=== design 1 ===
Figure 1. Clock distribution (design 1).
Bar = 20 um.
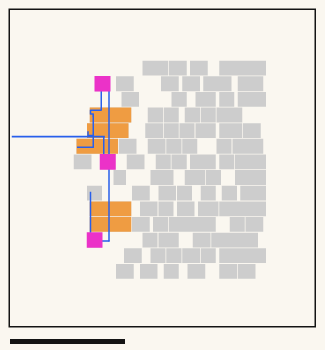

`src/rtl/mux_4_1.sv`:
```
// mux_4_1: four-input WIDTH-bit word multiplexer.
// y is the zero-latency selected word. y_q/out_valid are a registered copy
// that updates only when the inputs are qualified by in_valid.
module mux_4_1 #(
  parameter int unsigned           WIDTH       = 4,
  parameter logic [WIDTH-1:0]      RESET_VALUE = {WIDTH{1'b0}}
) (
  input  logic             clk,
  input  logic             rst,
  input  logic [WIDTH-1:0] d0,
  input  logic [WIDTH-1:0] d1,
  input  logic [WIDTH-1:0] d2,
  input  logic [WIDTH-1:0] d3,
  input  logic [1:0]       sel,
  input  logic             in_valid,
  output logic [WIDTH-1:0] y,
  output logic [WIDTH-1:0] y_q,
  output logic             out_valid
);

  // Data words gathered into an array so that the select becomes a plain
  // index. Indexing with an unknown sel yields X in simulation instead of
  // silently falling back to one of the inputs.
  logic [WIDTH-1:0] words [4];

  assign words[0] = d0;
  assign words[1] = d1;
  assign words[2] = d2;
  assign words[3] = d3;

  logic [WIDTH-1:0] sel_word;
  logic [WIDTH-1:0] y_q_reg;
  logic [WIDTH-1:0] y_q_next;
  logic             out_valid_reg;
  logic             out_valid_next;

  // Selected word, shared by the combinational output and the capture path.
  assign sel_word = words[sel];
  assign y        = sel_word;

  // Next-state: capture on in_valid, otherwise hold the word and drop valid.
  always_comb begin
    y_q_next       = y_q_reg;
    out_valid_next = 1'b0;
    if (in_valid) begin
      y_q_next       = sel_word;
      out_valid_next = 1'b1;
    end
  end

  // Output register; reset wins over a simultaneous in_valid.
  always_ff @(posedge clk) begin
    if (rst) begin
      y_q_reg       <= RESET_VALUE;
      out_valid_reg <= 1'b0;
    end else begin
      y_q_reg       <= y_q_next;
      out_valid_reg <= out_valid_next;
    end
  end

  assign y_q       = y_q_reg;
  assign out_valid = out_valid_reg;

endmodule

```
`config.mk`:
```
export PLATFORM = sky130hd
export DESIGN_NAME = mux_4_1
export DESIGN_NICKNAME = d
export VERILOG_FILES = /design/src/rtl/mux_4_1.sv
export SDC_FILE = /design/constraint.sdc
export NUM_CORES = 1
export LEC_CHECK = 0
export CAP_MARGIN = 15
export CORE_AREA = 8 8 45 47
export CTS_BUF_LIST = sky130_fd_sc_hd__clkbuf_4 sky130_fd_sc_hd__clkbuf_8
export DETAILED_ROUTE_END_ITERATION = 8
export DIE_AREA = 0 0 53 55
export PLACE_DENSITY = 0.67
export SLEW_MARGIN = 20
export SYNTH_ARGS = -nofsm -noshare
export SYNTH_HDL_FRONTEND = slang
export SYNTH_SLANG_ARGS = --single-unit
```
`constraint.sdc`:
```
create_clock -name clk -period 1.5 [get_ports clk]
set_clock_uncertainty 0.2 [all_clocks]
set_input_delay 0.3 -clock clk [delete_from_list [all_inputs] [get_ports clk]]
set_output_delay 0.3 -clock clk [all_outputs]
set_load 0.02 [all_outputs]
```
=== design 2 ===
File: src/rtl/mux2_rr_arbiter_pkg.sv
// rtl/mux2_rr_arbiter_pkg.sv - shared types and constants for the two-source packet arbiter
package mux2_arb_pkg;

  localparam int DATA_W_DEF = 4;

  localparam logic SRC_A = 1'b0;
  localparam logic SRC_B = 1'b1;

  typedef enum logic [1:0] {
    IDLE    = 2'd0,
    GRANT_A = 2'd1,
    GRANT_B = 2'd2
  } arb_state_t;

endpackage

File: src/rtl/mux2_rr_arbiter_if.sv
// rtl/mux2_rr_arbiter_if.sv - producer A/B and consumer stream bundle for mux2_rr_arbiter
interface mux2_rr_arbiter_if #(
  parameter int DATA_W = 4
);

  logic              a_valid_in;
  logic [DATA_W-1:0] a_data_in;
  logic              a_last_in;
  logic              a_ready_out;

  logic              b_valid_in;
  logic [DATA_W-1:0] b_data_in;
  logic              b_last_in;
  logic              b_ready_out;

  logic              y_valid_out;
  logic [DATA_W-1:0] y_data_out;
  logic              y_last_out;
  logic              y_ready_in;

  modport slave (
    input  a_valid_in, a_data_in, a_last_in,
    output a_ready_out,
    input  b_valid_in, b_data_in, b_last_in,
    output b_ready_out,
    output y_valid_out, y_data_out, y_last_out,
    input  y_ready_in
  );

  modport master (
    output a_valid_in, a_data_in, a_last_in,
    input  a_ready_out,
    output b_valid_in, b_data_in, b_last_in,
    input  b_ready_out,
    input  y_valid_out, y_data_out, y_last_out,
    output y_ready_in
  );

endinterface

File: src/rtl/mux2_rr_arbiter_rr_pick2.sv
// rtl/mux2_rr_arbiter_rr_pick2.sv - combinational two-request picker (round-robin or fixed A-first)
module rr_pick2
  import mux2_arb_pkg::*;
(
  input  logic req_a_i,
  input  logic req_b_i,
  input  logic ptr_i,
  input  logic fixed_prio_i,
  output logic grant_o
);

  always_comb begin
    grant_o = SRC_A;
    if (req_a_i && !req_b_i) begin
      grant_o = SRC_A;
    end else if (!req_a_i && req_b_i) begin
      grant_o = SRC_B;
    end else if (req_a_i && req_b_i) begin
      grant_o = fixed_prio_i ? SRC_A : ptr_i;
    end
  end

endmodule

File: src/rtl/mux2_rr_arbiter.sv
// rtl/mux2_rr_arbiter.sv - packet-locked 2:1 stream arbiter with registered output
// MUX2_ARB_FIXED_PRIO_EN: when defined, A always wins simultaneous requests instead of round-robin.
module mux2_rr_arbiter
  import mux2_arb_pkg::*;
#(
  parameter int DATA_W = DATA_W_DEF
) (
  input  logic                clk_in,
  input  logic                rst_n_in,
  mux2_rr_arbiter_if.slave    bus,
  output logic                sel_out,
  output logic                busy_out
);

`ifdef MUX2_ARB_FIXED_PRIO_EN
  localparam logic FIXED_PRIO = 1'b1;
`else
  localparam logic FIXED_PRIO = 1'b0;
`endif

  arb_state_t        state_q, state_d;
  logic              ptr_q, ptr_d;
  logic              sel_q, sel_d;
  logic              y_valid_q, y_valid_d;
  logic [DATA_W-1:0] y_data_q, y_data_d;
  logic              y_last_q, y_last_d;

  logic              pick;
  logic              out_free;
  logic              a_ready, b_ready;
  logic              accept;
  logic              src_valid;
  logic [DATA_W-1:0] src_data;
  logic              src_last;

  rr_pick2 u_pick (
    .req_a_i      (bus.a_valid_in),
    .req_b_i      (bus.b_valid_in),
    .ptr_i        (ptr_q),
    .fixed_prio_i (FIXED_PRIO),
    .grant_o      (pick)
  );

  assign src_valid = (sel_q == SRC_B) ? bus.b_valid_in : bus.a_valid_in;
  assign src_data  = (sel_q == SRC_B) ? bus.b_data_in  : bus.a_data_in;
  assign src_last  = (sel_q == SRC_B) ? bus.b_last_in  : bus.a_last_in;
  assign out_free  = bus.y_ready_in | ~y_valid_q;

  always_comb begin
    state_d   = state_q;
    ptr_d     = ptr_q;
    sel_d     = sel_q;
    y_valid_d = y_valid_q;
    y_data_d  = y_data_q;
    y_last_d  = y_last_q;
    a_ready   = 1'b0;
    b_ready   = 1'b0;

    case (state_q)
      IDLE: begin
        if (bus.a_valid_in || bus.b_valid_in) begin
          sel_d   = pick;
          state_d = (pick == SRC_B) ? GRANT_B : GRANT_A;
        end
      end
      GRANT_A: a_ready = out_free;
      GRANT_B: b_ready = out_free;
      default: state_d = IDLE;
    endcase

    accept = (a_ready || b_ready) && src_valid;

    // Loading and draining in the same cycle keeps the register full.
    if (accept) begin
      y_valid_d = 1'b1;
      y_data_d  = src_data;
      y_last_d  = src_last;
      if (src_last) begin
        state_d = IDLE;
        ptr_d   = ~sel_q;
      end
    end else if (bus.y_ready_in) begin
      y_valid_d = 1'b0;
    end
  end

  always_ff @(posedge clk_in or negedge rst_n_in) begin
    if (!rst_n_in) begin
      state_q   <= IDLE;
      ptr_q     <= SRC_A;
      sel_q     <= SRC_A;
      y_valid_q <= 1'b0;
      y_data_q  <= '0;
      y_last_q  <= 1'b0;
    end else begin
      state_q   <= state_d;
      ptr_q     <= ptr_d;
      sel_q     <= sel_d;
      y_valid_q <= y_valid_d;
      y_data_q  <= y_data_d;
      y_last_q  <= y_last_d;
    end
  end

  assign bus.a_ready_out = a_ready;
  assign bus.b_ready_out = b_ready;
  assign bus.y_valid_out = y_valid_q;
  assign bus.y_data_out  = y_data_q;
  assign bus.y_last_out  = y_last_q;
  assign sel_out         = sel_q;
  assign busy_out        = (state_q != IDLE);

endmodule

File: src/flat_wrapper.sv
// flat-port wrapper written by rule: the top's interface ports become plain ports
module mux2_rr_arbiter_flat import mux2_arb_pkg::*;
#(
  parameter int DATA_W = DATA_W_DEF
)
  (clk_in, rst_n_in, sel_out, busy_out, bus_a_valid_in, bus_a_data_in, bus_a_last_in, bus_a_ready_out, bus_b_valid_in, bus_b_data_in, bus_b_last_in, bus_b_ready_out, bus_y_valid_out, bus_y_data_out, bus_y_last_out, bus_y_ready_in);
  mux2_rr_arbiter_if #(.DATA_W(DATA_W)) bus_i ();
  input  logic clk_in;
  input  logic rst_n_in;
  output logic sel_out;
  output logic busy_out;
  input wire logic [$bits(bus_i.a_valid_in)-1:0] bus_a_valid_in;
  input wire logic [$bits(bus_i.a_data_in)-1:0] bus_a_data_in;
  input wire logic [$bits(bus_i.a_last_in)-1:0] bus_a_last_in;
  output wire logic [$bits(bus_i.a_ready_out)-1:0] bus_a_ready_out;
  input wire logic [$bits(bus_i.b_valid_in)-1:0] bus_b_valid_in;
  input wire logic [$bits(bus_i.b_data_in)-1:0] bus_b_data_in;
  input wire logic [$bits(bus_i.b_last_in)-1:0] bus_b_last_in;
  output wire logic [$bits(bus_i.b_ready_out)-1:0] bus_b_ready_out;
  output wire logic [$bits(bus_i.y_valid_out)-1:0] bus_y_valid_out;
  output wire logic [$bits(bus_i.y_data_out)-1:0] bus_y_data_out;
  output wire logic [$bits(bus_i.y_last_out)-1:0] bus_y_last_out;
  input wire logic [$bits(bus_i.y_ready_in)-1:0] bus_y_ready_in;
  assign bus_i.a_valid_in = bus_a_valid_in;
  assign bus_i.a_data_in = bus_a_data_in;
  assign bus_i.a_last_in = bus_a_last_in;
  assign bus_a_ready_out = bus_i.a_ready_out;
  assign bus_i.b_valid_in = bus_b_valid_in;
  assign bus_i.b_data_in = bus_b_data_in;
  assign bus_i.b_last_in = bus_b_last_in;
  assign bus_b_ready_out = bus_i.b_ready_out;
  assign bus_y_valid_out = bus_i.y_valid_out;
  assign bus_y_data_out = bus_i.y_data_out;
  assign bus_y_last_out = bus_i.y_last_out;
  assign bus_i.y_ready_in = bus_y_ready_in;
  mux2_rr_arbiter #(.DATA_W(DATA_W)) u_core (.clk_in(clk_in), .rst_n_in(rst_n_in), .bus(bus_i), .sel_out(sel_out), .busy_out(busy_out));
endmodule
File: config.mk
export PLATFORM = sky130hd
export DESIGN_NAME = mux2_rr_arbiter_flat
export DESIGN_NICKNAME = d
export VERILOG_FILES = /design/src/rtl/mux2_rr_arbiter_pkg.sv /design/src/rtl/mux2_rr_arbiter_if.sv /design/src/rtl/mux2_rr_arbiter_rr_pick2.sv /design/src/rtl/mux2_rr_arbiter.sv /design/src/flat_wrapper.sv
export SDC_FILE = /design/constraint.sdc
export NUM_CORES = 1
export LEC_CHECK = 0
export ABC_AREA = 1
export CAP_MARGIN = 20
export CORE_MARGIN = 10
export CORE_UTILIZATION = 36
export DETAILED_ROUTE_END_ITERATION = 7
export GPL_TIMING_DRIVEN = 0
export PLACE_DENSITY = 0.73
export SYNTH_ARGS = -nofsm -noshare
export SYNTH_HDL_FRONTEND = slang
export SYNTH_HIERARCHICAL = 1
export SYNTH_SLANG_ARGS = --single-unit
File: constraint.sdc
create_clock -name clk_in -period 1.1 [get_ports clk_in]
set_input_delay 0.11 -clock clk_in [delete_from_list [all_inputs] [get_ports clk_in]]
set_output_delay 0.11 -clock clk_in [all_outputs]
set_load 0.02 [all_outputs]

==> notes/layouts.md <==
Pictures saved along the way, in no particular order.

A small window of the routed layout.
Plate I
Window x 23 to 53, y 0 to 30 um. Cells in gray, sequential cells in the stronger gray; small squares are vias.
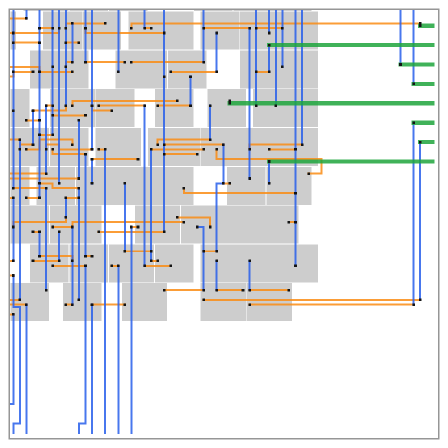
Plate II
Window x 30 to 60, y 0 to 30 um. Cells in gray, sequential cells in the stronger gray; small squares are vias.
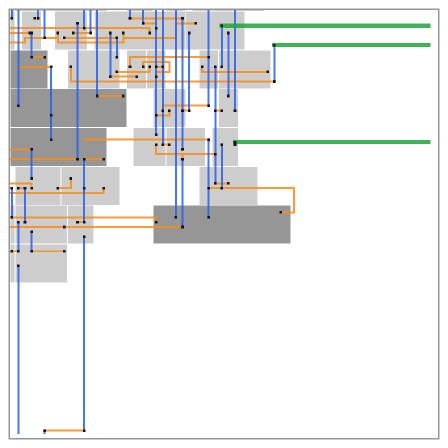
design 2: Plate II
design 1: Plate I

Key to Plate II:
blue -> met2
green -> met3
orange -> met1
sequential cells in the window = 3
most frequent = nand2_1 (4), clkdlybuf4s50_1 (3)
cells with their middle in the window = 23

Figure 2. Sequential cells grouped by signal name (design 2).
Bar = 20 um. Other sequential cells in the stronger gray, the rest of the logic in the fainter gray.
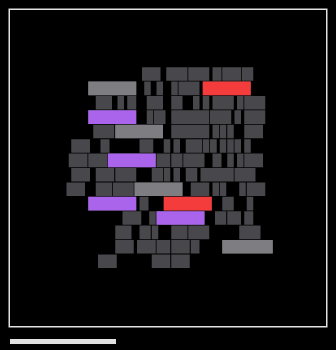
purple -> u_core/bus.y_data_out  # sequential cells 4
red -> u_core/state_q  # sequential cells 2
not colored = 4
Seq power: 689 uW
sequential standard cell area: 251.5 um2

==> impl_metrics.json, design 2 <==
{
  "run_status": "finished with violations",
  "violations_in_the_final_reports": "negative setup slack",
  "antenna_violating_nets_left": 0,
  "worst-path-stages": 5,
  "maxSlewViolCount": 0,
  "gpl.final_weighted_congestion": 0.7887,
  "tritoncts_num_sinks": 10,
  "post_synth_mux_area_share": 0.07064,
  "fin_area_um2": 963.4,
  "final.setup.worst_slack_ps": -125.5,
  "setup_viol_count_final": 11,
  "met1_length_um": 624,
  "io_buffer_count": 24,
  "vdd.ir_drop.worst_mv": 1.243,
  "track_usage": 0.08788,
  "met2RoutedLength_um": 824,
  "worstSetupPathType": "reg -> out",
  "fp.dieH_um": 59.68,
  "crit_end": "bus_a_ready_out",
  "detail_route.wirelength_mm": 1.547,
  "timing.critical_path.slowest_cell_delay_ps": 390,
  "internal_power_mw": 1.455,
  "tritoncts.num_buffers": 3
}
==> design 2: layout make-up <==
type / count / area [um2] / share of cell area
multi-input combinational: 48 / 359.1 / 0.3727
timing repair buffer: 27 / 247.7 / 0.2571
inverter: 12 / 47.55 / 0.04935
clock buffer: 4 / 26.28 / 0.02727
tap: 16 / 20.02 / 0.02078
buffer: 1 / 11.26 / 0.01169
sequential: 10 / 251.5 / 0.2610
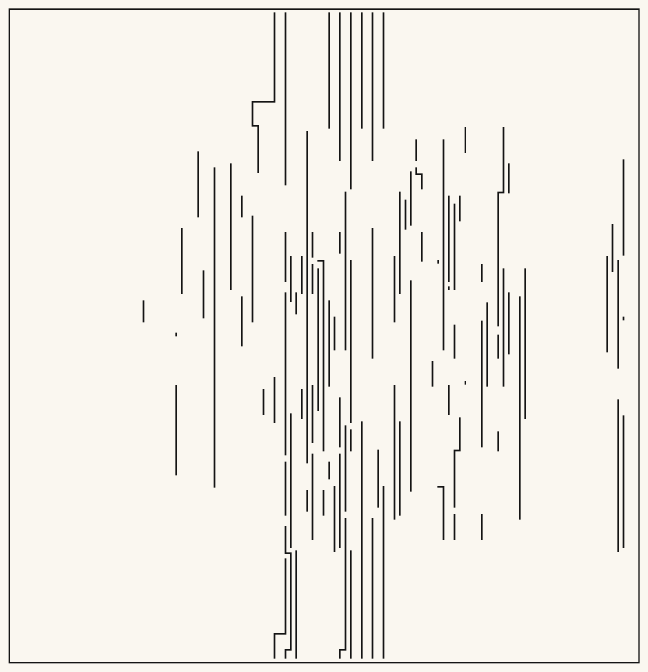
Figure 3: design 1, the metal 2 layer.
wire length on this layer = 746 um
nets with wire on the layer = 91
longest straight run = 27.9 um
main direction = vertical
share of all routed wire = 54%

## Picture notes: Figure 1
orange -> flip-flops  # count 5
magenta -> cells driving clock nets  # count 3
blue -> clock wires  # length 78.2 um
routed clock nets = 4

==> impl_metrics.json, design 1 <==
{
  "run_status": "finished with violations",
  "power-top-group": "combinational cells",
  "grt_pass1_wl_mm": 2.180,
  "violations_in_the_final_reports": "negative setup slack",
  "endpoint_kind": "output port",
  "period_needed_ps": 1531,
  "number_of_clock_buffers_in_the_layout": 4,
  "ff_count": 5,
  "cp_data_arrival_time_ps": 1030,
  "crit_slowest_cell": "mux2i_4",
  "via_count_of_the_first_global_routing_pass": 492,
  "final.setup.worst_slack_ps": -31.31,
  "setup_viol_count_final": 4,
  "netlist.top_cell.by_instances": "mux2i_1",
  "top_cells_by_count": "12 x mux2i_1, 5 x dfxtp_1, 4 x o221ai_1, 4 x or3b_2"
}
==> design 1: routing by layer <==
| metal | share of wire | vias up | routed length, um |
|---|---|---|---|
| met5 | 0 | - | 0 |
| met3 | 0.078 | 0 | 108 |
| li1 | - | 225 | - |
| met2 | 0.54 | 16 | 745 |
| met4 | 0 | 0 | 0 |
| met1 | 0.38 | 201 | 526 |
==> design 1: final timing paths <==
path                             start   endpoint  slack, ps  cells after the start
worst min register to register  y_q[2]     y_q[2]        440                      2
worst max-delay path            sel[1]       y[2]        -30                      5
worst max register to register  y_q[3]     y_q[3]        370                      2
worst min-delay path               rst  out_valid        180                      2

=== design 3 ===
Figure 4. The clock network (design 3).
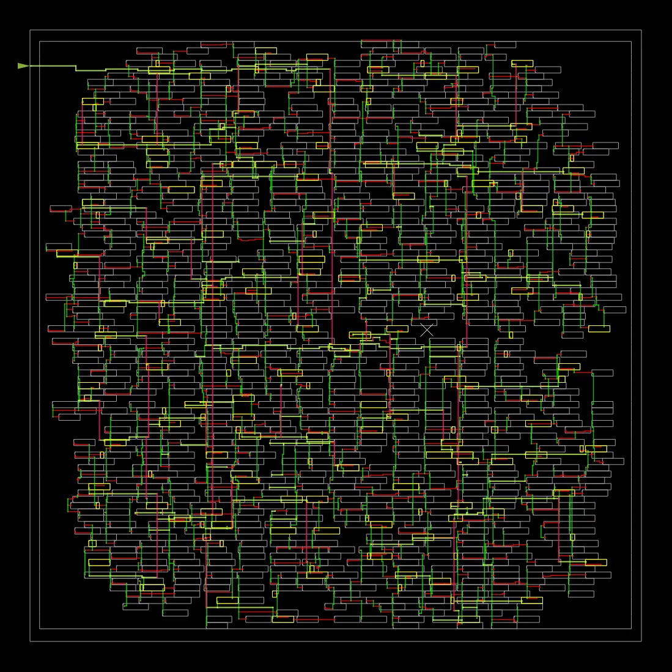

===== config.mk =====
export PLATFORM = sky130hd
export DESIGN_NAME = dual_port_ram_be
export DESIGN_NICKNAME = d
export VERILOG_FILES = /design/src/rtl/dual_port_ram_be.sv
export SDC_FILE = /design/constraint.sdc
export NUM_CORES = 1
export LEC_CHECK = 0
export CAP_MARGIN = 40
export CORE_MARGIN = 4
export CORE_UTILIZATION = 65
export DETAILED_ROUTE_END_ITERATION = 7
export MAX_ROUTING_LAYER = met4
export PLACE_DENSITY = 0.83
export SYNTH_ARGS = -nofsm -noshare
export SYNTH_HDL_FRONTEND = slang
export SYNTH_SLANG_ARGS = --single-unit

===== constraint.sdc =====
create_clock -name clk_i -period 7.4 [get_ports clk_i]
set_clock_uncertainty 0.2 [all_clocks]
set_input_delay 1.85 -clock clk_i [delete_from_list [all_inputs] [get_ports clk_i]]
set_output_delay 1.85 -clock clk_i [all_outputs]
set_load 0.02 [all_outputs]

===== src/rtl/dual_port_ram_be.sv =====
// dual_port_ram_be: simple dual-port RAM with byte enables, selectable read latency, collision control and a clear engine
module dual_port_ram_be #(
   parameter int    DATA_WIDTH        = 32,
   parameter int    BYTE_WIDTH        = 8,
   parameter int    ADDR_WIDTH        = 5,
   parameter bit    REGISTERED_OUTPUT = 0,
   parameter bit    WRITE_FIRST       = 1,
   parameter bit    CLEAR_ON_RESET    = 1,
   parameter string INIT_FILE         = ""
) (
   input  logic                             clk_i,
   input  logic                             rst_n_i,
   input  logic                             wr_i,
   input  logic [ADDR_WIDTH-1:0]            wr_addr_i,
   input  logic [DATA_WIDTH-1:0]            wr_data_i,
   input  logic [DATA_WIDTH/BYTE_WIDTH-1:0] wr_be_i,
   input  logic                             rd_i,
   input  logic [ADDR_WIDTH-1:0]            rd_addr_i,
   output logic [DATA_WIDTH-1:0]            rd_data_o,
   output logic                             rd_valid_o,
   input  logic                             clear_i,
   output logic                             busy_o
);
   localparam int LANES   = DATA_WIDTH / BYTE_WIDTH;
   localparam bit CLR_RST = CLEAR_ON_RESET && (INIT_FILE == "");
   typedef enum logic {IDLE, CLEAR} state_t;
   state_t                  state;
   logic [ADDR_WIDTH-1:0]   clr_addr;
   logic [DATA_WIDTH-1:0]   mem [2**ADDR_WIDTH];
   logic [DATA_WIDTH-1:0]   rd_word, d1;
   logic                    v1, wr_acc, rd_acc;
   assign busy_o = state == CLEAR;
   assign wr_acc = wr_i && !busy_o;
   assign rd_acc = rd_i && !busy_o;
   always_ff @(posedge clk_i or negedge rst_n_i)
      if (!rst_n_i) begin
         state    <= CLR_RST ? CLEAR : IDLE;
         clr_addr <= '0;
      end else if (state == CLEAR) begin
         clr_addr <= clr_addr + 1'b1;
         if (&clr_addr) state <= IDLE;
      end else if (clear_i)
         state <= CLEAR;
   always_ff @(posedge clk_i)
      if (busy_o)
         mem[clr_addr] <= '0;
      else if (wr_acc)
         for (int k = 0; k < LANES; k++)
            if (wr_be_i[k]) mem[wr_addr_i][k*BYTE_WIDTH +: BYTE_WIDTH] <= wr_data_i[k*BYTE_WIDTH +: BYTE_WIDTH];
   // write-first collisions forward only the enabled lanes; the rest come from the array
   always_comb begin
      rd_word = mem[rd_addr_i];
      for (int k = 0; k < LANES; k++)
         if (WRITE_FIRST && wr_acc && wr_be_i[k] && wr_addr_i == rd_addr_i)
            rd_word[k*BYTE_WIDTH +: BYTE_WIDTH] = wr_data_i[k*BYTE_WIDTH +: BYTE_WIDTH];
   end
   always_ff @(posedge clk_i or negedge rst_n_i)
      if (!rst_n_i) begin
         d1 <= '0;
         v1 <= 1'b0;
      end else begin
         v1 <= rd_acc;
         if (rd_acc) d1 <= rd_word;
      end
   generate
      if (REGISTERED_OUTPUT) begin : g_reg
         logic [DATA_WIDTH-1:0] d2;
         logic                  v2;
         always_ff @(posedge clk_i or negedge rst_n_i)
            if (!rst_n_i) begin
               d2 <= '0;
               v2 <= 1'b0;
            end else begin
               v2 <= v1;
               if (v1) d2 <= d1;
            end
         assign rd_data_o  = d2;
         assign rd_valid_o = v2;
      end else begin : g_comb
         assign rd_data_o  = d1;
         assign rd_valid_o = v1;
      end
   endgenerate
endmodule


=== design 4 ===
[src/rtl/counter_ctrl.sv]
// counter_ctrl: synchronizes and debounces four buttons plus a 4-bit switch bank,
// and drives an external up/down counter through a run/hold FSM with a tick prescaler.
module counter_ctrl #(
  parameter int unsigned DEBOUNCE_CYCLES = 4,
  parameter int unsigned TICK_DIV        = 4
) (
  input  logic       clk,
  input  logic       rst,
  input  logic       btn_up,
  input  logic       btn_down,
  input  logic       btn_load,
  input  logic       btn_stop,
  input  logic [3:0] sw,
  output logic       load,
  output logic       up_down,
  output logic       enable,
  output logic [3:0] d_in,
  output logic [1:0] state
);

  localparam int unsigned CW = $clog2(DEBOUNCE_CYCLES);
  localparam int unsigned PW = $clog2(TICK_DIV);
  localparam int unsigned BUP = 0;
  localparam int unsigned BDN = 1;
  localparam int unsigned BLD = 2;
  localparam int unsigned BST = 3;

  typedef enum logic [1:0] {
    IDLE     = 2'b00,
    RUN_UP   = 2'b01,
    RUN_DOWN = 2'b10,
    HOLD     = 2'b11
  } state_e;

  logic [7:0]         sync1_q, sync2_q;
  logic [3:0]         btn_s, sw_s;
  logic [3:0][CW-1:0] cnt_q, cnt_d;
  logic [3:0]         lvl_q, lvl_d, lvl_prev_q, press;

  state_e        state_q, state_d;
  logic [PW-1:0] presc_q, presc_d;
  logic          up_down_q, up_down_d;
  logic          load_q, load_d;
  logic [3:0]    d_in_q, d_in_d;

  assign btn_s = sync2_q[3:0];
  assign sw_s  = sync2_q[7:4];

  always_ff @(posedge clk or posedge rst) begin
    if (rst) begin
      sync1_q <= '0;
      sync2_q <= '0;
    end else begin
      sync1_q <= {sw, btn_stop, btn_load, btn_down, btn_up};
      sync2_q <= sync1_q;
    end
  end

  // Level flips on the edge where the mismatch has already lasted DEBOUNCE_CYCLES-1 counts.
  always_comb begin
    lvl_d = lvl_q;
    cnt_d = '0;
    for (int unsigned i = 0; i < 4; i++) begin
      if (btn_s[i] != lvl_q[i]) begin
        if (cnt_q[i] == CW'(DEBOUNCE_CYCLES - 1)) begin
          lvl_d[i] = btn_s[i];
        end else begin
          cnt_d[i] = cnt_q[i] + CW'(1);
        end
      end
    end
  end

  always_ff @(posedge clk or posedge rst) begin
    if (rst) begin
      cnt_q      <= '0;
      lvl_q      <= '0;
      lvl_prev_q <= '0;
    end else begin
      cnt_q      <= cnt_d;
      lvl_q      <= lvl_d;
      lvl_prev_q <= lvl_q;
    end
  end

  assign press = lvl_q & ~lvl_prev_q;

  always_ff @(posedge clk or posedge rst) begin
    if (rst) begin
      state_q   <= IDLE;
      presc_q   <= '0;
      up_down_q <= 1'b1;
      load_q    <= 1'b0;
      d_in_q    <= '0;
    end else begin
      state_q   <= state_d;
      presc_q   <= presc_d;
      up_down_q <= up_down_d;
      load_q    <= load_d;
      d_in_q    <= d_in_d;
    end
  end

  always_comb begin
    state_d = state_q;
    load_d  = 1'b0;
    d_in_d  = d_in_q;
    if (press[BST]) begin
      // Stop wins even where it changes nothing, so it still masks lower events.
      if (state_q == RUN_UP || state_q == RUN_DOWN) begin
        state_d = HOLD;
      end
    end else if (press[BLD]) begin
      state_d = HOLD;
      load_d  = 1'b1;
      d_in_d  = sw_s;
    end else if (press[BUP]) begin
      state_d = RUN_UP;
    end else if (press[BDN]) begin
      state_d = RUN_DOWN;
    end

    up_down_d = up_down_q;
    if (state_d == RUN_UP) begin
      up_down_d = 1'b1;
    end else if (state_d == RUN_DOWN) begin
      up_down_d = 1'b0;
    end

    presc_d = '0;
    if ((state_d == state_q) && (state_q == RUN_UP || state_q == RUN_DOWN)) begin
      presc_d = (presc_q == PW'(TICK_DIV - 1)) ? '0 : presc_q + PW'(1);
    end
  end

  always_comb begin
    state   = state_q;
    load    = load_q;
    up_down = up_down_q;
    d_in    = d_in_q;
    enable  = (state_q == RUN_UP || state_q == RUN_DOWN) &&
              (presc_q == PW'(TICK_DIV - 1));
  end

endmodule

[config.mk]
export PLATFORM = sky130hd
export DESIGN_NAME = counter_ctrl
export DESIGN_NICKNAME = d
export VERILOG_FILES = /design/src/rtl/counter_ctrl.sv
export SDC_FILE = /design/constraint.sdc
export NUM_CORES = 1
export LEC_CHECK = 0
export ABC_AREA = 1
export CORE_MARGIN = 2
export CORE_UTILIZATION = 50
export DETAILED_ROUTE_END_ITERATION = 8
export PLACE_DENSITY = 0.72
export SYNTH_ARGS = -nofsm -noshare
export SYNTH_HDL_FRONTEND = slang
export SYNTH_SLANG_ARGS = --single-unit
[constraint.sdc]
create_clock -name clk -period 2.7 [get_ports clk]
set_input_delay 0.54 -clock clk [delete_from_list [all_inputs] [get_ports clk]]
set_output_delay 0.54 -clock clk [all_outputs]
set_load 0.03 [all_outputs]
=== design 5 ===
`config.mk`:
```
export PLATFORM = sky130hd
export DESIGN_NAME = alu_issue_stage
export DESIGN_NICKNAME = d
export VERILOG_FILES = /design/src/rtl/alu_issue_stage.sv
export SDC_FILE = /design/constraint.sdc
export NUM_CORES = 1
export LEC_CHECK = 0
export CAP_MARGIN = 20
export CORE_MARGIN = 2
export CORE_UTILIZATION = 40
export DETAILED_ROUTE_END_ITERATION = 8
export PLACE_DENSITY = 0.69
export SYNTH_ARGS = -nofsm -noshare
export SYNTH_HDL_FRONTEND = slang
export SYNTH_SLANG_ARGS = --single-unit
```
`constraint.sdc`:
```
create_clock -name clk -period 3.1 [get_ports clk]
set_input_delay 0.62 -clock clk [delete_from_list [all_inputs] [get_ports clk]]
set_output_delay 0.62 -clock clk [all_outputs]
set_load 0.05 [all_outputs]
```
`src/rtl/alu_issue_stage.sv`:
```
// alu_issue_stage: two-stage valid/ready issue wrapper around a 16-bit ALU with accumulator chaining and result flags
module alu_issue_stage #(
  parameter int WIDTH = 16,
  parameter int OPW = 3
) (
  input  logic             clk,
  input  logic             rst_n,
  input  logic             in_valid,
  output logic             in_ready,
  input  logic [WIDTH-1:0] in_a,
  input  logic [WIDTH-1:0] in_b,
  input  logic [OPW-1:0]   in_op,
  input  logic             in_acc_sel,
  output logic [WIDTH-1:0] alu_a,
  output logic [WIDTH-1:0] alu_b,
  output logic [OPW-1:0]   alu_ctrl,
  input  logic [WIDTH-1:0] alu_result,
  output logic             out_valid,
  input  logic             out_ready,
  output logic [WIDTH-1:0] out_result,
  output logic             out_zero,
  output logic             out_carry,
  output logic             out_ovf,
  output logic             out_illegal,
  output logic [WIDTH-1:0] acc
);
  logic s1_valid, s2_take, s1_adv, hazard, accept;
  logic is_add, is_sub, illegal, carry, ovf;
  logic [WIDTH:0] sum, dif;
  logic [WIDTH-1:0] res;
  assign s2_take = !out_valid || out_ready;
  assign s1_adv = s1_valid && s2_take;
  assign hazard = in_acc_sel && s1_valid;
  assign in_ready = (!s1_valid || s2_take) && !hazard;
  assign accept = in_valid && in_ready;
  assign sum = {1'b0, alu_a} + {1'b0, alu_b};
  assign dif = {1'b0, alu_a} - {1'b0, alu_b};
  always_comb begin
    is_add = alu_ctrl == OPW'(0);
    is_sub = alu_ctrl == OPW'(1);
    illegal = alu_ctrl > OPW'(4);
    res = illegal ? '0 : alu_result;
    carry = is_add ? sum[WIDTH] : is_sub ? dif[WIDTH] : 1'b0;
    ovf = is_add ? (alu_a[WIDTH-1] == alu_b[WIDTH-1] && sum[WIDTH-1] != alu_a[WIDTH-1]) :
          is_sub ? (alu_a[WIDTH-1] != alu_b[WIDTH-1] && dif[WIDTH-1] != alu_a[WIDTH-1]) : 1'b0;
  end
  always_ff @(posedge clk) begin
    if (!rst_n) begin
      s1_valid <= 1'b0;
      alu_a <= '0;
      alu_b <= '0;
      alu_ctrl <= '0;
      out_valid <= 1'b0;
      out_result <= '0;
      out_zero <= 1'b0;
      out_carry <= 1'b0;
      out_ovf <= 1'b0;
      out_illegal <= 1'b0;
      acc <= '0;
    end else begin
      if (accept) begin
        s1_valid <= 1'b1;
        alu_a <= in_acc_sel ? acc : in_a;
        alu_b <= in_b;
        alu_ctrl <= in_op;
      end else if (s1_adv) begin
        s1_valid <= 1'b0;
      end
      if (s1_adv) begin
        out_valid <= 1'b1;
        out_result <= res;
        out_zero <= res == '0;
        out_carry <= carry;
        out_ovf <= ovf;
        out_illegal <= illegal;
        if (!illegal) acc <= alu_result;
      end else if (out_ready) begin
        out_valid <= 1'b0;
      end
    end
  end
endmodule

```
=== design 6 ===
`src/rtl/sata_rx_prim_if.sv`:
```
// Receive dword stream into the primitive decoder and its decoded outputs.
// align_cnt/err_cnt are only driven with counters when RXP_STATS_EN is defined.
interface sata_rx_prim_if #(
    parameter int C_CNT_W = 16
);
    logic               rx_ce;
    logic               link_up;
    logic [31:0]        rxdata;
    logic [3:0]         rxdatak;
    logic               prim_valid;
    logic [4:0]         prim_code;
    logic               data_valid;
    logic [31:0]        data;
    logic               rx_err;
    logic [C_CNT_W-1:0] align_cnt;
    logic [C_CNT_W-1:0] err_cnt;

    modport master (
        output rx_ce, link_up, rxdata, rxdatak,
        input  prim_valid, prim_code, data_valid, data, rx_err, align_cnt, err_cnt
    );

    modport slave (
        input  rx_ce, link_up, rxdata, rxdatak,
        output prim_valid, prim_code, data_valid, data, rx_err, align_cnt, err_cnt
    );
endinterface

```
`src/rtl/sata_rx_prim.sv`:
```
// SATA receive primitive decoder: drops ALIGNp, decodes primitives, expands CONTp.
// Optional ALIGN/error statistics counters are built when RXP_STATS_EN is defined.
module sata_rx_prim #(
    parameter int C_CNT_W = 16
) (
    input  logic           sys_clk,
    input  logic           sys_rst_n,
    sata_rx_prim_if.slave  rx
);
    localparam logic [4:0] C_CONT = 5'd17;

    // state  | meaning
    // S_IDLE | no primitive seen since link-up or last data
    // S_PRIM | last_prim holds the most recent primitive
    // S_CONT | CONTp repetition active, data dwords are scrambled junk
    typedef enum logic [1:0] {S_IDLE, S_PRIM, S_CONT} state_t;

    state_t      state_q, state_d;
    logic [4:0]  last_q, last_d;
    logic        pv_q, pv_d;
    logic        dv_q, dv_d;
    logic        err_q, err_d;
    logic [4:0]  code_q, code_d;
    logic [31:0] data_q, data_d;

    logic        is_align, is_prim, is_data;
    logic [4:0]  lookup;

    function automatic logic [4:0] prim_lookup(input logic [31:0] d);
        case (d)
            32'hB5B5957C: prim_lookup = 5'd1;
            32'h5757B57C: prim_lookup = 5'd2;
            32'h4A4A957C: prim_lookup = 5'd3;
            32'h3737B57C: prim_lookup = 5'd4;
            32'hD5D5B57C: prim_lookup = 5'd5;
            32'hD5D5AA7C: prim_lookup = 5'd6;
            32'h9595AA7C: prim_lookup = 5'd7;
            32'h5555B57C: prim_lookup = 5'd8;
            32'h3535B57C: prim_lookup = 5'd9;
            32'h5656B57C: prim_lookup = 5'd10;
            32'h5858B57C: prim_lookup = 5'd11;
            32'h3636B57C: prim_lookup = 5'd12;
            32'h1717B57C: prim_lookup = 5'd13;
            32'h7575957C: prim_lookup = 5'd14;
            32'h9595957C: prim_lookup = 5'd15;
            32'hF5F5957C: prim_lookup = 5'd16;
            32'h9999AA7C: prim_lookup = 5'd17;
            default:      prim_lookup = 5'd0;
        endcase
    endfunction

    assign is_align = (rx.rxdatak == 4'b0001) && (rx.rxdata[7:0] == 8'hBC);
    assign is_prim  = (rx.rxdatak == 4'b0001) && (rx.rxdata[7:0] == 8'h7C);
    assign is_data  = (rx.rxdatak == 4'b0000);
    assign lookup   = prim_lookup(rx.rxdata);

    always_comb begin
        state_d = state_q;
        last_d  = last_q;
        pv_d    = 1'b0;
        dv_d    = 1'b0;
        err_d   = 1'b0;
        code_d  = code_q;
        data_d  = data_q;
        if (!rx.link_up) begin
            state_d = S_IDLE;
            last_d  = 5'd0;
        end else if (rx.rx_ce) begin
            if (is_align) begin
                state_d = state_q;
            end else if (is_data) begin
                if (state_q == S_CONT) begin
                    pv_d   = 1'b1;
                    code_d = last_q;
                end else begin
                    dv_d    = 1'b1;
                    data_d  = rx.rxdata;
                    state_d = S_IDLE;
                end
            end else if (is_prim) begin
                if (lookup == 5'd0) begin
                    err_d = 1'b1;
                end else if (lookup == C_CONT) begin
                    // CONT without a known primitive to repeat is a protocol error
                    if (state_q == S_IDLE)
                        err_d = 1'b1;
                    else
                        state_d = S_CONT;
                end else begin
                    pv_d    = 1'b1;
                    code_d  = lookup;
                    last_d  = lookup;
                    state_d = S_PRIM;
                end
            end else begin
                err_d = 1'b1;
            end
        end
    end

    always_ff @(posedge sys_clk or negedge sys_rst_n) begin
        if (!sys_rst_n) begin
            state_q <= S_IDLE;
            last_q  <= 5'd0;
            pv_q    <= 1'b0;
            dv_q    <= 1'b0;
            err_q   <= 1'b0;
            code_q  <= 5'd0;
            data_q  <= 32'd0;
        end else begin
            state_q <= state_d;
            last_q  <= last_d;
            pv_q    <= pv_d;
            dv_q    <= dv_d;
            err_q   <= err_d;
            code_q  <= code_d;
            data_q  <= data_d;
        end
    end

    assign rx.prim_valid = pv_q;
    assign rx.prim_code  = code_q;
    assign rx.data_valid = dv_q;
    assign rx.data       = data_q;
    assign rx.rx_err     = err_q;

`ifdef RXP_STATS_EN
    logic [C_CNT_W-1:0] align_cnt_q;
    logic [C_CNT_W-1:0] err_cnt_q;
    logic               align_hit;

    assign align_hit = rx.link_up && rx.rx_ce && is_align;

    // saturating; unaffected by link_up so counts survive link drops
    always_ff @(posedge sys_clk or negedge sys_rst_n) begin
        if (!sys_rst_n) begin
            align_cnt_q <= '0;
            err_cnt_q   <= '0;
        end else begin
            if (align_hit && (align_cnt_q != '1))
                align_cnt_q <= align_cnt_q + 1'b1;
            if (err_d && (err_cnt_q != '1))
                err_cnt_q <= err_cnt_q + 1'b1;
        end
    end

    assign rx.align_cnt = align_cnt_q;
    assign rx.err_cnt   = err_cnt_q;
`else
    assign rx.align_cnt = '0;
    assign rx.err_cnt   = '0;
`endif
endmodule

```
`src/flat_wrapper.sv`:
```
// flat-port wrapper written by rule: the top's interface ports become plain ports
module sata_rx_prim_flat 
#(
    parameter int C_CNT_W = 16
)
  (sys_clk, sys_rst_n, rx_rx_ce, rx_link_up, rx_rxdata, rx_rxdatak, rx_prim_valid, rx_prim_code, rx_data_valid, rx_data, rx_rx_err, rx_align_cnt, rx_err_cnt);
  sata_rx_prim_if #(.C_CNT_W(C_CNT_W)) rx_i ();
  input  logic sys_clk;
  input  logic sys_rst_n;
  input wire logic [$bits(rx_i.rx_ce)-1:0] rx_rx_ce;
  input wire logic [$bits(rx_i.link_up)-1:0] rx_link_up;
  input wire logic [$bits(rx_i.rxdata)-1:0] rx_rxdata;
  input wire logic [$bits(rx_i.rxdatak)-1:0] rx_rxdatak;
  output wire logic [$bits(rx_i.prim_valid)-1:0] rx_prim_valid;
  output wire logic [$bits(rx_i.prim_code)-1:0] rx_prim_code;
  output wire logic [$bits(rx_i.data_valid)-1:0] rx_data_valid;
  output wire logic [$bits(rx_i.data)-1:0] rx_data;
  output wire logic [$bits(rx_i.rx_err)-1:0] rx_rx_err;
  output wire logic [$bits(rx_i.align_cnt)-1:0] rx_align_cnt;
  output wire logic [$bits(rx_i.err_cnt)-1:0] rx_err_cnt;
  assign rx_i.rx_ce = rx_rx_ce;
  assign rx_i.link_up = rx_link_up;
  assign rx_i.rxdata = rx_rxdata;
  assign rx_i.rxdatak = rx_rxdatak;
  assign rx_prim_valid = rx_i.prim_valid;
  assign rx_prim_code = rx_i.prim_code;
  assign rx_data_valid = rx_i.data_valid;
  assign rx_data = rx_i.data;
  assign rx_rx_err = rx_i.rx_err;
  assign rx_align_cnt = rx_i.align_cnt;
  assign rx_err_cnt = rx_i.err_cnt;
  sata_rx_prim #(.C_CNT_W(C_CNT_W)) u_core (.sys_clk(sys_clk), .sys_rst_n(sys_rst_n), .rx(rx_i));
endmodule
```
`config.mk`:
```
export PLATFORM = sky130hd
export DESIGN_NAME = sata_rx_prim_flat
export DESIGN_NICKNAME = d
export VERILOG_FILES = /design/src/rtl/sata_rx_prim_if.sv /design/src/rtl/sata_rx_prim.sv /design/src/flat_wrapper.sv
export SDC_FILE = /design/constraint.sdc
export NUM_CORES = 1
export LEC_CHECK = 0
export ABC_AREA = 1
export CORE_MARGIN = 5
export CORE_UTILIZATION = 40
export DETAILED_ROUTE_END_ITERATION = 10
export PLACE_DENSITY_LB_ADDON = 0.3
export SKIP_CTS_REPAIR_TIMING = 1
export SLEW_MARGIN = 30
export SYNTH_ARGS = -nofsm -noshare
export SYNTH_HDL_FRONTEND = slang
export SYNTH_SLANG_ARGS = --single-unit
```
`constraint.sdc`:
```
create_clock -name sys_clk -period 1.8 [get_ports sys_clk]
set_clock_uncertainty 0.1 [all_clocks]
set_input_delay 0.36 -clock sys_clk [delete_from_list [all_inputs] [get_ports sys_clk]]
set_output_delay 0.36 -clock sys_clk [all_outputs]
set_load 0.02 [all_outputs]
```
Figure 5. A small window of the routed layout (design 3).
Window x 182 to 212, y 51 to 81 um. Cells in gray, sequential cells in the stronger gray; small squares are vias.
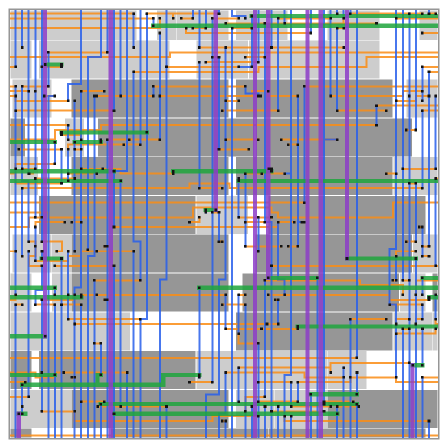
blue -> met2
purple -> met4
orange -> met1
green -> met3
most frequent = edfxtp_1 (16), mux2i_1 (7), a22oi_1 (7)
sequential cells in the window = 16
cells with their middle in the window = 41
netlist names of flops here include = mem (16)

Notes on Figure 4 above:
number of clock buffers in the layout: 134
number of sequential cells in the layout: 1063
number of CTS-inserted buffers: 101
clock tree sinks: 1063
insertion delay at the late pin of the worst-skew pair: 670 ps

==> impl_metrics.json, design 3 <==
{
  "final-nonclk-buf-share": 0.02998,
  "non_clock_inverter_count": 8,
  "overflow_after_grt": 0,
  "gpl.final_weighted_congestion": 0.9895,
  "rr_startpoint": "busy_o",
  "first_iter_violations": 3392,
  "synth_compound_gate_area_share": 0.05253,
  "pwr.group.combinational_mw": 2.50,
  "core_area_um2": 64460,
  "routedWlPerCell_um": 31.72,
  "fin_area_um2": 47660,
  "worstRegToRegCells": 6,
  "run_status": "finished with violations",
  "period_needed_ps": 5401,
  "max-clock-path-buffers": 3,
  "cts_max_level": 3,
  "violations_in_the_final_reports": "design-rule violations",
  "setup_repair_after_global_routing_missed_its_margin": "no",
  "remaining_drc_errors": 1,
  "synth_top_flop_cell": "edfxtp_1",
  "final_layout_top_logic_cells": "1024 x edfxtp_1, 260 x mux2i_1, 192 x a22oi_1",
  "async_reset_ff_frac": 0.03669,
  "layout.area.top_class": "flip-flops and latches",
  "layout.cells.most_common": "edfxtp_1",
  "worst_setup_path_startpoint": "wr_be_i[2]",
  "launch_point_of_the_worst_hold_path": "rd_data_o[0]"
}
[design 3: stage by stage]
| stage | hold slack (ps) | setup slack (ps) |
|---|---|---|
| after floorplan | 341.9 | 3066 |
| after global placement | 272.2 | 1744 |
| after detailed placement | 275.2 | 1560 |
| after CTS | 289.3 | 2163 |
| after global routing | 300.0 | 1934 |
| final | 284.1 | 1999 |
[design 3: routing by layer]
layer,routed length [um],vias up,track usage
li1,-,9528,-
met1,38210,11710,0.4210
met2,51120,1671,0.4837
met3,12210,305,0.07178
met4,4839,0,0.1226
met5,0,-,-
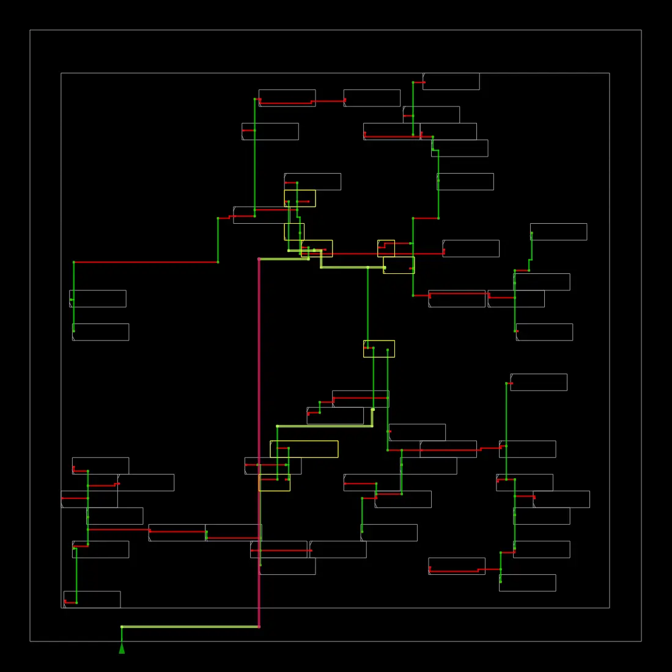
Figure 6: design 6, the clock network.
number of clock buffers in the layout: 5
number of sequential cells in the layout: 47
clock tree sinks: 47

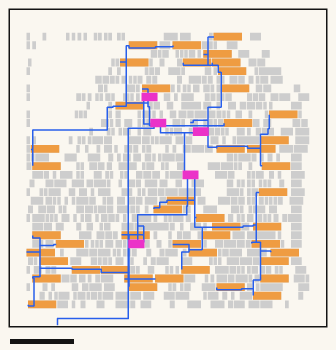
Figure 7: design 6, clock distribution.
Bar = 20 um.
magenta -> cells driving clock nets  # count 5
orange -> flip-flops  # count 47
blue -> clock wires  # length 652 um
routed clock nets = 6
insertion delay at the late pin of the worst-skew pair: 300 ps
power drawn by the clock network: 812 uW
clock network fraction of design power: 0.265

==> impl_metrics.json, design 6 <==
{
  "run_status": "complete, no violations",
  "synth-edff-count": 0,
  "synth_top_flop_cell": "dfrtp_1",
  "crit_buf_inv": 3,
  "crit_path_start_kind": "input pin",
  "synth.yosys.chip_area_um2": 3203,
  "power.combinational.fraction": 0.320,
  "final-nonclk-buf-share": 0.2729,
  "finalCritPeriodShare": 0.9767,
  "gpl.final_weighted_congestion": 0.8950,
  "die_width_um": 99.49,
  "grt_max_degree": 48,
  "place_area_um2": 4486,
  "via_count_of_the_first_global_routing_pass": 3301,
  "period_needed_ps": 1758,
  "dp_cells": 728,
  "met2RoutedLength_mm": 5.215,
  "grt_util_met3": 0.02314
}
-- design 6: worst max-delay path by stage --
stage               cells past startpoint                endpoint
floorplan                              16  u_core.rx.prim_code[0]
global placement                       14  u_core.rx.prim_code[2]
detailed placement                     14  u_core.rx.prim_code[4]
CTS                                    16  u_core.rx.prim_code[4]
global route                           11       u_core.rx.data[4]
finish                                 11       u_core.rx.data[4]
-- design 6: registers in the layout, indices dropped and copies added (netlist names) --
name,cells
u_core.rx.prim_valid,1
u_core.rx.prim_code,5
u_core.rx.rx_err,1
u_core.state_q,2
u_core.last_q,5
u_core.rx.data,32
u_core.rx.data_valid,1
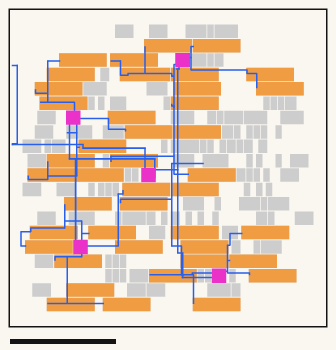
Figure 8: design 4, clock distribution.
Bar = 20 um.
blue -> clock wires  # length 435 um
magenta -> cells driving clock nets  # count 5
orange -> flip-flops  # count 42
routed clock nets = 6
clock network fraction of design power: 0.171
worst clock skew: 7.973 ps
insertion delay at the late pin of the worst-skew pair: 350 ps
power drawn by the clock network: 364 uW

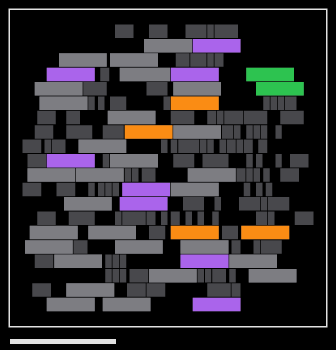
Figure 9: design 4, sequential cells grouped by signal name.
Bar = 20 um. Other sequential cells in the stronger gray, the rest of the logic in the fainter gray.
purple -> cnt_q  # sequential cells 8
green -> presc_q  # sequential cells 2
orange -> lvl_prev_q  # sequential cells 4, where center
not colored = 28
sequential standard cell area: 1052 um2
sequential cell area share: 0.5644
Seq power: 925 uW
utilization after layout: 0.6208

==> impl_metrics.json, design 4 <==
{
  "synthesis.area_per_instance_um2": 11.88,
  "met2RoutedLength_um": 973,
  "overflow_after_grt": 0,
  "synth_top_flop_cell": "dfrtp_1",
  "dp_hpwl_mm": 1.494,
  "worstSetupPathType": "reg -> out",
  "post_synth_mux_area_share": 0.02170,
  "number_of_clock_buffers_in_the_layout": 8,
  "tns_ps": 0,
  "layout.area.top_class": "flip-flops and latches",
  "timing.critical_path.slowest_cell_delay_ps": 650,
  "run_status": "complete, no violations",
  "final_layout_top_logic_cells": "41 x dfrtp_1, 27 x nand2_1, 18 x clkdlybuf4s50_1",
  "die_width_um": 59.80,
  "worst-endpoint-required_ps": 2160,
  "synth-edff-count": 0,
  "final.setup.worst_slack_ps": 259.4,
  "synthesis.area_um2": 1556,
  "grt_pass1_wl_mm": 3.870,
  "netlist_logic_family_top": "simple AND/OR/NAND/NOR gates",
  "comb.multi_input.count": 72,
  "fin_area_um2": 1864,
  "synth.yosys.warnings": 0,
  "hold_violations": 0,
  "combined_area_of_the_multi_input_logic_cells_um2": 440.4,
  "met1_length_um": 950,
  "route.detailed.vias_per_inst": 4.775,
  "max_freq_mhz": 409.7
}
-- design 4: flip-flops by register name (all words and copies together) (netlist names) --
signal      flops
sync2_q         8
lvl_prev_q      4
presc_q         2
d_in            4
cnt_q           8
lvl_q           4
up_down         1
load            1
state           2
sync1_q         8
-- design 4: power breakdown --
| part | internal (mW) | total, mW | switching (mW) |
|---|---|---|---|
| clock network | 0.178 | 0.364 | 0.186 |
| registers | 0.815 | 0.925 | 0.111 |
| logic | 0.356 | 0.846 | 0.490 |
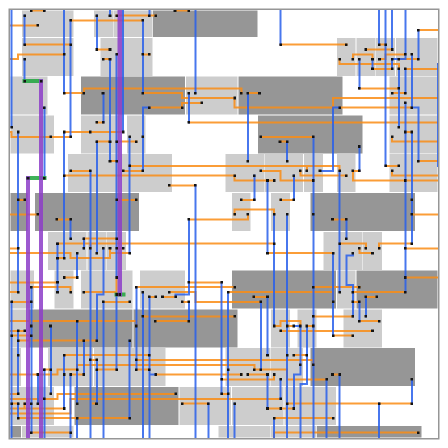
Figure 10: design 5, a small window of the routed layout.
Window x 59 to 89, y 10 to 40 um. Cells in gray, sequential cells in the stronger gray; small squares are vias.
green -> met3
purple -> met4
orange -> met1
blue -> met2
cells with their middle in the window = 58
most frequent = nand2_1 (16), dfxtp_1 (12)
netlist names of flops here include = acc (6), out_result (5)
sequential cells in the window = 12

==> impl_metrics.json, design 5 <==
{
  "p_seq_frac": 0.438,
  "cts_max_level": 3,
  "tightest_slew_ps": 739.8,
  "met2RoutedLength_mm": 4.495,
  "crit_path_start_kind": "input pin",
  "clk_pin_slew_worst_paths_ps": 70,
  "fp-utilization": 0.4121,
  "fp.dieH_um": 98.78,
  "postSynthSeqShare": 0.4067,
  "place_area_um2": 4950,
  "power-top-group": "sequential cells",
  "power.combinational.fraction": 0.267,
  "grt_use_met1": 0.2393,
  "fin_area_um2": 5137,
  "run_status": "complete, no violations",
  "hold_path_class": "reg -> reg",
  "timing.critical_path.slowest_cell_delay_ps": 450,
  "period_needed_ps": 2371,
  "die_width_um": 98.78,
  "pwr.group.sequential_mw": 1.05,
  "setup_viol_count_final": 0,
  "cp_data_arrival_time_ps": 1750,
  "io_buffer_count": 128
}
-- design 5: worst max path at each step --
| stage | startpoint | endpoint | depth (start not counted) |
|---|---|---|---|
| finish | out_ready | in_ready | 4 |
| global route | out_ready | acc[13] | 7 |
| CTS | out_ready | in_ready | 4 |
| detailed placement | out_ready | acc[4] | 7 |
| global placement | out_ready | out_result[3] | 5 |
| floorplan | in_acc_sel | alu_a[11] | 7 |
-- design 5: cell type report --
cell class              count  area [um2]
flip-flops and latches     73        1461
inverters                  19       71.32
multi-input cells         284        1958
fillers                   782        3583
repair buffers            133        1324
clock buffers              10       137.6
clock inverters             6       50.05
well taps                 108       135.1

## Gallery

Drive-strength map.
shot_01.png
Bar = 20 um.
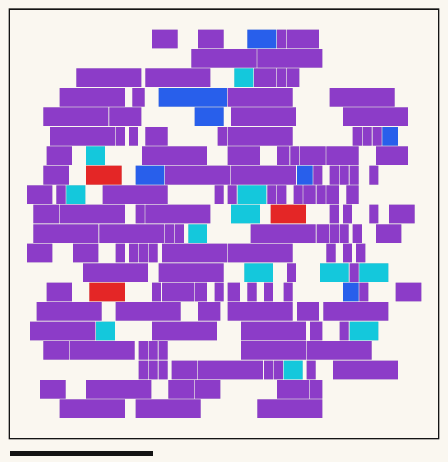
shot_02.png
Bar = 20 um.
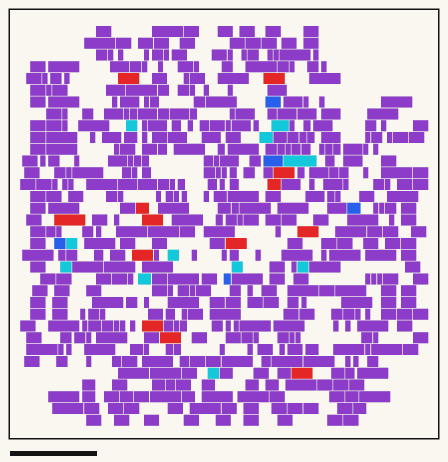
shot_03.png
Bar = 100 um.
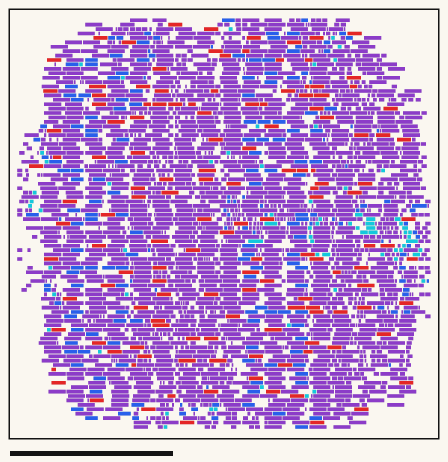
shot_04.png
Bar = 20 um.
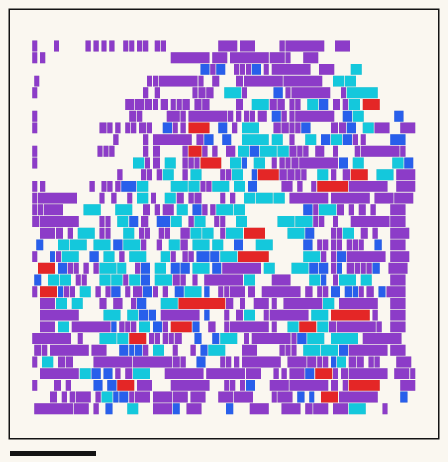
For design 4, see shot_01.png.
For design 6, see shot_04.png.
For design 5, see shot_02.png.
For design 3, see shot_03.png.
Of these, fewest cells: shot_01.png


=== design 7 ===
==> config.mk <==
export PLATFORM = sky130hd
export DESIGN_NAME = mem_port_arbiter
export DESIGN_NICKNAME = d
export VERILOG_FILES = /design/src/rtl/mem_port_arbiter.sv
export SDC_FILE = /design/constraint.sdc
export NUM_CORES = 1
export LEC_CHECK = 0
export CORE_ASPECT_RATIO = 1.4
export CORE_MARGIN = 2
export CORE_UTILIZATION = 45
export DETAILED_ROUTE_END_ITERATION = 12
export GPL_ROUTABILITY_DRIVEN = 0
export PLACE_DENSITY_LB_ADDON = 0.3
export SLEW_MARGIN = 20
export SYNTH_ARGS = -nofsm -noshare
export SYNTH_HDL_FRONTEND = slang
export SYNTH_SLANG_ARGS = --single-unit
==> constraint.sdc <==
create_clock -name clk -period 12.6 [get_ports clk]
set_clock_uncertainty 0.15 [all_clocks]
set_input_delay 2.52 -clock clk [delete_from_list [all_inputs] [get_ports clk]]
set_output_delay 2.52 -clock clk [all_outputs]
set_load 0.005 [all_outputs]
==> src/rtl/mem_port_arbiter.sv <==
// Shares one external memory port between instruction fetch and data access.
// Data wins by default; a fetch is forced through after FAIR_LIMIT data grants.
module mem_port_arbiter #(
  parameter int BIT_WIDTH  = 32,
  parameter int FAIR_LIMIT = 4,
  parameter int MAX_WAIT   = 15
) (
  input  logic                 clk,
  input  logic                 rst,
  input  logic                 i_req,
  input  logic [BIT_WIDTH-1:0] i_addr,
  output logic [BIT_WIDTH-1:0] i_rdata,
  output logic                 i_ack,
  input  logic                 d_req,
  input  logic                 d_write,
  input  logic [1:0]           d_size,
  input  logic [BIT_WIDTH-1:0] d_addr,
  input  logic [BIT_WIDTH-1:0] d_wdata,
  output logic [BIT_WIDTH-1:0] d_rdata,
  output logic                 d_ack,
  output logic                 bus_err,
  output logic                 m_req,
  output logic                 m_write,
  output logic [1:0]           m_size,
  output logic [BIT_WIDTH-1:0] m_addr,
  output logic [BIT_WIDTH-1:0] m_wdata,
  input  logic [BIT_WIDTH-1:0] m_rdata,
  input  logic                 m_ack_n
);

  typedef enum logic [1:0] {IDLE, IBUSY, DBUSY} state_t;

  state_t               state_q, state_d;
  logic [3:0]           fcnt_q, fcnt_d;
  logic [7:0]           wcnt_q, wcnt_d;
  logic                 m_req_q, m_req_d;
  logic                 m_write_q, m_write_d;
  logic [1:0]           m_size_q, m_size_d;
  logic [BIT_WIDTH-1:0] m_addr_q, m_addr_d;
  logic [BIT_WIDTH-1:0] m_wdata_q, m_wdata_d;
  logic [BIT_WIDTH-1:0] i_rdata_q, i_rdata_d;
  logic [BIT_WIDTH-1:0] d_rdata_q, d_rdata_d;
  logic                 i_ack_q, i_ack_d;
  logic                 d_ack_q, d_ack_d;
  logic                 bus_err_q, bus_err_d;

  logic i_pend, d_pend, force_i, acked, tmo;

  always_comb begin
    state_d   = state_q;
    fcnt_d    = fcnt_q;
    wcnt_d    = wcnt_q;
    m_req_d   = m_req_q;
    m_write_d = m_write_q;
    m_size_d  = m_size_q;
    m_addr_d  = m_addr_q;
    m_wdata_d = m_wdata_q;
    i_rdata_d = i_rdata_q;
    d_rdata_d = d_rdata_q;
    i_ack_d   = 1'b0;
    d_ack_d   = 1'b0;
    bus_err_d = 1'b0;
    // a requester still shows its request during its own ack cycle
    i_pend  = i_req & ~i_ack_q;
    d_pend  = d_req & ~d_ack_q;
    force_i = i_pend & d_pend & (fcnt_q == 4'(FAIR_LIMIT));
    acked   = ~m_ack_n;
    tmo     = (wcnt_q == 8'(MAX_WAIT - 1));
    unique case (state_q)
      IDLE: begin
        if (d_pend && !force_i) begin
          state_d   = DBUSY;
          m_req_d   = 1'b1;
          m_write_d = d_write;
          m_size_d  = d_size;
          m_addr_d  = d_addr;
          m_wdata_d = d_wdata;
          wcnt_d    = '0;
          if (i_pend && fcnt_q != 4'hF)
            fcnt_d = fcnt_q + 4'd1;
        end else if (i_pend) begin
          state_d   = IBUSY;
          m_req_d   = 1'b1;
          m_write_d = 1'b0;
          m_size_d  = 2'b00;
          m_addr_d  = i_addr;
          wcnt_d    = '0;
          fcnt_d    = '0;
        end
      end
      IBUSY, DBUSY: begin
        wcnt_d = wcnt_q + 8'd1;
        if (acked || tmo) begin
          state_d   = IDLE;
          m_req_d   = 1'b0;
          bus_err_d = ~acked;
          if (state_q == IBUSY) begin
            i_ack_d   = 1'b1;
            i_rdata_d = acked ? m_rdata : '0;
          end else begin
            d_ack_d = 1'b1;
            if (!acked)
              d_rdata_d = '0;
            else if (!m_write_q)
              d_rdata_d = m_rdata;
          end
        end
      end
      default: state_d = IDLE;
    endcase
  end

  always_ff @(posedge clk or posedge rst) begin
    if (rst) begin
      state_q   <= IDLE;
      fcnt_q    <= '0;
      wcnt_q    <= '0;
      m_req_q   <= 1'b0;
      m_write_q <= 1'b0;
      m_size_q  <= '0;
      m_addr_q  <= '0;
      m_wdata_q <= '0;
      i_rdata_q <= '0;
      d_rdata_q <= '0;
      i_ack_q   <= 1'b0;
      d_ack_q   <= 1'b0;
      bus_err_q <= 1'b0;
    end else begin
      state_q   <= state_d;
      fcnt_q    <= fcnt_d;
      wcnt_q    <= wcnt_d;
      m_req_q   <= m_req_d;
      m_write_q <= m_write_d;
      m_size_q  <= m_size_d;
      m_addr_q  <= m_addr_d;
      m_wdata_q <= m_wdata_d;
      i_rdata_q <= i_rdata_d;
      d_rdata_q <= d_rdata_d;
      i_ack_q   <= i_ack_d;
      d_ack_q   <= d_ack_d;
      bus_err_q <= bus_err_d;
    end
  end

  assign m_req   = m_req_q;
  assign m_write = m_write_q;
  assign m_size  = m_size_q;
  assign m_addr  = m_addr_q;
  assign m_wdata = m_wdata_q;
  assign i_rdata = i_rdata_q;
  assign d_rdata = d_rdata_q;
  assign i_ack   = i_ack_q;
  assign d_ack   = d_ack_q;
  assign bus_err = bus_err_q;

endmodule

=== design 8 ===
**config.mk**
```make
export PLATFORM = sky130hd
export DESIGN_NAME = matmul_host_sequencer_flat
export DESIGN_NICKNAME = d
export VERILOG_FILES = /design/src/rtl/matmul_host_sequencer_if.sv /design/src/rtl/matmul_host_sequencer.sv /design/src/flat_wrapper.sv
export SDC_FILE = /design/constraint.sdc
export NUM_CORES = 1
export LEC_CHECK = 0
export CAP_MARGIN = 20
export CORE_MARGIN = 8
export CORE_UTILIZATION = 45
export DETAILED_ROUTE_END_ITERATION = 8
export GPL_TIMING_DRIVEN = 0
export HOLD_SLACK_MARGIN = 0.1
export PLACE_DENSITY = 0.81
export SLEW_MARGIN = 20
export SYNTH_ARGS = -nofsm -noshare
export SYNTH_HDL_FRONTEND = slang
export SYNTH_SLANG_ARGS = --single-unit
```
**constraint.sdc**
```tcl
create_clock -name clk -period 7.36 [get_ports clk]
set_clock_uncertainty 0.05 [all_clocks]
set_input_delay 1.472 -clock clk [delete_from_list [all_inputs] [get_ports clk]]
set_output_delay 1.472 -clock clk [all_outputs]
set_load 0.05 [all_outputs]
```
**src/rtl/matmul_host_sequencer_if.sv**
```systemverilog
// ---------------------------------------------------------------------------
// matmul_host_sequencer_if
//   Bundles every handshake and bus signal of the matmul host sequencer:
//   the host command channel, the host load/read data channels, the status
//   outputs and the wires that go to/come from the 4x4 matmul wrapper.
//
//   modport master : the sequencer (drives cmd_ready, in_ready, out_*,
//                    status and all wrapper control/data inputs)
//   modport slave  : the environment (host plus wrapper)
//
//   Host command : cmd_valid, cmd_ready, cmd_op, cmd_base, cmd_len
//   Host load    : in_valid, in_ready, in_data
//   Host read    : out_valid, out_data, out_last
//   Status       : cmd_done, err_timeout
//   Wrapper      : addr_pi, data_pi, we_a, we_b, we_c,
//                  enable_writing_to_mem, enable_reading_from_mem,
//                  start_mat_mul, done_mat_mul, data_from_out_mat
// ---------------------------------------------------------------------------
interface matmul_host_sequencer_if #(
    parameter int DWIDTH          = 8,
    parameter int BB_MAT_MUL_SIZE = 4,
    parameter int AWIDTH          = 7
) ();
    localparam int RW = BB_MAT_MUL_SIZE * DWIDTH;

    // host command channel
    logic              cmd_valid;
    logic              cmd_ready;
    logic [1:0]        cmd_op;
    logic [AWIDTH-1:0] cmd_base;
    logic [AWIDTH:0]   cmd_len;

    // host load channel
    logic              in_valid;
    logic              in_ready;
    logic [RW-1:0]     in_data;

    // host read channel
    logic              out_valid;
    logic [RW-1:0]     out_data;
    logic              out_last;

    // status
    logic              cmd_done;
    logic              err_timeout;

    // wrapper side
    logic [AWIDTH-1:0] addr_pi;
    logic [RW-1:0]     data_pi;
    logic              we_a;
    logic              we_b;
    logic              we_c;
    logic              enable_writing_to_mem;
    logic              enable_reading_from_mem;
    logic              start_mat_mul;
    logic              done_mat_mul;
    logic [RW-1:0]     data_from_out_mat;

    modport master (
        input  cmd_valid, cmd_op, cmd_base, cmd_len,
        input  in_valid, in_data,
        input  done_mat_mul, data_from_out_mat,
        output cmd_ready, in_ready,
        output out_valid, out_data, out_last,
        output cmd_done, err_timeout,
        output addr_pi, data_pi, we_a, we_b, we_c,
        output enable_writing_to_mem, enable_reading_from_mem, start_mat_mul
    );

    modport slave (
        output cmd_valid, cmd_op, cmd_base, cmd_len,
        output in_valid, in_data,
        output done_mat_mul, data_from_out_mat,
        input  cmd_ready, in_ready,
        input  out_valid, out_data, out_last,
        input  cmd_done, err_timeout,
        input  addr_pi, data_pi, we_a, we_b, we_c,
        input  enable_writing_to_mem, enable_reading_from_mem, start_mat_mul
    );
endinterface

```
**src/rtl/matmul_host_sequencer.sv**
```systemverilog
// ---------------------------------------------------------------------------
// matmul_host_sequencer
//   Command-driven controller that drives the 4x4 matmul-with-memories
//   wrapper for a host. Four commands: LOAD_A, LOAD_B (write rows of A/B),
//   RUN (start the multiply and wait for done with a timeout) and READ_C
//   (stream rows of C back to the host). The wrapper writes data WR_SKEW
//   cycles after the address and returns read data RD_LAT cycles after the
//   address; both skews are absorbed by small shift pipes here.
//
//   Ports:
//     clk   - single clock (also feeds wrapper clk / clk_mem externally)
//     reset - synchronous, active-high
//     bus   - matmul_host_sequencer_if.master (host + wrapper signals)
// ---------------------------------------------------------------------------
module matmul_host_sequencer #(
    parameter int DWIDTH          = 8,
    parameter int BB_MAT_MUL_SIZE = 4,
    parameter int AWIDTH          = 7,
    parameter int WR_SKEW         = 2,
    parameter int RD_LAT          = 4,
    parameter int TIMEOUT_CYCLES  = 64
) (
    input  logic                       clk,
    input  logic                       reset,
    matmul_host_sequencer_if.master    bus
);
    localparam int RW  = BB_MAT_MUL_SIZE * DWIDTH;
    localparam int LW  = AWIDTH + 1;
    localparam int CW  = $clog2(TIMEOUT_CYCLES + 1);
    localparam int DRW = $clog2(WR_SKEW + 2);

    localparam logic [LW-1:0]  LEN_ONE   = LW'(1);
    localparam logic [CW-1:0]  CNT_ONE   = CW'(1);
    localparam logic [CW-1:0]  CNT_LIMIT = CW'(TIMEOUT_CYCLES - 1);
    localparam logic [DRW-1:0] DRN_ONE   = DRW'(1);
    localparam logic [DRW-1:0] DRN_LIMIT = DRW'(WR_SKEW);

    localparam logic [1:0] OP_LOAD_A = 2'd0;
    localparam logic [1:0] OP_LOAD_B = 2'd1;
    localparam logic [1:0] OP_RUN    = 2'd2;

    typedef enum logic [2:0] {
        S_IDLE,
        S_LOAD,
        S_LOAD_DRAIN,
        S_RUN,
        S_READ,
        S_READ_DRAIN
    } state_t;

    // ---------------------------------------------------------------------
    // Registers
    // ---------------------------------------------------------------------
    state_t             r_state;
    logic               r_sel_b;      // 1 = LOAD_B target, 0 = LOAD_A
    logic [AWIDTH-1:0]  r_base;
    logic [LW-1:0]      r_len;
    logic [LW-1:0]      r_idx;
    logic [CW-1:0]      r_run_cnt;
    logic [DRW-1:0]     r_drain_cnt;
    logic               r_cmd_done;
    logic               r_err_timeout;

    // ---------------------------------------------------------------------
    // Next-state / combinational outputs
    // ---------------------------------------------------------------------
    state_t             w_state_next;
    logic [LW-1:0]      w_idx_next;
    logic [CW-1:0]      w_run_cnt_next;
    logic [DRW-1:0]     w_drain_next;
    logic               w_cmd_done_next;
    logic               w_err_next;
    logic               w_accept;
    logic               w_beat;
    logic               w_rd_issue;
    logic               w_rd_last_in;
    logic [AWIDTH-1:0]  w_addr;
    logic               w_cmd_ready;
    logic               w_in_ready;
    logic               w_en_wr;
    logic               w_en_rd;
    logic               w_start;

    logic [LW-1:0]      w_idx_inc;
    logic [AWIDTH-1:0]  w_row_addr;
    logic               w_out_valid;
    logic               w_out_last;
    logic               w_wr_vld;
    logic               w_wr_sel;
    logic [RW-1:0]      w_wr_data;

    assign w_idx_inc  = r_idx + LEN_ONE;
    // Truncation to AWIDTH bits gives the modulo-2^AWIDTH wrap for free.
    assign w_row_addr = r_base + r_idx[AWIDTH-1:0];

    always_comb begin
        w_state_next    = r_state;
        w_idx_next      = r_idx;
        w_run_cnt_next  = r_run_cnt;
        w_drain_next    = r_drain_cnt;
        w_cmd_done_next = 1'b0;
        w_err_next      = r_err_timeout;
        w_accept        = 1'b0;
        w_beat          = 1'b0;
        w_rd_issue      = 1'b0;
        w_rd_last_in    = 1'b0;
        w_addr          = '0;
        w_cmd_ready     = 1'b0;
        w_in_ready      = 1'b0;
        w_en_wr         = 1'b0;
        w_en_rd         = 1'b0;
        w_start         = 1'b0;

        unique case (r_state)
            S_IDLE: begin
                w_cmd_ready = 1'b1;
                if (bus.cmd_valid) begin
                    w_accept       = 1'b1;
                    w_err_next     = 1'b0;
                    w_idx_next     = '0;
                    w_run_cnt_next = '0;
                    w_drain_next   = '0;
                    if (bus.cmd_op == OP_RUN) begin
                        w_state_next = S_RUN;
                    end else if (bus.cmd_len == '0) begin
                        // Empty transfer: complete at once, touch no memory.
                        w_cmd_done_next = 1'b1;
                    end else if (bus.cmd_op == OP_LOAD_A || bus.cmd_op == OP_LOAD_B) begin
                        w_state_next = S_LOAD;
                    end else begin
                        w_state_next = S_READ;
                    end
                end
            end

            S_LOAD: begin
                w_en_wr    = 1'b1;
                w_in_ready = (r_idx < r_len);
                if (w_in_ready && bus.in_valid) begin
                    w_beat     = 1'b1;
                    w_addr     = w_row_addr;
                    w_idx_next = w_idx_inc;
                    if (w_idx_inc == r_len) begin
                        w_state_next = S_LOAD_DRAIN;
                    end
                end
            end

            S_LOAD_DRAIN: begin
                // Keep the write path enabled until the skewed data has landed.
                w_en_wr = 1'b1;
                if (r_drain_cnt == DRN_LIMIT) begin
                    w_state_next    = S_IDLE;
                    w_cmd_done_next = 1'b1;
                end else begin
                    w_drain_next = r_drain_cnt + DRN_ONE;
                end
            end

            S_RUN: begin
                w_start = 1'b1;
                // done is tested first so it wins over a coincident timeout.
                if (bus.done_mat_mul) begin
                    w_state_next    = S_IDLE;
                    w_cmd_done_next = 1'b1;
                end else if (r_run_cnt == CNT_LIMIT) begin
                    w_state_next    = S_IDLE;
                    w_cmd_done_next = 1'b1;
                    w_err_next      = 1'b1;
                end else begin
                    w_run_cnt_next = r_run_cnt + CNT_ONE;
                end
            end

            S_READ: begin
                w_en_rd      = 1'b1;
                w_rd_issue   = 1'b1;
                w_addr       = w_row_addr;
                w_idx_next   = w_idx_inc;
                w_rd_last_in = (w_idx_inc == r_len);
                if (w_idx_inc == r_len) begin
                    w_state_next = S_READ_DRAIN;
                end
            end

            S_READ_DRAIN: begin
                // The final row leaving the pipe empties it; completion is
                // signalled combinationally alongside out_last.
                w_en_rd = 1'b1;
                if (w_out_last) begin
                    w_state_next = S_IDLE;
                end
            end

            default: begin
                w_state_next = S_IDLE;
            end
        endcase
    end

    always_ff @(posedge clk) begin
        if (reset) begin
            r_state       <= S_IDLE;
            r_sel_b       <= 1'b0;
            r_base        <= '0;
            r_len         <= '0;
            r_idx         <= '0;
            r_run_cnt     <= '0;
            r_drain_cnt   <= '0;
            r_cmd_done    <= 1'b0;
            r_err_timeout <= 1'b0;
        end else begin
            r_state       <= w_state_next;
            r_idx         <= w_idx_next;
            r_run_cnt     <= w_run_cnt_next;
            r_drain_cnt   <= w_drain_next;
            r_cmd_done    <= w_cmd_done_next;
            r_err_timeout <= w_err_next;
            if (w_accept) begin
                r_sel_b <= bus.cmd_op[0];
                r_base  <= bus.cmd_base;
                r_len   <= bus.cmd_len;
            end
        end
    end

    // ---------------------------------------------------------------------
    // Write skew pipe: row data and target select travel WR_SKEW stages so
    // that data_pi/we_x line up with the wrapper's delayed address.
    // ---------------------------------------------------------------------
    genvar gi;
    generate
        for (gi = 0; gi < WR_SKEW; gi++) begin : g_wr
            logic          r_vld;
            logic          r_sel;
            logic [RW-1:0] r_data;
            if (gi == 0) begin : g_head
                always_ff @(posedge clk) begin
                    if (reset) begin
                        r_vld  <= 1'b0;
                        r_sel  <= 1'b0;
                        r_data <= '0;
                    end else begin
                        r_vld  <= w_beat;
                        r_sel  <= w_beat & r_sel_b;
                        r_data <= w_beat ? bus.in_data : '0;
                    end
                end
            end else begin : g_body
                always_ff @(posedge clk) begin
                    if (reset) begin
                        r_vld  <= 1'b0;
                        r_sel  <= 1'b0;
                        r_data <= '0;
                    end else begin
                        r_vld  <= g_wr[gi-1].r_vld;
                        r_sel  <= g_wr[gi-1].r_sel;
                        r_data <= g_wr[gi-1].r_data;
                    end
                end
            end
        end
    endgenerate

    assign w_wr_vld  = g_wr[WR_SKEW-1].r_vld;
    assign w_wr_sel  = g_wr[WR_SKEW-1].r_sel;
    assign w_wr_data = g_wr[WR_SKEW-1].r_data;

    // ---------------------------------------------------------------------
    // Read latency pipe: one valid bit and one last bit per outstanding
    // address, so returning wrapper data can be qualified RD_LAT later.
    // ---------------------------------------------------------------------
    generate
        for (gi = 0; gi < RD_LAT; gi++) begin : g_rd
            logic r_vld;
            logic r_last;
            if (gi == 0) begin : g_head
                always_ff @(posedge clk) begin
                    if (reset) begin
                        r_vld  <= 1'b0;
                        r_last <= 1'b0;
                    end else begin
                        r_vld  <= w_rd_issue;
                        r_last <= w_rd_last_in;
                    end
                end
            end else begin : g_body
                always_ff @(posedge clk) begin
                    if (reset) begin
                        r_vld  <= 1'b0;
                        r_last <= 1'b0;
                    end else begin
                        r_vld  <= g_rd[gi-1].r_vld;
                        r_last <= g_rd[gi-1].r_last;
                    end
                end
            end
        end
    endgenerate

    assign w_out_valid = g_rd[RD_LAT-1].r_vld;
    assign w_out_last  = g_rd[RD_LAT-1].r_vld & g_rd[RD_LAT-1].r_last;

    // ---------------------------------------------------------------------
    // Outputs
    // ---------------------------------------------------------------------
    // cmd_ready is masked by reset so it reads 0 while reset is held.
    assign bus.cmd_ready               = w_cmd_ready & ~reset;
    assign bus.in_ready                = w_in_ready;
    assign bus.out_valid               = w_out_valid;
    assign bus.out_data                = w_out_valid ? bus.data_from_out_mat : '0;
    assign bus.out_last                = w_out_last;
    assign bus.cmd_done                = r_cmd_done | w_out_last;
    assign bus.err_timeout             = r_err_timeout;
    assign bus.addr_pi                 = w_addr;
    assign bus.data_pi                 = w_wr_data;
    assign bus.we_a                    = w_wr_vld & ~w_wr_sel;
    assign bus.we_b                    = w_wr_vld & w_wr_sel;
    assign bus.we_c                    = w_start;
    assign bus.enable_writing_to_mem   = w_en_wr;
    assign bus.enable_reading_from_mem = w_en_rd;
    assign bus.start_mat_mul           = w_start;

endmodule

```
**src/flat_wrapper.sv**
```systemverilog
// flat-port wrapper written by rule: the top's interface ports become plain ports
module matmul_host_sequencer_flat 
#(
    parameter int DWIDTH          = 8,
    parameter int BB_MAT_MUL_SIZE = 4,
    parameter int AWIDTH          = 7,
    parameter int WR_SKEW         = 2,
    parameter int RD_LAT          = 4,
    parameter int TIMEOUT_CYCLES  = 64
)
  (clk, reset, bus_cmd_valid, bus_cmd_op, bus_cmd_base, bus_cmd_len, bus_in_valid, bus_in_data, bus_done_mat_mul, bus_data_from_out_mat, bus_cmd_ready, bus_in_ready, bus_out_valid, bus_out_data, bus_out_last, bus_cmd_done, bus_err_timeout, bus_addr_pi, bus_data_pi, bus_we_a, bus_we_b, bus_we_c, bus_enable_writing_to_mem, bus_enable_reading_from_mem, bus_start_mat_mul);
  matmul_host_sequencer_if #(.DWIDTH(DWIDTH), .BB_MAT_MUL_SIZE(BB_MAT_MUL_SIZE), .AWIDTH(AWIDTH)) bus_i ();
  input  logic clk;
  input  logic reset;
  input wire logic [$bits(bus_i.cmd_valid)-1:0] bus_cmd_valid;
  input wire logic [$bits(bus_i.cmd_op)-1:0] bus_cmd_op;
  input wire logic [$bits(bus_i.cmd_base)-1:0] bus_cmd_base;
  input wire logic [$bits(bus_i.cmd_len)-1:0] bus_cmd_len;
  input wire logic [$bits(bus_i.in_valid)-1:0] bus_in_valid;
  input wire logic [$bits(bus_i.in_data)-1:0] bus_in_data;
  input wire logic [$bits(bus_i.done_mat_mul)-1:0] bus_done_mat_mul;
  input wire logic [$bits(bus_i.data_from_out_mat)-1:0] bus_data_from_out_mat;
  output wire logic [$bits(bus_i.cmd_ready)-1:0] bus_cmd_ready;
  output wire logic [$bits(bus_i.in_ready)-1:0] bus_in_ready;
  output wire logic [$bits(bus_i.out_valid)-1:0] bus_out_valid;
  output wire logic [$bits(bus_i.out_data)-1:0] bus_out_data;
  output wire logic [$bits(bus_i.out_last)-1:0] bus_out_last;
  output wire logic [$bits(bus_i.cmd_done)-1:0] bus_cmd_done;
  output wire logic [$bits(bus_i.err_timeout)-1:0] bus_err_timeout;
  output wire logic [$bits(bus_i.addr_pi)-1:0] bus_addr_pi;
  output wire logic [$bits(bus_i.data_pi)-1:0] bus_data_pi;
  output wire logic [$bits(bus_i.we_a)-1:0] bus_we_a;
  output wire logic [$bits(bus_i.we_b)-1:0] bus_we_b;
  output wire logic [$bits(bus_i.we_c)-1:0] bus_we_c;
  output wire logic [$bits(bus_i.enable_writing_to_mem)-1:0] bus_enable_writing_to_mem;
  output wire logic [$bits(bus_i.enable_reading_from_mem)-1:0] bus_enable_reading_from_mem;
  output wire logic [$bits(bus_i.start_mat_mul)-1:0] bus_start_mat_mul;
  assign bus_i.cmd_valid = bus_cmd_valid;
  assign bus_i.cmd_op = bus_cmd_op;
  assign bus_i.cmd_base = bus_cmd_base;
  assign bus_i.cmd_len = bus_cmd_len;
  assign bus_i.in_valid = bus_in_valid;
  assign bus_i.in_data = bus_in_data;
  assign bus_i.done_mat_mul = bus_done_mat_mul;
  assign bus_i.data_from_out_mat = bus_data_from_out_mat;
  assign bus_cmd_ready = bus_i.cmd_ready;
  assign bus_in_ready = bus_i.in_ready;
  assign bus_out_valid = bus_i.out_valid;
  assign bus_out_data = bus_i.out_data;
  assign bus_out_last = bus_i.out_last;
  assign bus_cmd_done = bus_i.cmd_done;
  assign bus_err_timeout = bus_i.err_timeout;
  assign bus_addr_pi = bus_i.addr_pi;
  assign bus_data_pi = bus_i.data_pi;
  assign bus_we_a = bus_i.we_a;
  assign bus_we_b = bus_i.we_b;
  assign bus_we_c = bus_i.we_c;
  assign bus_enable_writing_to_mem = bus_i.enable_writing_to_mem;
  assign bus_enable_reading_from_mem = bus_i.enable_reading_from_mem;
  assign bus_start_mat_mul = bus_i.start_mat_mul;
  matmul_host_sequencer #(.DWIDTH(DWIDTH), .BB_MAT_MUL_SIZE(BB_MAT_MUL_SIZE), .AWIDTH(AWIDTH), .WR_SKEW(WR_SKEW), .RD_LAT(RD_LAT), .TIMEOUT_CYCLES(TIMEOUT_CYCLES)) u_core (.clk(clk), .reset(reset), .bus(bus_i));
endmodule
```
=== design 9 ===
File: src/rtl/hilo_div_unit_pkg.sv
// Shared definitions for the HI/LO divide unit: FSM state encodings and width default.
package hilo_div_unit_pkg;

    localparam int DIV_WIDTH = 32;

    typedef enum logic [1:0] {
        DIV_IDLE = 2'b00,
        DIV_CALC = 2'b01,
        DIV_FIX  = 2'b10
    } div_state_e;

endpackage

File: src/rtl/hilo_div_unit_div_iter_core.sv
// Restoring shift-subtract divider datapath: holds remainder, quotient, divisor
// and the step counter; performs one restoring step per asserted step cycle.
module div_iter_core #(
    parameter int WIDTH = 32
) (
    input  logic             clk,
    input  logic             rst,
    input  logic             load,
    input  logic             step,
    input  logic [WIDTH-1:0] dividend,
    input  logic [WIDTH-1:0] divisor,
    output logic [WIDTH-1:0] rem,
    output logic [WIDTH-1:0] quo,
    output logic             last
);

    localparam int CW = $clog2(WIDTH);

    logic [WIDTH-1:0] rem_q, rem_d;
    logic [WIDTH-1:0] quo_q, quo_d;
    logic [WIDTH-1:0] dvs_q, dvs_d;
    logic [CW-1:0]    cnt_q, cnt_d;
    logic [WIDTH:0]   r_sh_s;
    logic [WIDTH:0]   diff_s;

    // Next-state for the datapath: load operands, run one restoring step, or hold.
    always_comb begin
        rem_d  = rem_q;
        quo_d  = quo_q;
        dvs_d  = dvs_q;
        cnt_d  = cnt_q;
        // {R,Q} shifted left by one; the top bit is needed because 2R+1 can exceed WIDTH bits.
        r_sh_s = {rem_q, quo_q[WIDTH-1]};
        diff_s = r_sh_s - {1'b0, dvs_q};
        if (load) begin
            rem_d = {WIDTH{1'b0}};
            quo_d = dividend;
            dvs_d = divisor;
            cnt_d = CW'(WIDTH - 1);
        end else if (step) begin
            if (!diff_s[WIDTH]) begin
                rem_d = diff_s[WIDTH-1:0];
                quo_d = {quo_q[WIDTH-2:0], 1'b1};
            end else begin
                rem_d = r_sh_s[WIDTH-1:0];
                quo_d = {quo_q[WIDTH-2:0], 1'b0};
            end
            // Wraps after the final step; the FSM has left CALC by then.
            cnt_d = cnt_q - CW'(1'b1);
        end else begin
            rem_d = rem_q;
            quo_d = quo_q;
        end
    end

    // Datapath registers with synchronous reset.
    always_ff @(posedge clk) begin
        if (rst) begin
            rem_q <= {WIDTH{1'b0}};
            quo_q <= {WIDTH{1'b0}};
            dvs_q <= {WIDTH{1'b0}};
            cnt_q <= {CW{1'b0}};
        end else begin
            rem_q <= rem_d;
            quo_q <= quo_d;
            dvs_q <= dvs_d;
            cnt_q <= cnt_d;
        end
    end

    assign rem  = rem_q;
    assign quo  = quo_q;
    assign last = (cnt_q == {CW{1'b0}});

endmodule

File: src/rtl/hilo_div_unit.sv
// EX-stage divide unit with HI/LO architectural registers: DIV/DIVU sequencing,
// sign handling, MTHI/MTLO moves and pipeline flush.
module hilo_div_unit
    import hilo_div_unit_pkg::*;
#(
    parameter int WIDTH = DIV_WIDTH
) (
    input  logic             clk,
    input  logic             rst,
    input  logic             start,
    input  logic             is_signed,
    input  logic [WIDTH-1:0] op_a,
    input  logic [WIDTH-1:0] op_b,
    input  logic             flush,
    input  logic             mthi,
    input  logic             mtlo,
    input  logic [WIDTH-1:0] wdata,
    output logic             busy,
    output logic             done,
    output logic [WIDTH-1:0] hi,
    output logic [WIDTH-1:0] lo
);

    // Two's complement negation when neg is set. Used both for operand
    // magnitudes (the WIDTH+1-bit magnitude of -2^(WIDTH-1) has a zero top bit,
    // so the WIDTH-bit result is exact) and for result fix-up (wraps mod 2^WIDTH).
    function automatic logic [WIDTH-1:0] cond_neg(input logic neg, input logic [WIDTH-1:0] v);
        if (neg) begin
            cond_neg = (~v) + {{(WIDTH-1){1'b0}}, 1'b1};
        end else begin
            cond_neg = v;
        end
    endfunction

    div_state_e       state_q, state_d;
    logic             neg_quo_q, neg_quo_d;
    logic             neg_rem_q, neg_rem_d;
    logic             zero_div_q, zero_div_d;
    logic             done_q, done_d;
    logic [WIDTH-1:0] hi_q, hi_d;
    logic [WIDTH-1:0] lo_q, lo_d;

    logic             core_load_s;
    logic             core_step_s;
    logic [WIDTH-1:0] a_mag_s;
    logic [WIDTH-1:0] b_mag_s;
    logic [WIDTH-1:0] core_rem_s;
    logic [WIDTH-1:0] core_quo_s;
    logic             core_last_s;

    assign a_mag_s = cond_neg(is_signed & op_a[WIDTH-1], op_a);
    assign b_mag_s = cond_neg(is_signed & op_b[WIDTH-1], op_b);

    div_iter_core #(.WIDTH(WIDTH)) u_core (
        .clk      (clk),
        .rst      (rst),
        .load     (core_load_s),
        .step     (core_step_s),
        .dividend (a_mag_s),
        .divisor  (b_mag_s),
        .rem      (core_rem_s),
        .quo      (core_quo_s),
        .last     (core_last_s)
    );

    // FSM next-state, sign flags, HI/LO updates and done pulse; flush overrides all.
    always_comb begin
        state_d     = state_q;
        neg_quo_d   = neg_quo_q;
        neg_rem_d   = neg_rem_q;
        zero_div_d  = zero_div_q;
        done_d      = 1'b0;
        hi_d        = hi_q;
        lo_d        = lo_q;
        core_load_s = 1'b0;
        core_step_s = 1'b0;
        if (flush) begin
            state_d = DIV_IDLE;
        end else begin
            case (state_q)
                DIV_IDLE: begin
                    if (start) begin
                        core_load_s = 1'b1;
                        neg_quo_d   = is_signed & (op_a[WIDTH-1] ^ op_b[WIDTH-1]);
                        neg_rem_d   = is_signed & op_a[WIDTH-1];
                        zero_div_d  = (op_b == {WIDTH{1'b0}});
                        state_d     = DIV_CALC;
                    end else begin
                        if (mthi) begin
                            hi_d = wdata;
                        end else begin
                            hi_d = hi_q;
                        end
                        if (mtlo) begin
                            lo_d = wdata;
                        end else begin
                            lo_d = lo_q;
                        end
                    end
                end
                DIV_CALC: begin
                    core_step_s = 1'b1;
                    if (core_last_s) begin
                        state_d = DIV_FIX;
                    end else begin
                        state_d = DIV_CALC;
                    end
                end
                DIV_FIX: begin
                    // Divide by zero: quotient forced to all ones; the core's
                    // remainder equals |a|, so the sign fix-up restores raw op_a.
                    if (zero_div_q) begin
                        lo_d = {WIDTH{1'b1}};
                    end else begin
                        lo_d = cond_neg(neg_quo_q, core_quo_s);
                    end
                    hi_d    = cond_neg(neg_rem_q, core_rem_s);
                    done_d  = 1'b1;
                    state_d = DIV_IDLE;
                end
                default: begin
                    state_d = DIV_IDLE;
                end
            endcase
        end
    end

    // Control and architectural registers with synchronous reset.
    always_ff @(posedge clk) begin
        if (rst) begin
            state_q    <= DIV_IDLE;
            neg_quo_q  <= 1'b0;
            neg_rem_q  <= 1'b0;
            zero_div_q <= 1'b0;
            done_q     <= 1'b0;
            hi_q       <= {WIDTH{1'b0}};
            lo_q       <= {WIDTH{1'b0}};
        end else begin
            state_q    <= state_d;
            neg_quo_q  <= neg_quo_d;
            neg_rem_q  <= neg_rem_d;
            zero_div_q <= zero_div_d;
            done_q     <= done_d;
            hi_q       <= hi_d;
            lo_q       <= lo_d;
        end
    end

    assign busy = (state_q != DIV_IDLE);
    assign done = done_q;
    assign hi   = hi_q;
    assign lo   = lo_q;

endmodule
File: config.mk
export PLATFORM = sky130hd
export DESIGN_NAME = hilo_div_unit
export DESIGN_NICKNAME = d
export VERILOG_FILES = /design/src/rtl/hilo_div_unit_pkg.sv /design/src/rtl/hilo_div_unit_div_iter_core.sv /design/src/rtl/hilo_div_unit.sv
export SDC_FILE = /design/constraint.sdc
export NUM_CORES = 1
export LEC_CHECK = 0
export ABC_CLOCK_PERIOD_IN_PS = 4000
export CAP_MARGIN = 15
export CORE_UTILIZATION = 50
export DETAILED_ROUTE_END_ITERATION = 12
export HOLD_SLACK_MARGIN = 0.02
export PLACE_DENSITY = 0.74
export REMOVE_ABC_BUFFERS = 1
export SYNTH_ARGS = -nofsm -noshare
export SYNTH_HDL_FRONTEND = slang
export SYNTH_HIERARCHICAL = 1
export SYNTH_SLANG_ARGS = --single-unit
File: constraint.sdc
create_clock -name clk -period 4 [get_ports clk]
set_input_delay 0.6 -clock clk [delete_from_list [all_inputs] [get_ports clk]]
set_output_delay 0.6 -clock clk [all_outputs]
set_load 0.02 [all_outputs]

==> screenshots <==
Clock distribution.
picture 1
Bar = 20 um.
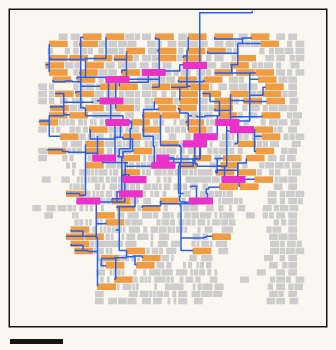
picture 2
Bar = 20 um.
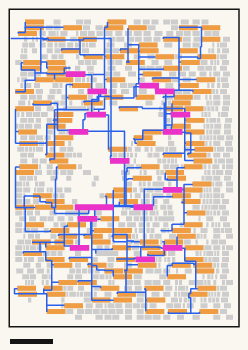
picture 3
Bar = 50 um.
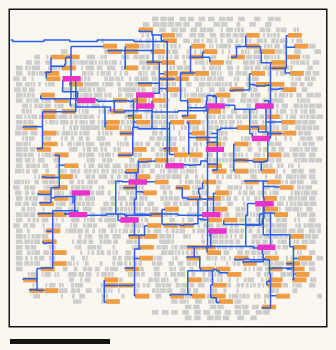
For design 7, see picture 2.
For design 8, see picture 1.
For design 9, see picture 3.
- fewest sequential cells: picture 1

Figure 11. A small window of the routed layout (design 7).
Window x 65 to 95, y 22 to 52 um. Cells in gray, sequential cells in the stronger gray; small squares are vias.
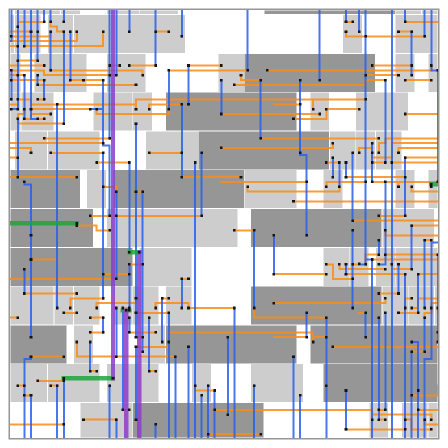
green -> met3
purple -> met4
orange -> met1
blue -> met2
sequential cells in the window = 13
netlist names of flops here include = m_addr (11), wcnt_q (2)
most frequent = dfrtp_1 (13), a21oi_1 (12), clkdlybuf4s50_1 (12)
cells with their middle in the window = 62

==> impl_metrics.json, design 7 <==
{
  "run_status": "complete, no violations",
  "grt_max_degree": 88,
  "pwr.group.clock_uw": 529,
  "io_buffer_count": 270,
  "setup_viol_count_final": 0,
  "fp.dieH_um": 148.4,
  "pwr.group.sequential_uw": 865,
  "p_total_mw": 2.544,
  "met3WireLength_mm": 1.344,
  "clk_pin_slew_worst_paths_ps": 60,
  "dp_hpwl_mm": 13.36,
  "ctsHoldBuffers": 0,
  "worst_hold_path.endpoint": "m_size[0]",
  "antenna_violating_nets_left": 0,
  "dr_total_vias": 5858,
  "max_freq_mhz": 217.0,
  "synth_nets": 761,
  "yosys.area.top_type_share": 0.5564,
  "synth_area_leader_cell": "dfrtp_1",
  "crit_family": "simple AND/OR/NAND/NOR gates",
  "crit_end": "m_wdata[20]",
  "synthesis.area_per_instance_um2": 10.83,
  "power.static_leakage_nw": 4.132
}
## design 7: kinds of logic after synthesis
kind of cell | Yosys count
AND-OR/OR-AND | 191
XOR/XNOR | 6
flip-flops | 149
multiplexers | 35
AND/OR/NAND/NOR | 139
buffers and inverters | 93
adder cells (fa/ha/maj) | 6
## design 7: final cells by class
class	count	area (um2)	area share
clock inverter	12	168.9	0.01682
clock buffer	20	446.7	0.04448
sequential	149	3729	0.3713
multi-input combinational	377	2530	0.2519
inverter	41	158.9	0.01582
timing repair buffer	280	2773	0.2761
tap	189	236.5	0.02355
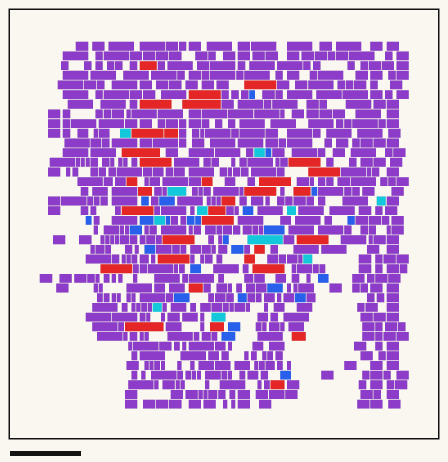
Figure 12: design 8, drive-strength map.
Bar = 20 um.
blue -> drive 2  # cells 26
red -> drive 6 and up  # cells 33
purple -> drive 1 or less  # cells 658
cyan -> drive 3 to 4  # cells 11

==> impl_metrics.json, design 8 <==
{
  "run_status": "complete, no violations",
  "global_route.peak_usage_layer": "met2",
  "setup_viol_count_final": 0,
  "fin_area_um2": 7361,
  "layout.nets": 819,
  "crit_end": "bus_addr_pi[5]",
  "cap_violations": 0,
  "netlist.top_cell.by_instances": "dfxtp_1",
  "synth.yosys.warnings": 0,
  "tritoncts.num_buffers": 17,
  "cp_data_arrival_time_ps": 3950,
  "grt_use_met1": 0.2192,
  "worst_path_most_repeated_cell": "clkdlybuf4s50_1",
  "gpl.final_weighted_congestion": 0.9308,
  "number_of_antenna_cells_inserted": 0,
  "launch_point_of_the_worst_hold_path": "u_core.g_wr[0].r_data[12]",
  "highest_layer": "met4",
  "place_ws_ps": 1887,
  "combined_area_of_the_multi_input_logic_cells_um2": 2325,
  "synth.lib_cells_used.distinct": 61,
  "antenna_found_initial": 0,
  "worst_hold_path.endpoint": "u_core.bus.data_pi[12]",
  "synth_area_leader_cell": "dfxtp_1",
  "tightest_slew_ps": 760.8,
  "fp-utilization": 0.4560
}
==> design 8: cell usage in the layout (no fill, tap or decap), types with 10 or more instances in the layout <==
| cell type | count |
|---|---|
| inv_1 | 24 |
| nand3_1 | 10 |
| clkdlybuf4s50_1 | 168 |
| and2_1 | 69 |
| clkbuf_16 | 16 |
| a21oi_1 | 30 |
| ha_1 | 17 |
| nor2b_1 | 45 |
| nand2_1 | 43 |
| xor2_1 | 10 |
| nor2_1 | 21 |
| clkbuf_1 | 17 |
| dfxtp_1 | 114 |
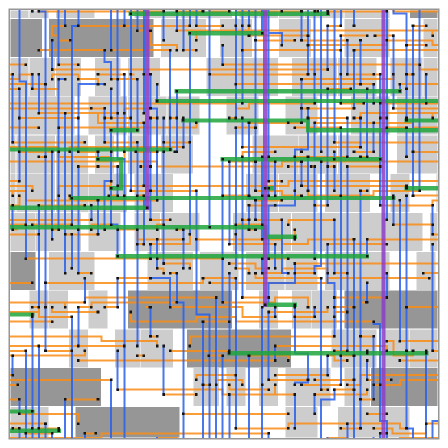
Figure 13: design 9, a small window of the routed layout.
Window x 104 to 134, y 25 to 55 um. Cells in gray, sequential cells in the stronger gray; small squares are vias.
blue -> met2
purple -> met4
orange -> met1
green -> met3
netlist names of flops here include = hi (4), lo (3)
most frequent = nor2_1 (8), dfxtp_1 (7), or3_1 (5)
sequential cells in the window = 7
cells with their middle in the window = 77

==> impl_metrics.json, design 9 <==
{
  "grt_util_met3": 0.04818,
  "worstRegToRegCells": 12,
  "io-pin-count": 169,
  "routedWlPerCell_um": 18.32,
  "xor_xnor_share": 0.09407,
  "endpoint_kind": "register",
  "overflow_after_grt": 0,
  "netSwitchingPower_mw": 1.655,
  "combined_area_of_the_multi_input_logic_cells_um2": 8084,
  "grt_use_met1": 0.3792,
  "synthesized_area_fraction_occupied_by_and_or_nand_nor_cells": 0.2298,
  "async_reset_ff_frac": 0,
  "vdd.ir_drop.worst_mv": 0.2173,
  "internal_power_mw": 3.398,
  "rr_startpoint": "u_core/quo[31]",
  "syn_to_final_growth_pct": 20.10,
  "run_status": "complete, no violations",
  "synth_area_leader_cell": "dfxtp_1",
  "rows": 56,
  "pwr.group.combinational_mw": 1.42,
  "maxSlewViolCount": 0,
  "combAreaFraction": 0.5519,
  "max-clock-path-buffers": 2,
  "crit-reg2reg-capture": "u_core/rem[28]",
  "clk_pin_slew_worst_paths_ps": 70
}
==> design 9: worst max-delay path by stage <==
stage | endpoint | slack, ps | cells after the start
final | u_core/rem[28] | 600 | 12
after global routing | u_core/rem[28] | 450 | 12
after CTS | u_core/rem[28] | 620 | 12
after detailed placement | u_core/quo[31] | 620 | 8
after global placement | u_core/quo[31] | 640 | 8
after floorplan | u_core/cnt_q[3] | -5250 | 6
==> design 9: metal layers <==
layer / vias up / routed length [um]
li1: 5934 / -
met1: 5837 / 15990
met2: 476 / 17590
met3: 65 / 2535
met4: 0 / 841
met5: - / 0


==> gallery <==
Sequential cells grouped by signal name.
(a)
Bar = 20 um. Other sequential cells in the stronger gray, the rest of the logic in the fainter gray.
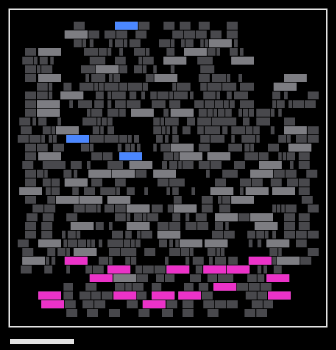
(b)
Bar = 20 um. Other sequential cells in the stronger gray, the rest of the logic in the fainter gray.
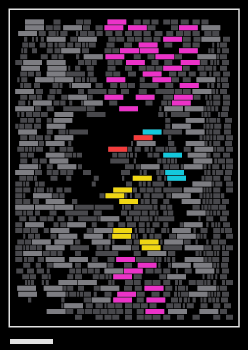
(c)
Bar = 20 um. Other sequential cells in the stronger gray, the rest of the logic in the fainter gray.
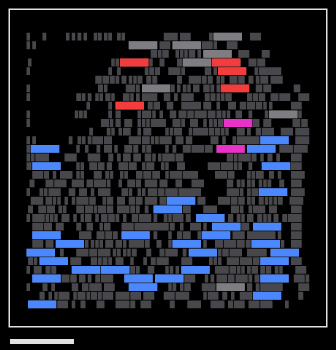
(d)
Bar = 20 um. Other sequential cells in the stronger gray, the rest of the logic in the fainter gray.
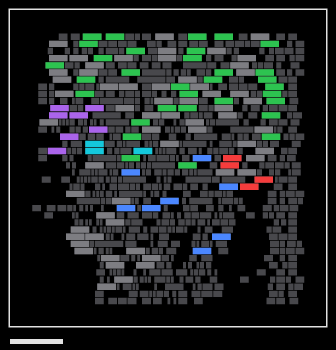
(e)
Bar = 100 um. Other sequential cells in the stronger gray, the rest of the logic in the fainter gray.
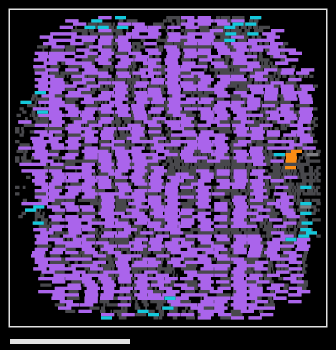
Of these, fewest cells: (a)
Of these, most cells: (e)
Design 5 is (a).
Design 6 is (c).
Design 3 is (e).
Design 8 is (d).
Design 7 is (b).


==> screenshots <==
Clock distribution.
panel A
Bar = 100 um.
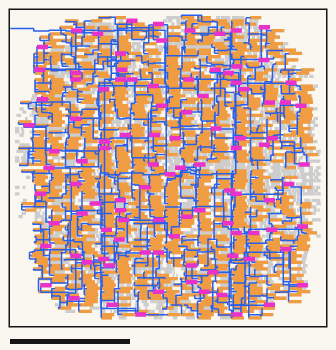
panel B
Bar = 20 um.
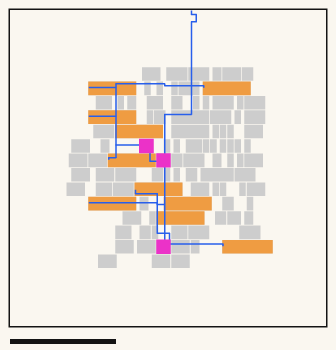
panel C
Bar = 20 um.
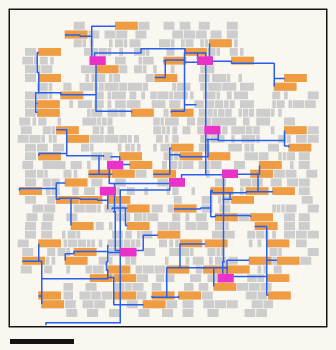
Of these, fewest sequential cells: panel B
Of these, largest die: panel A
panel A: design 3
panel C: design 5
panel B: design 2

Power is estimated from default activity; no workload was simulated.
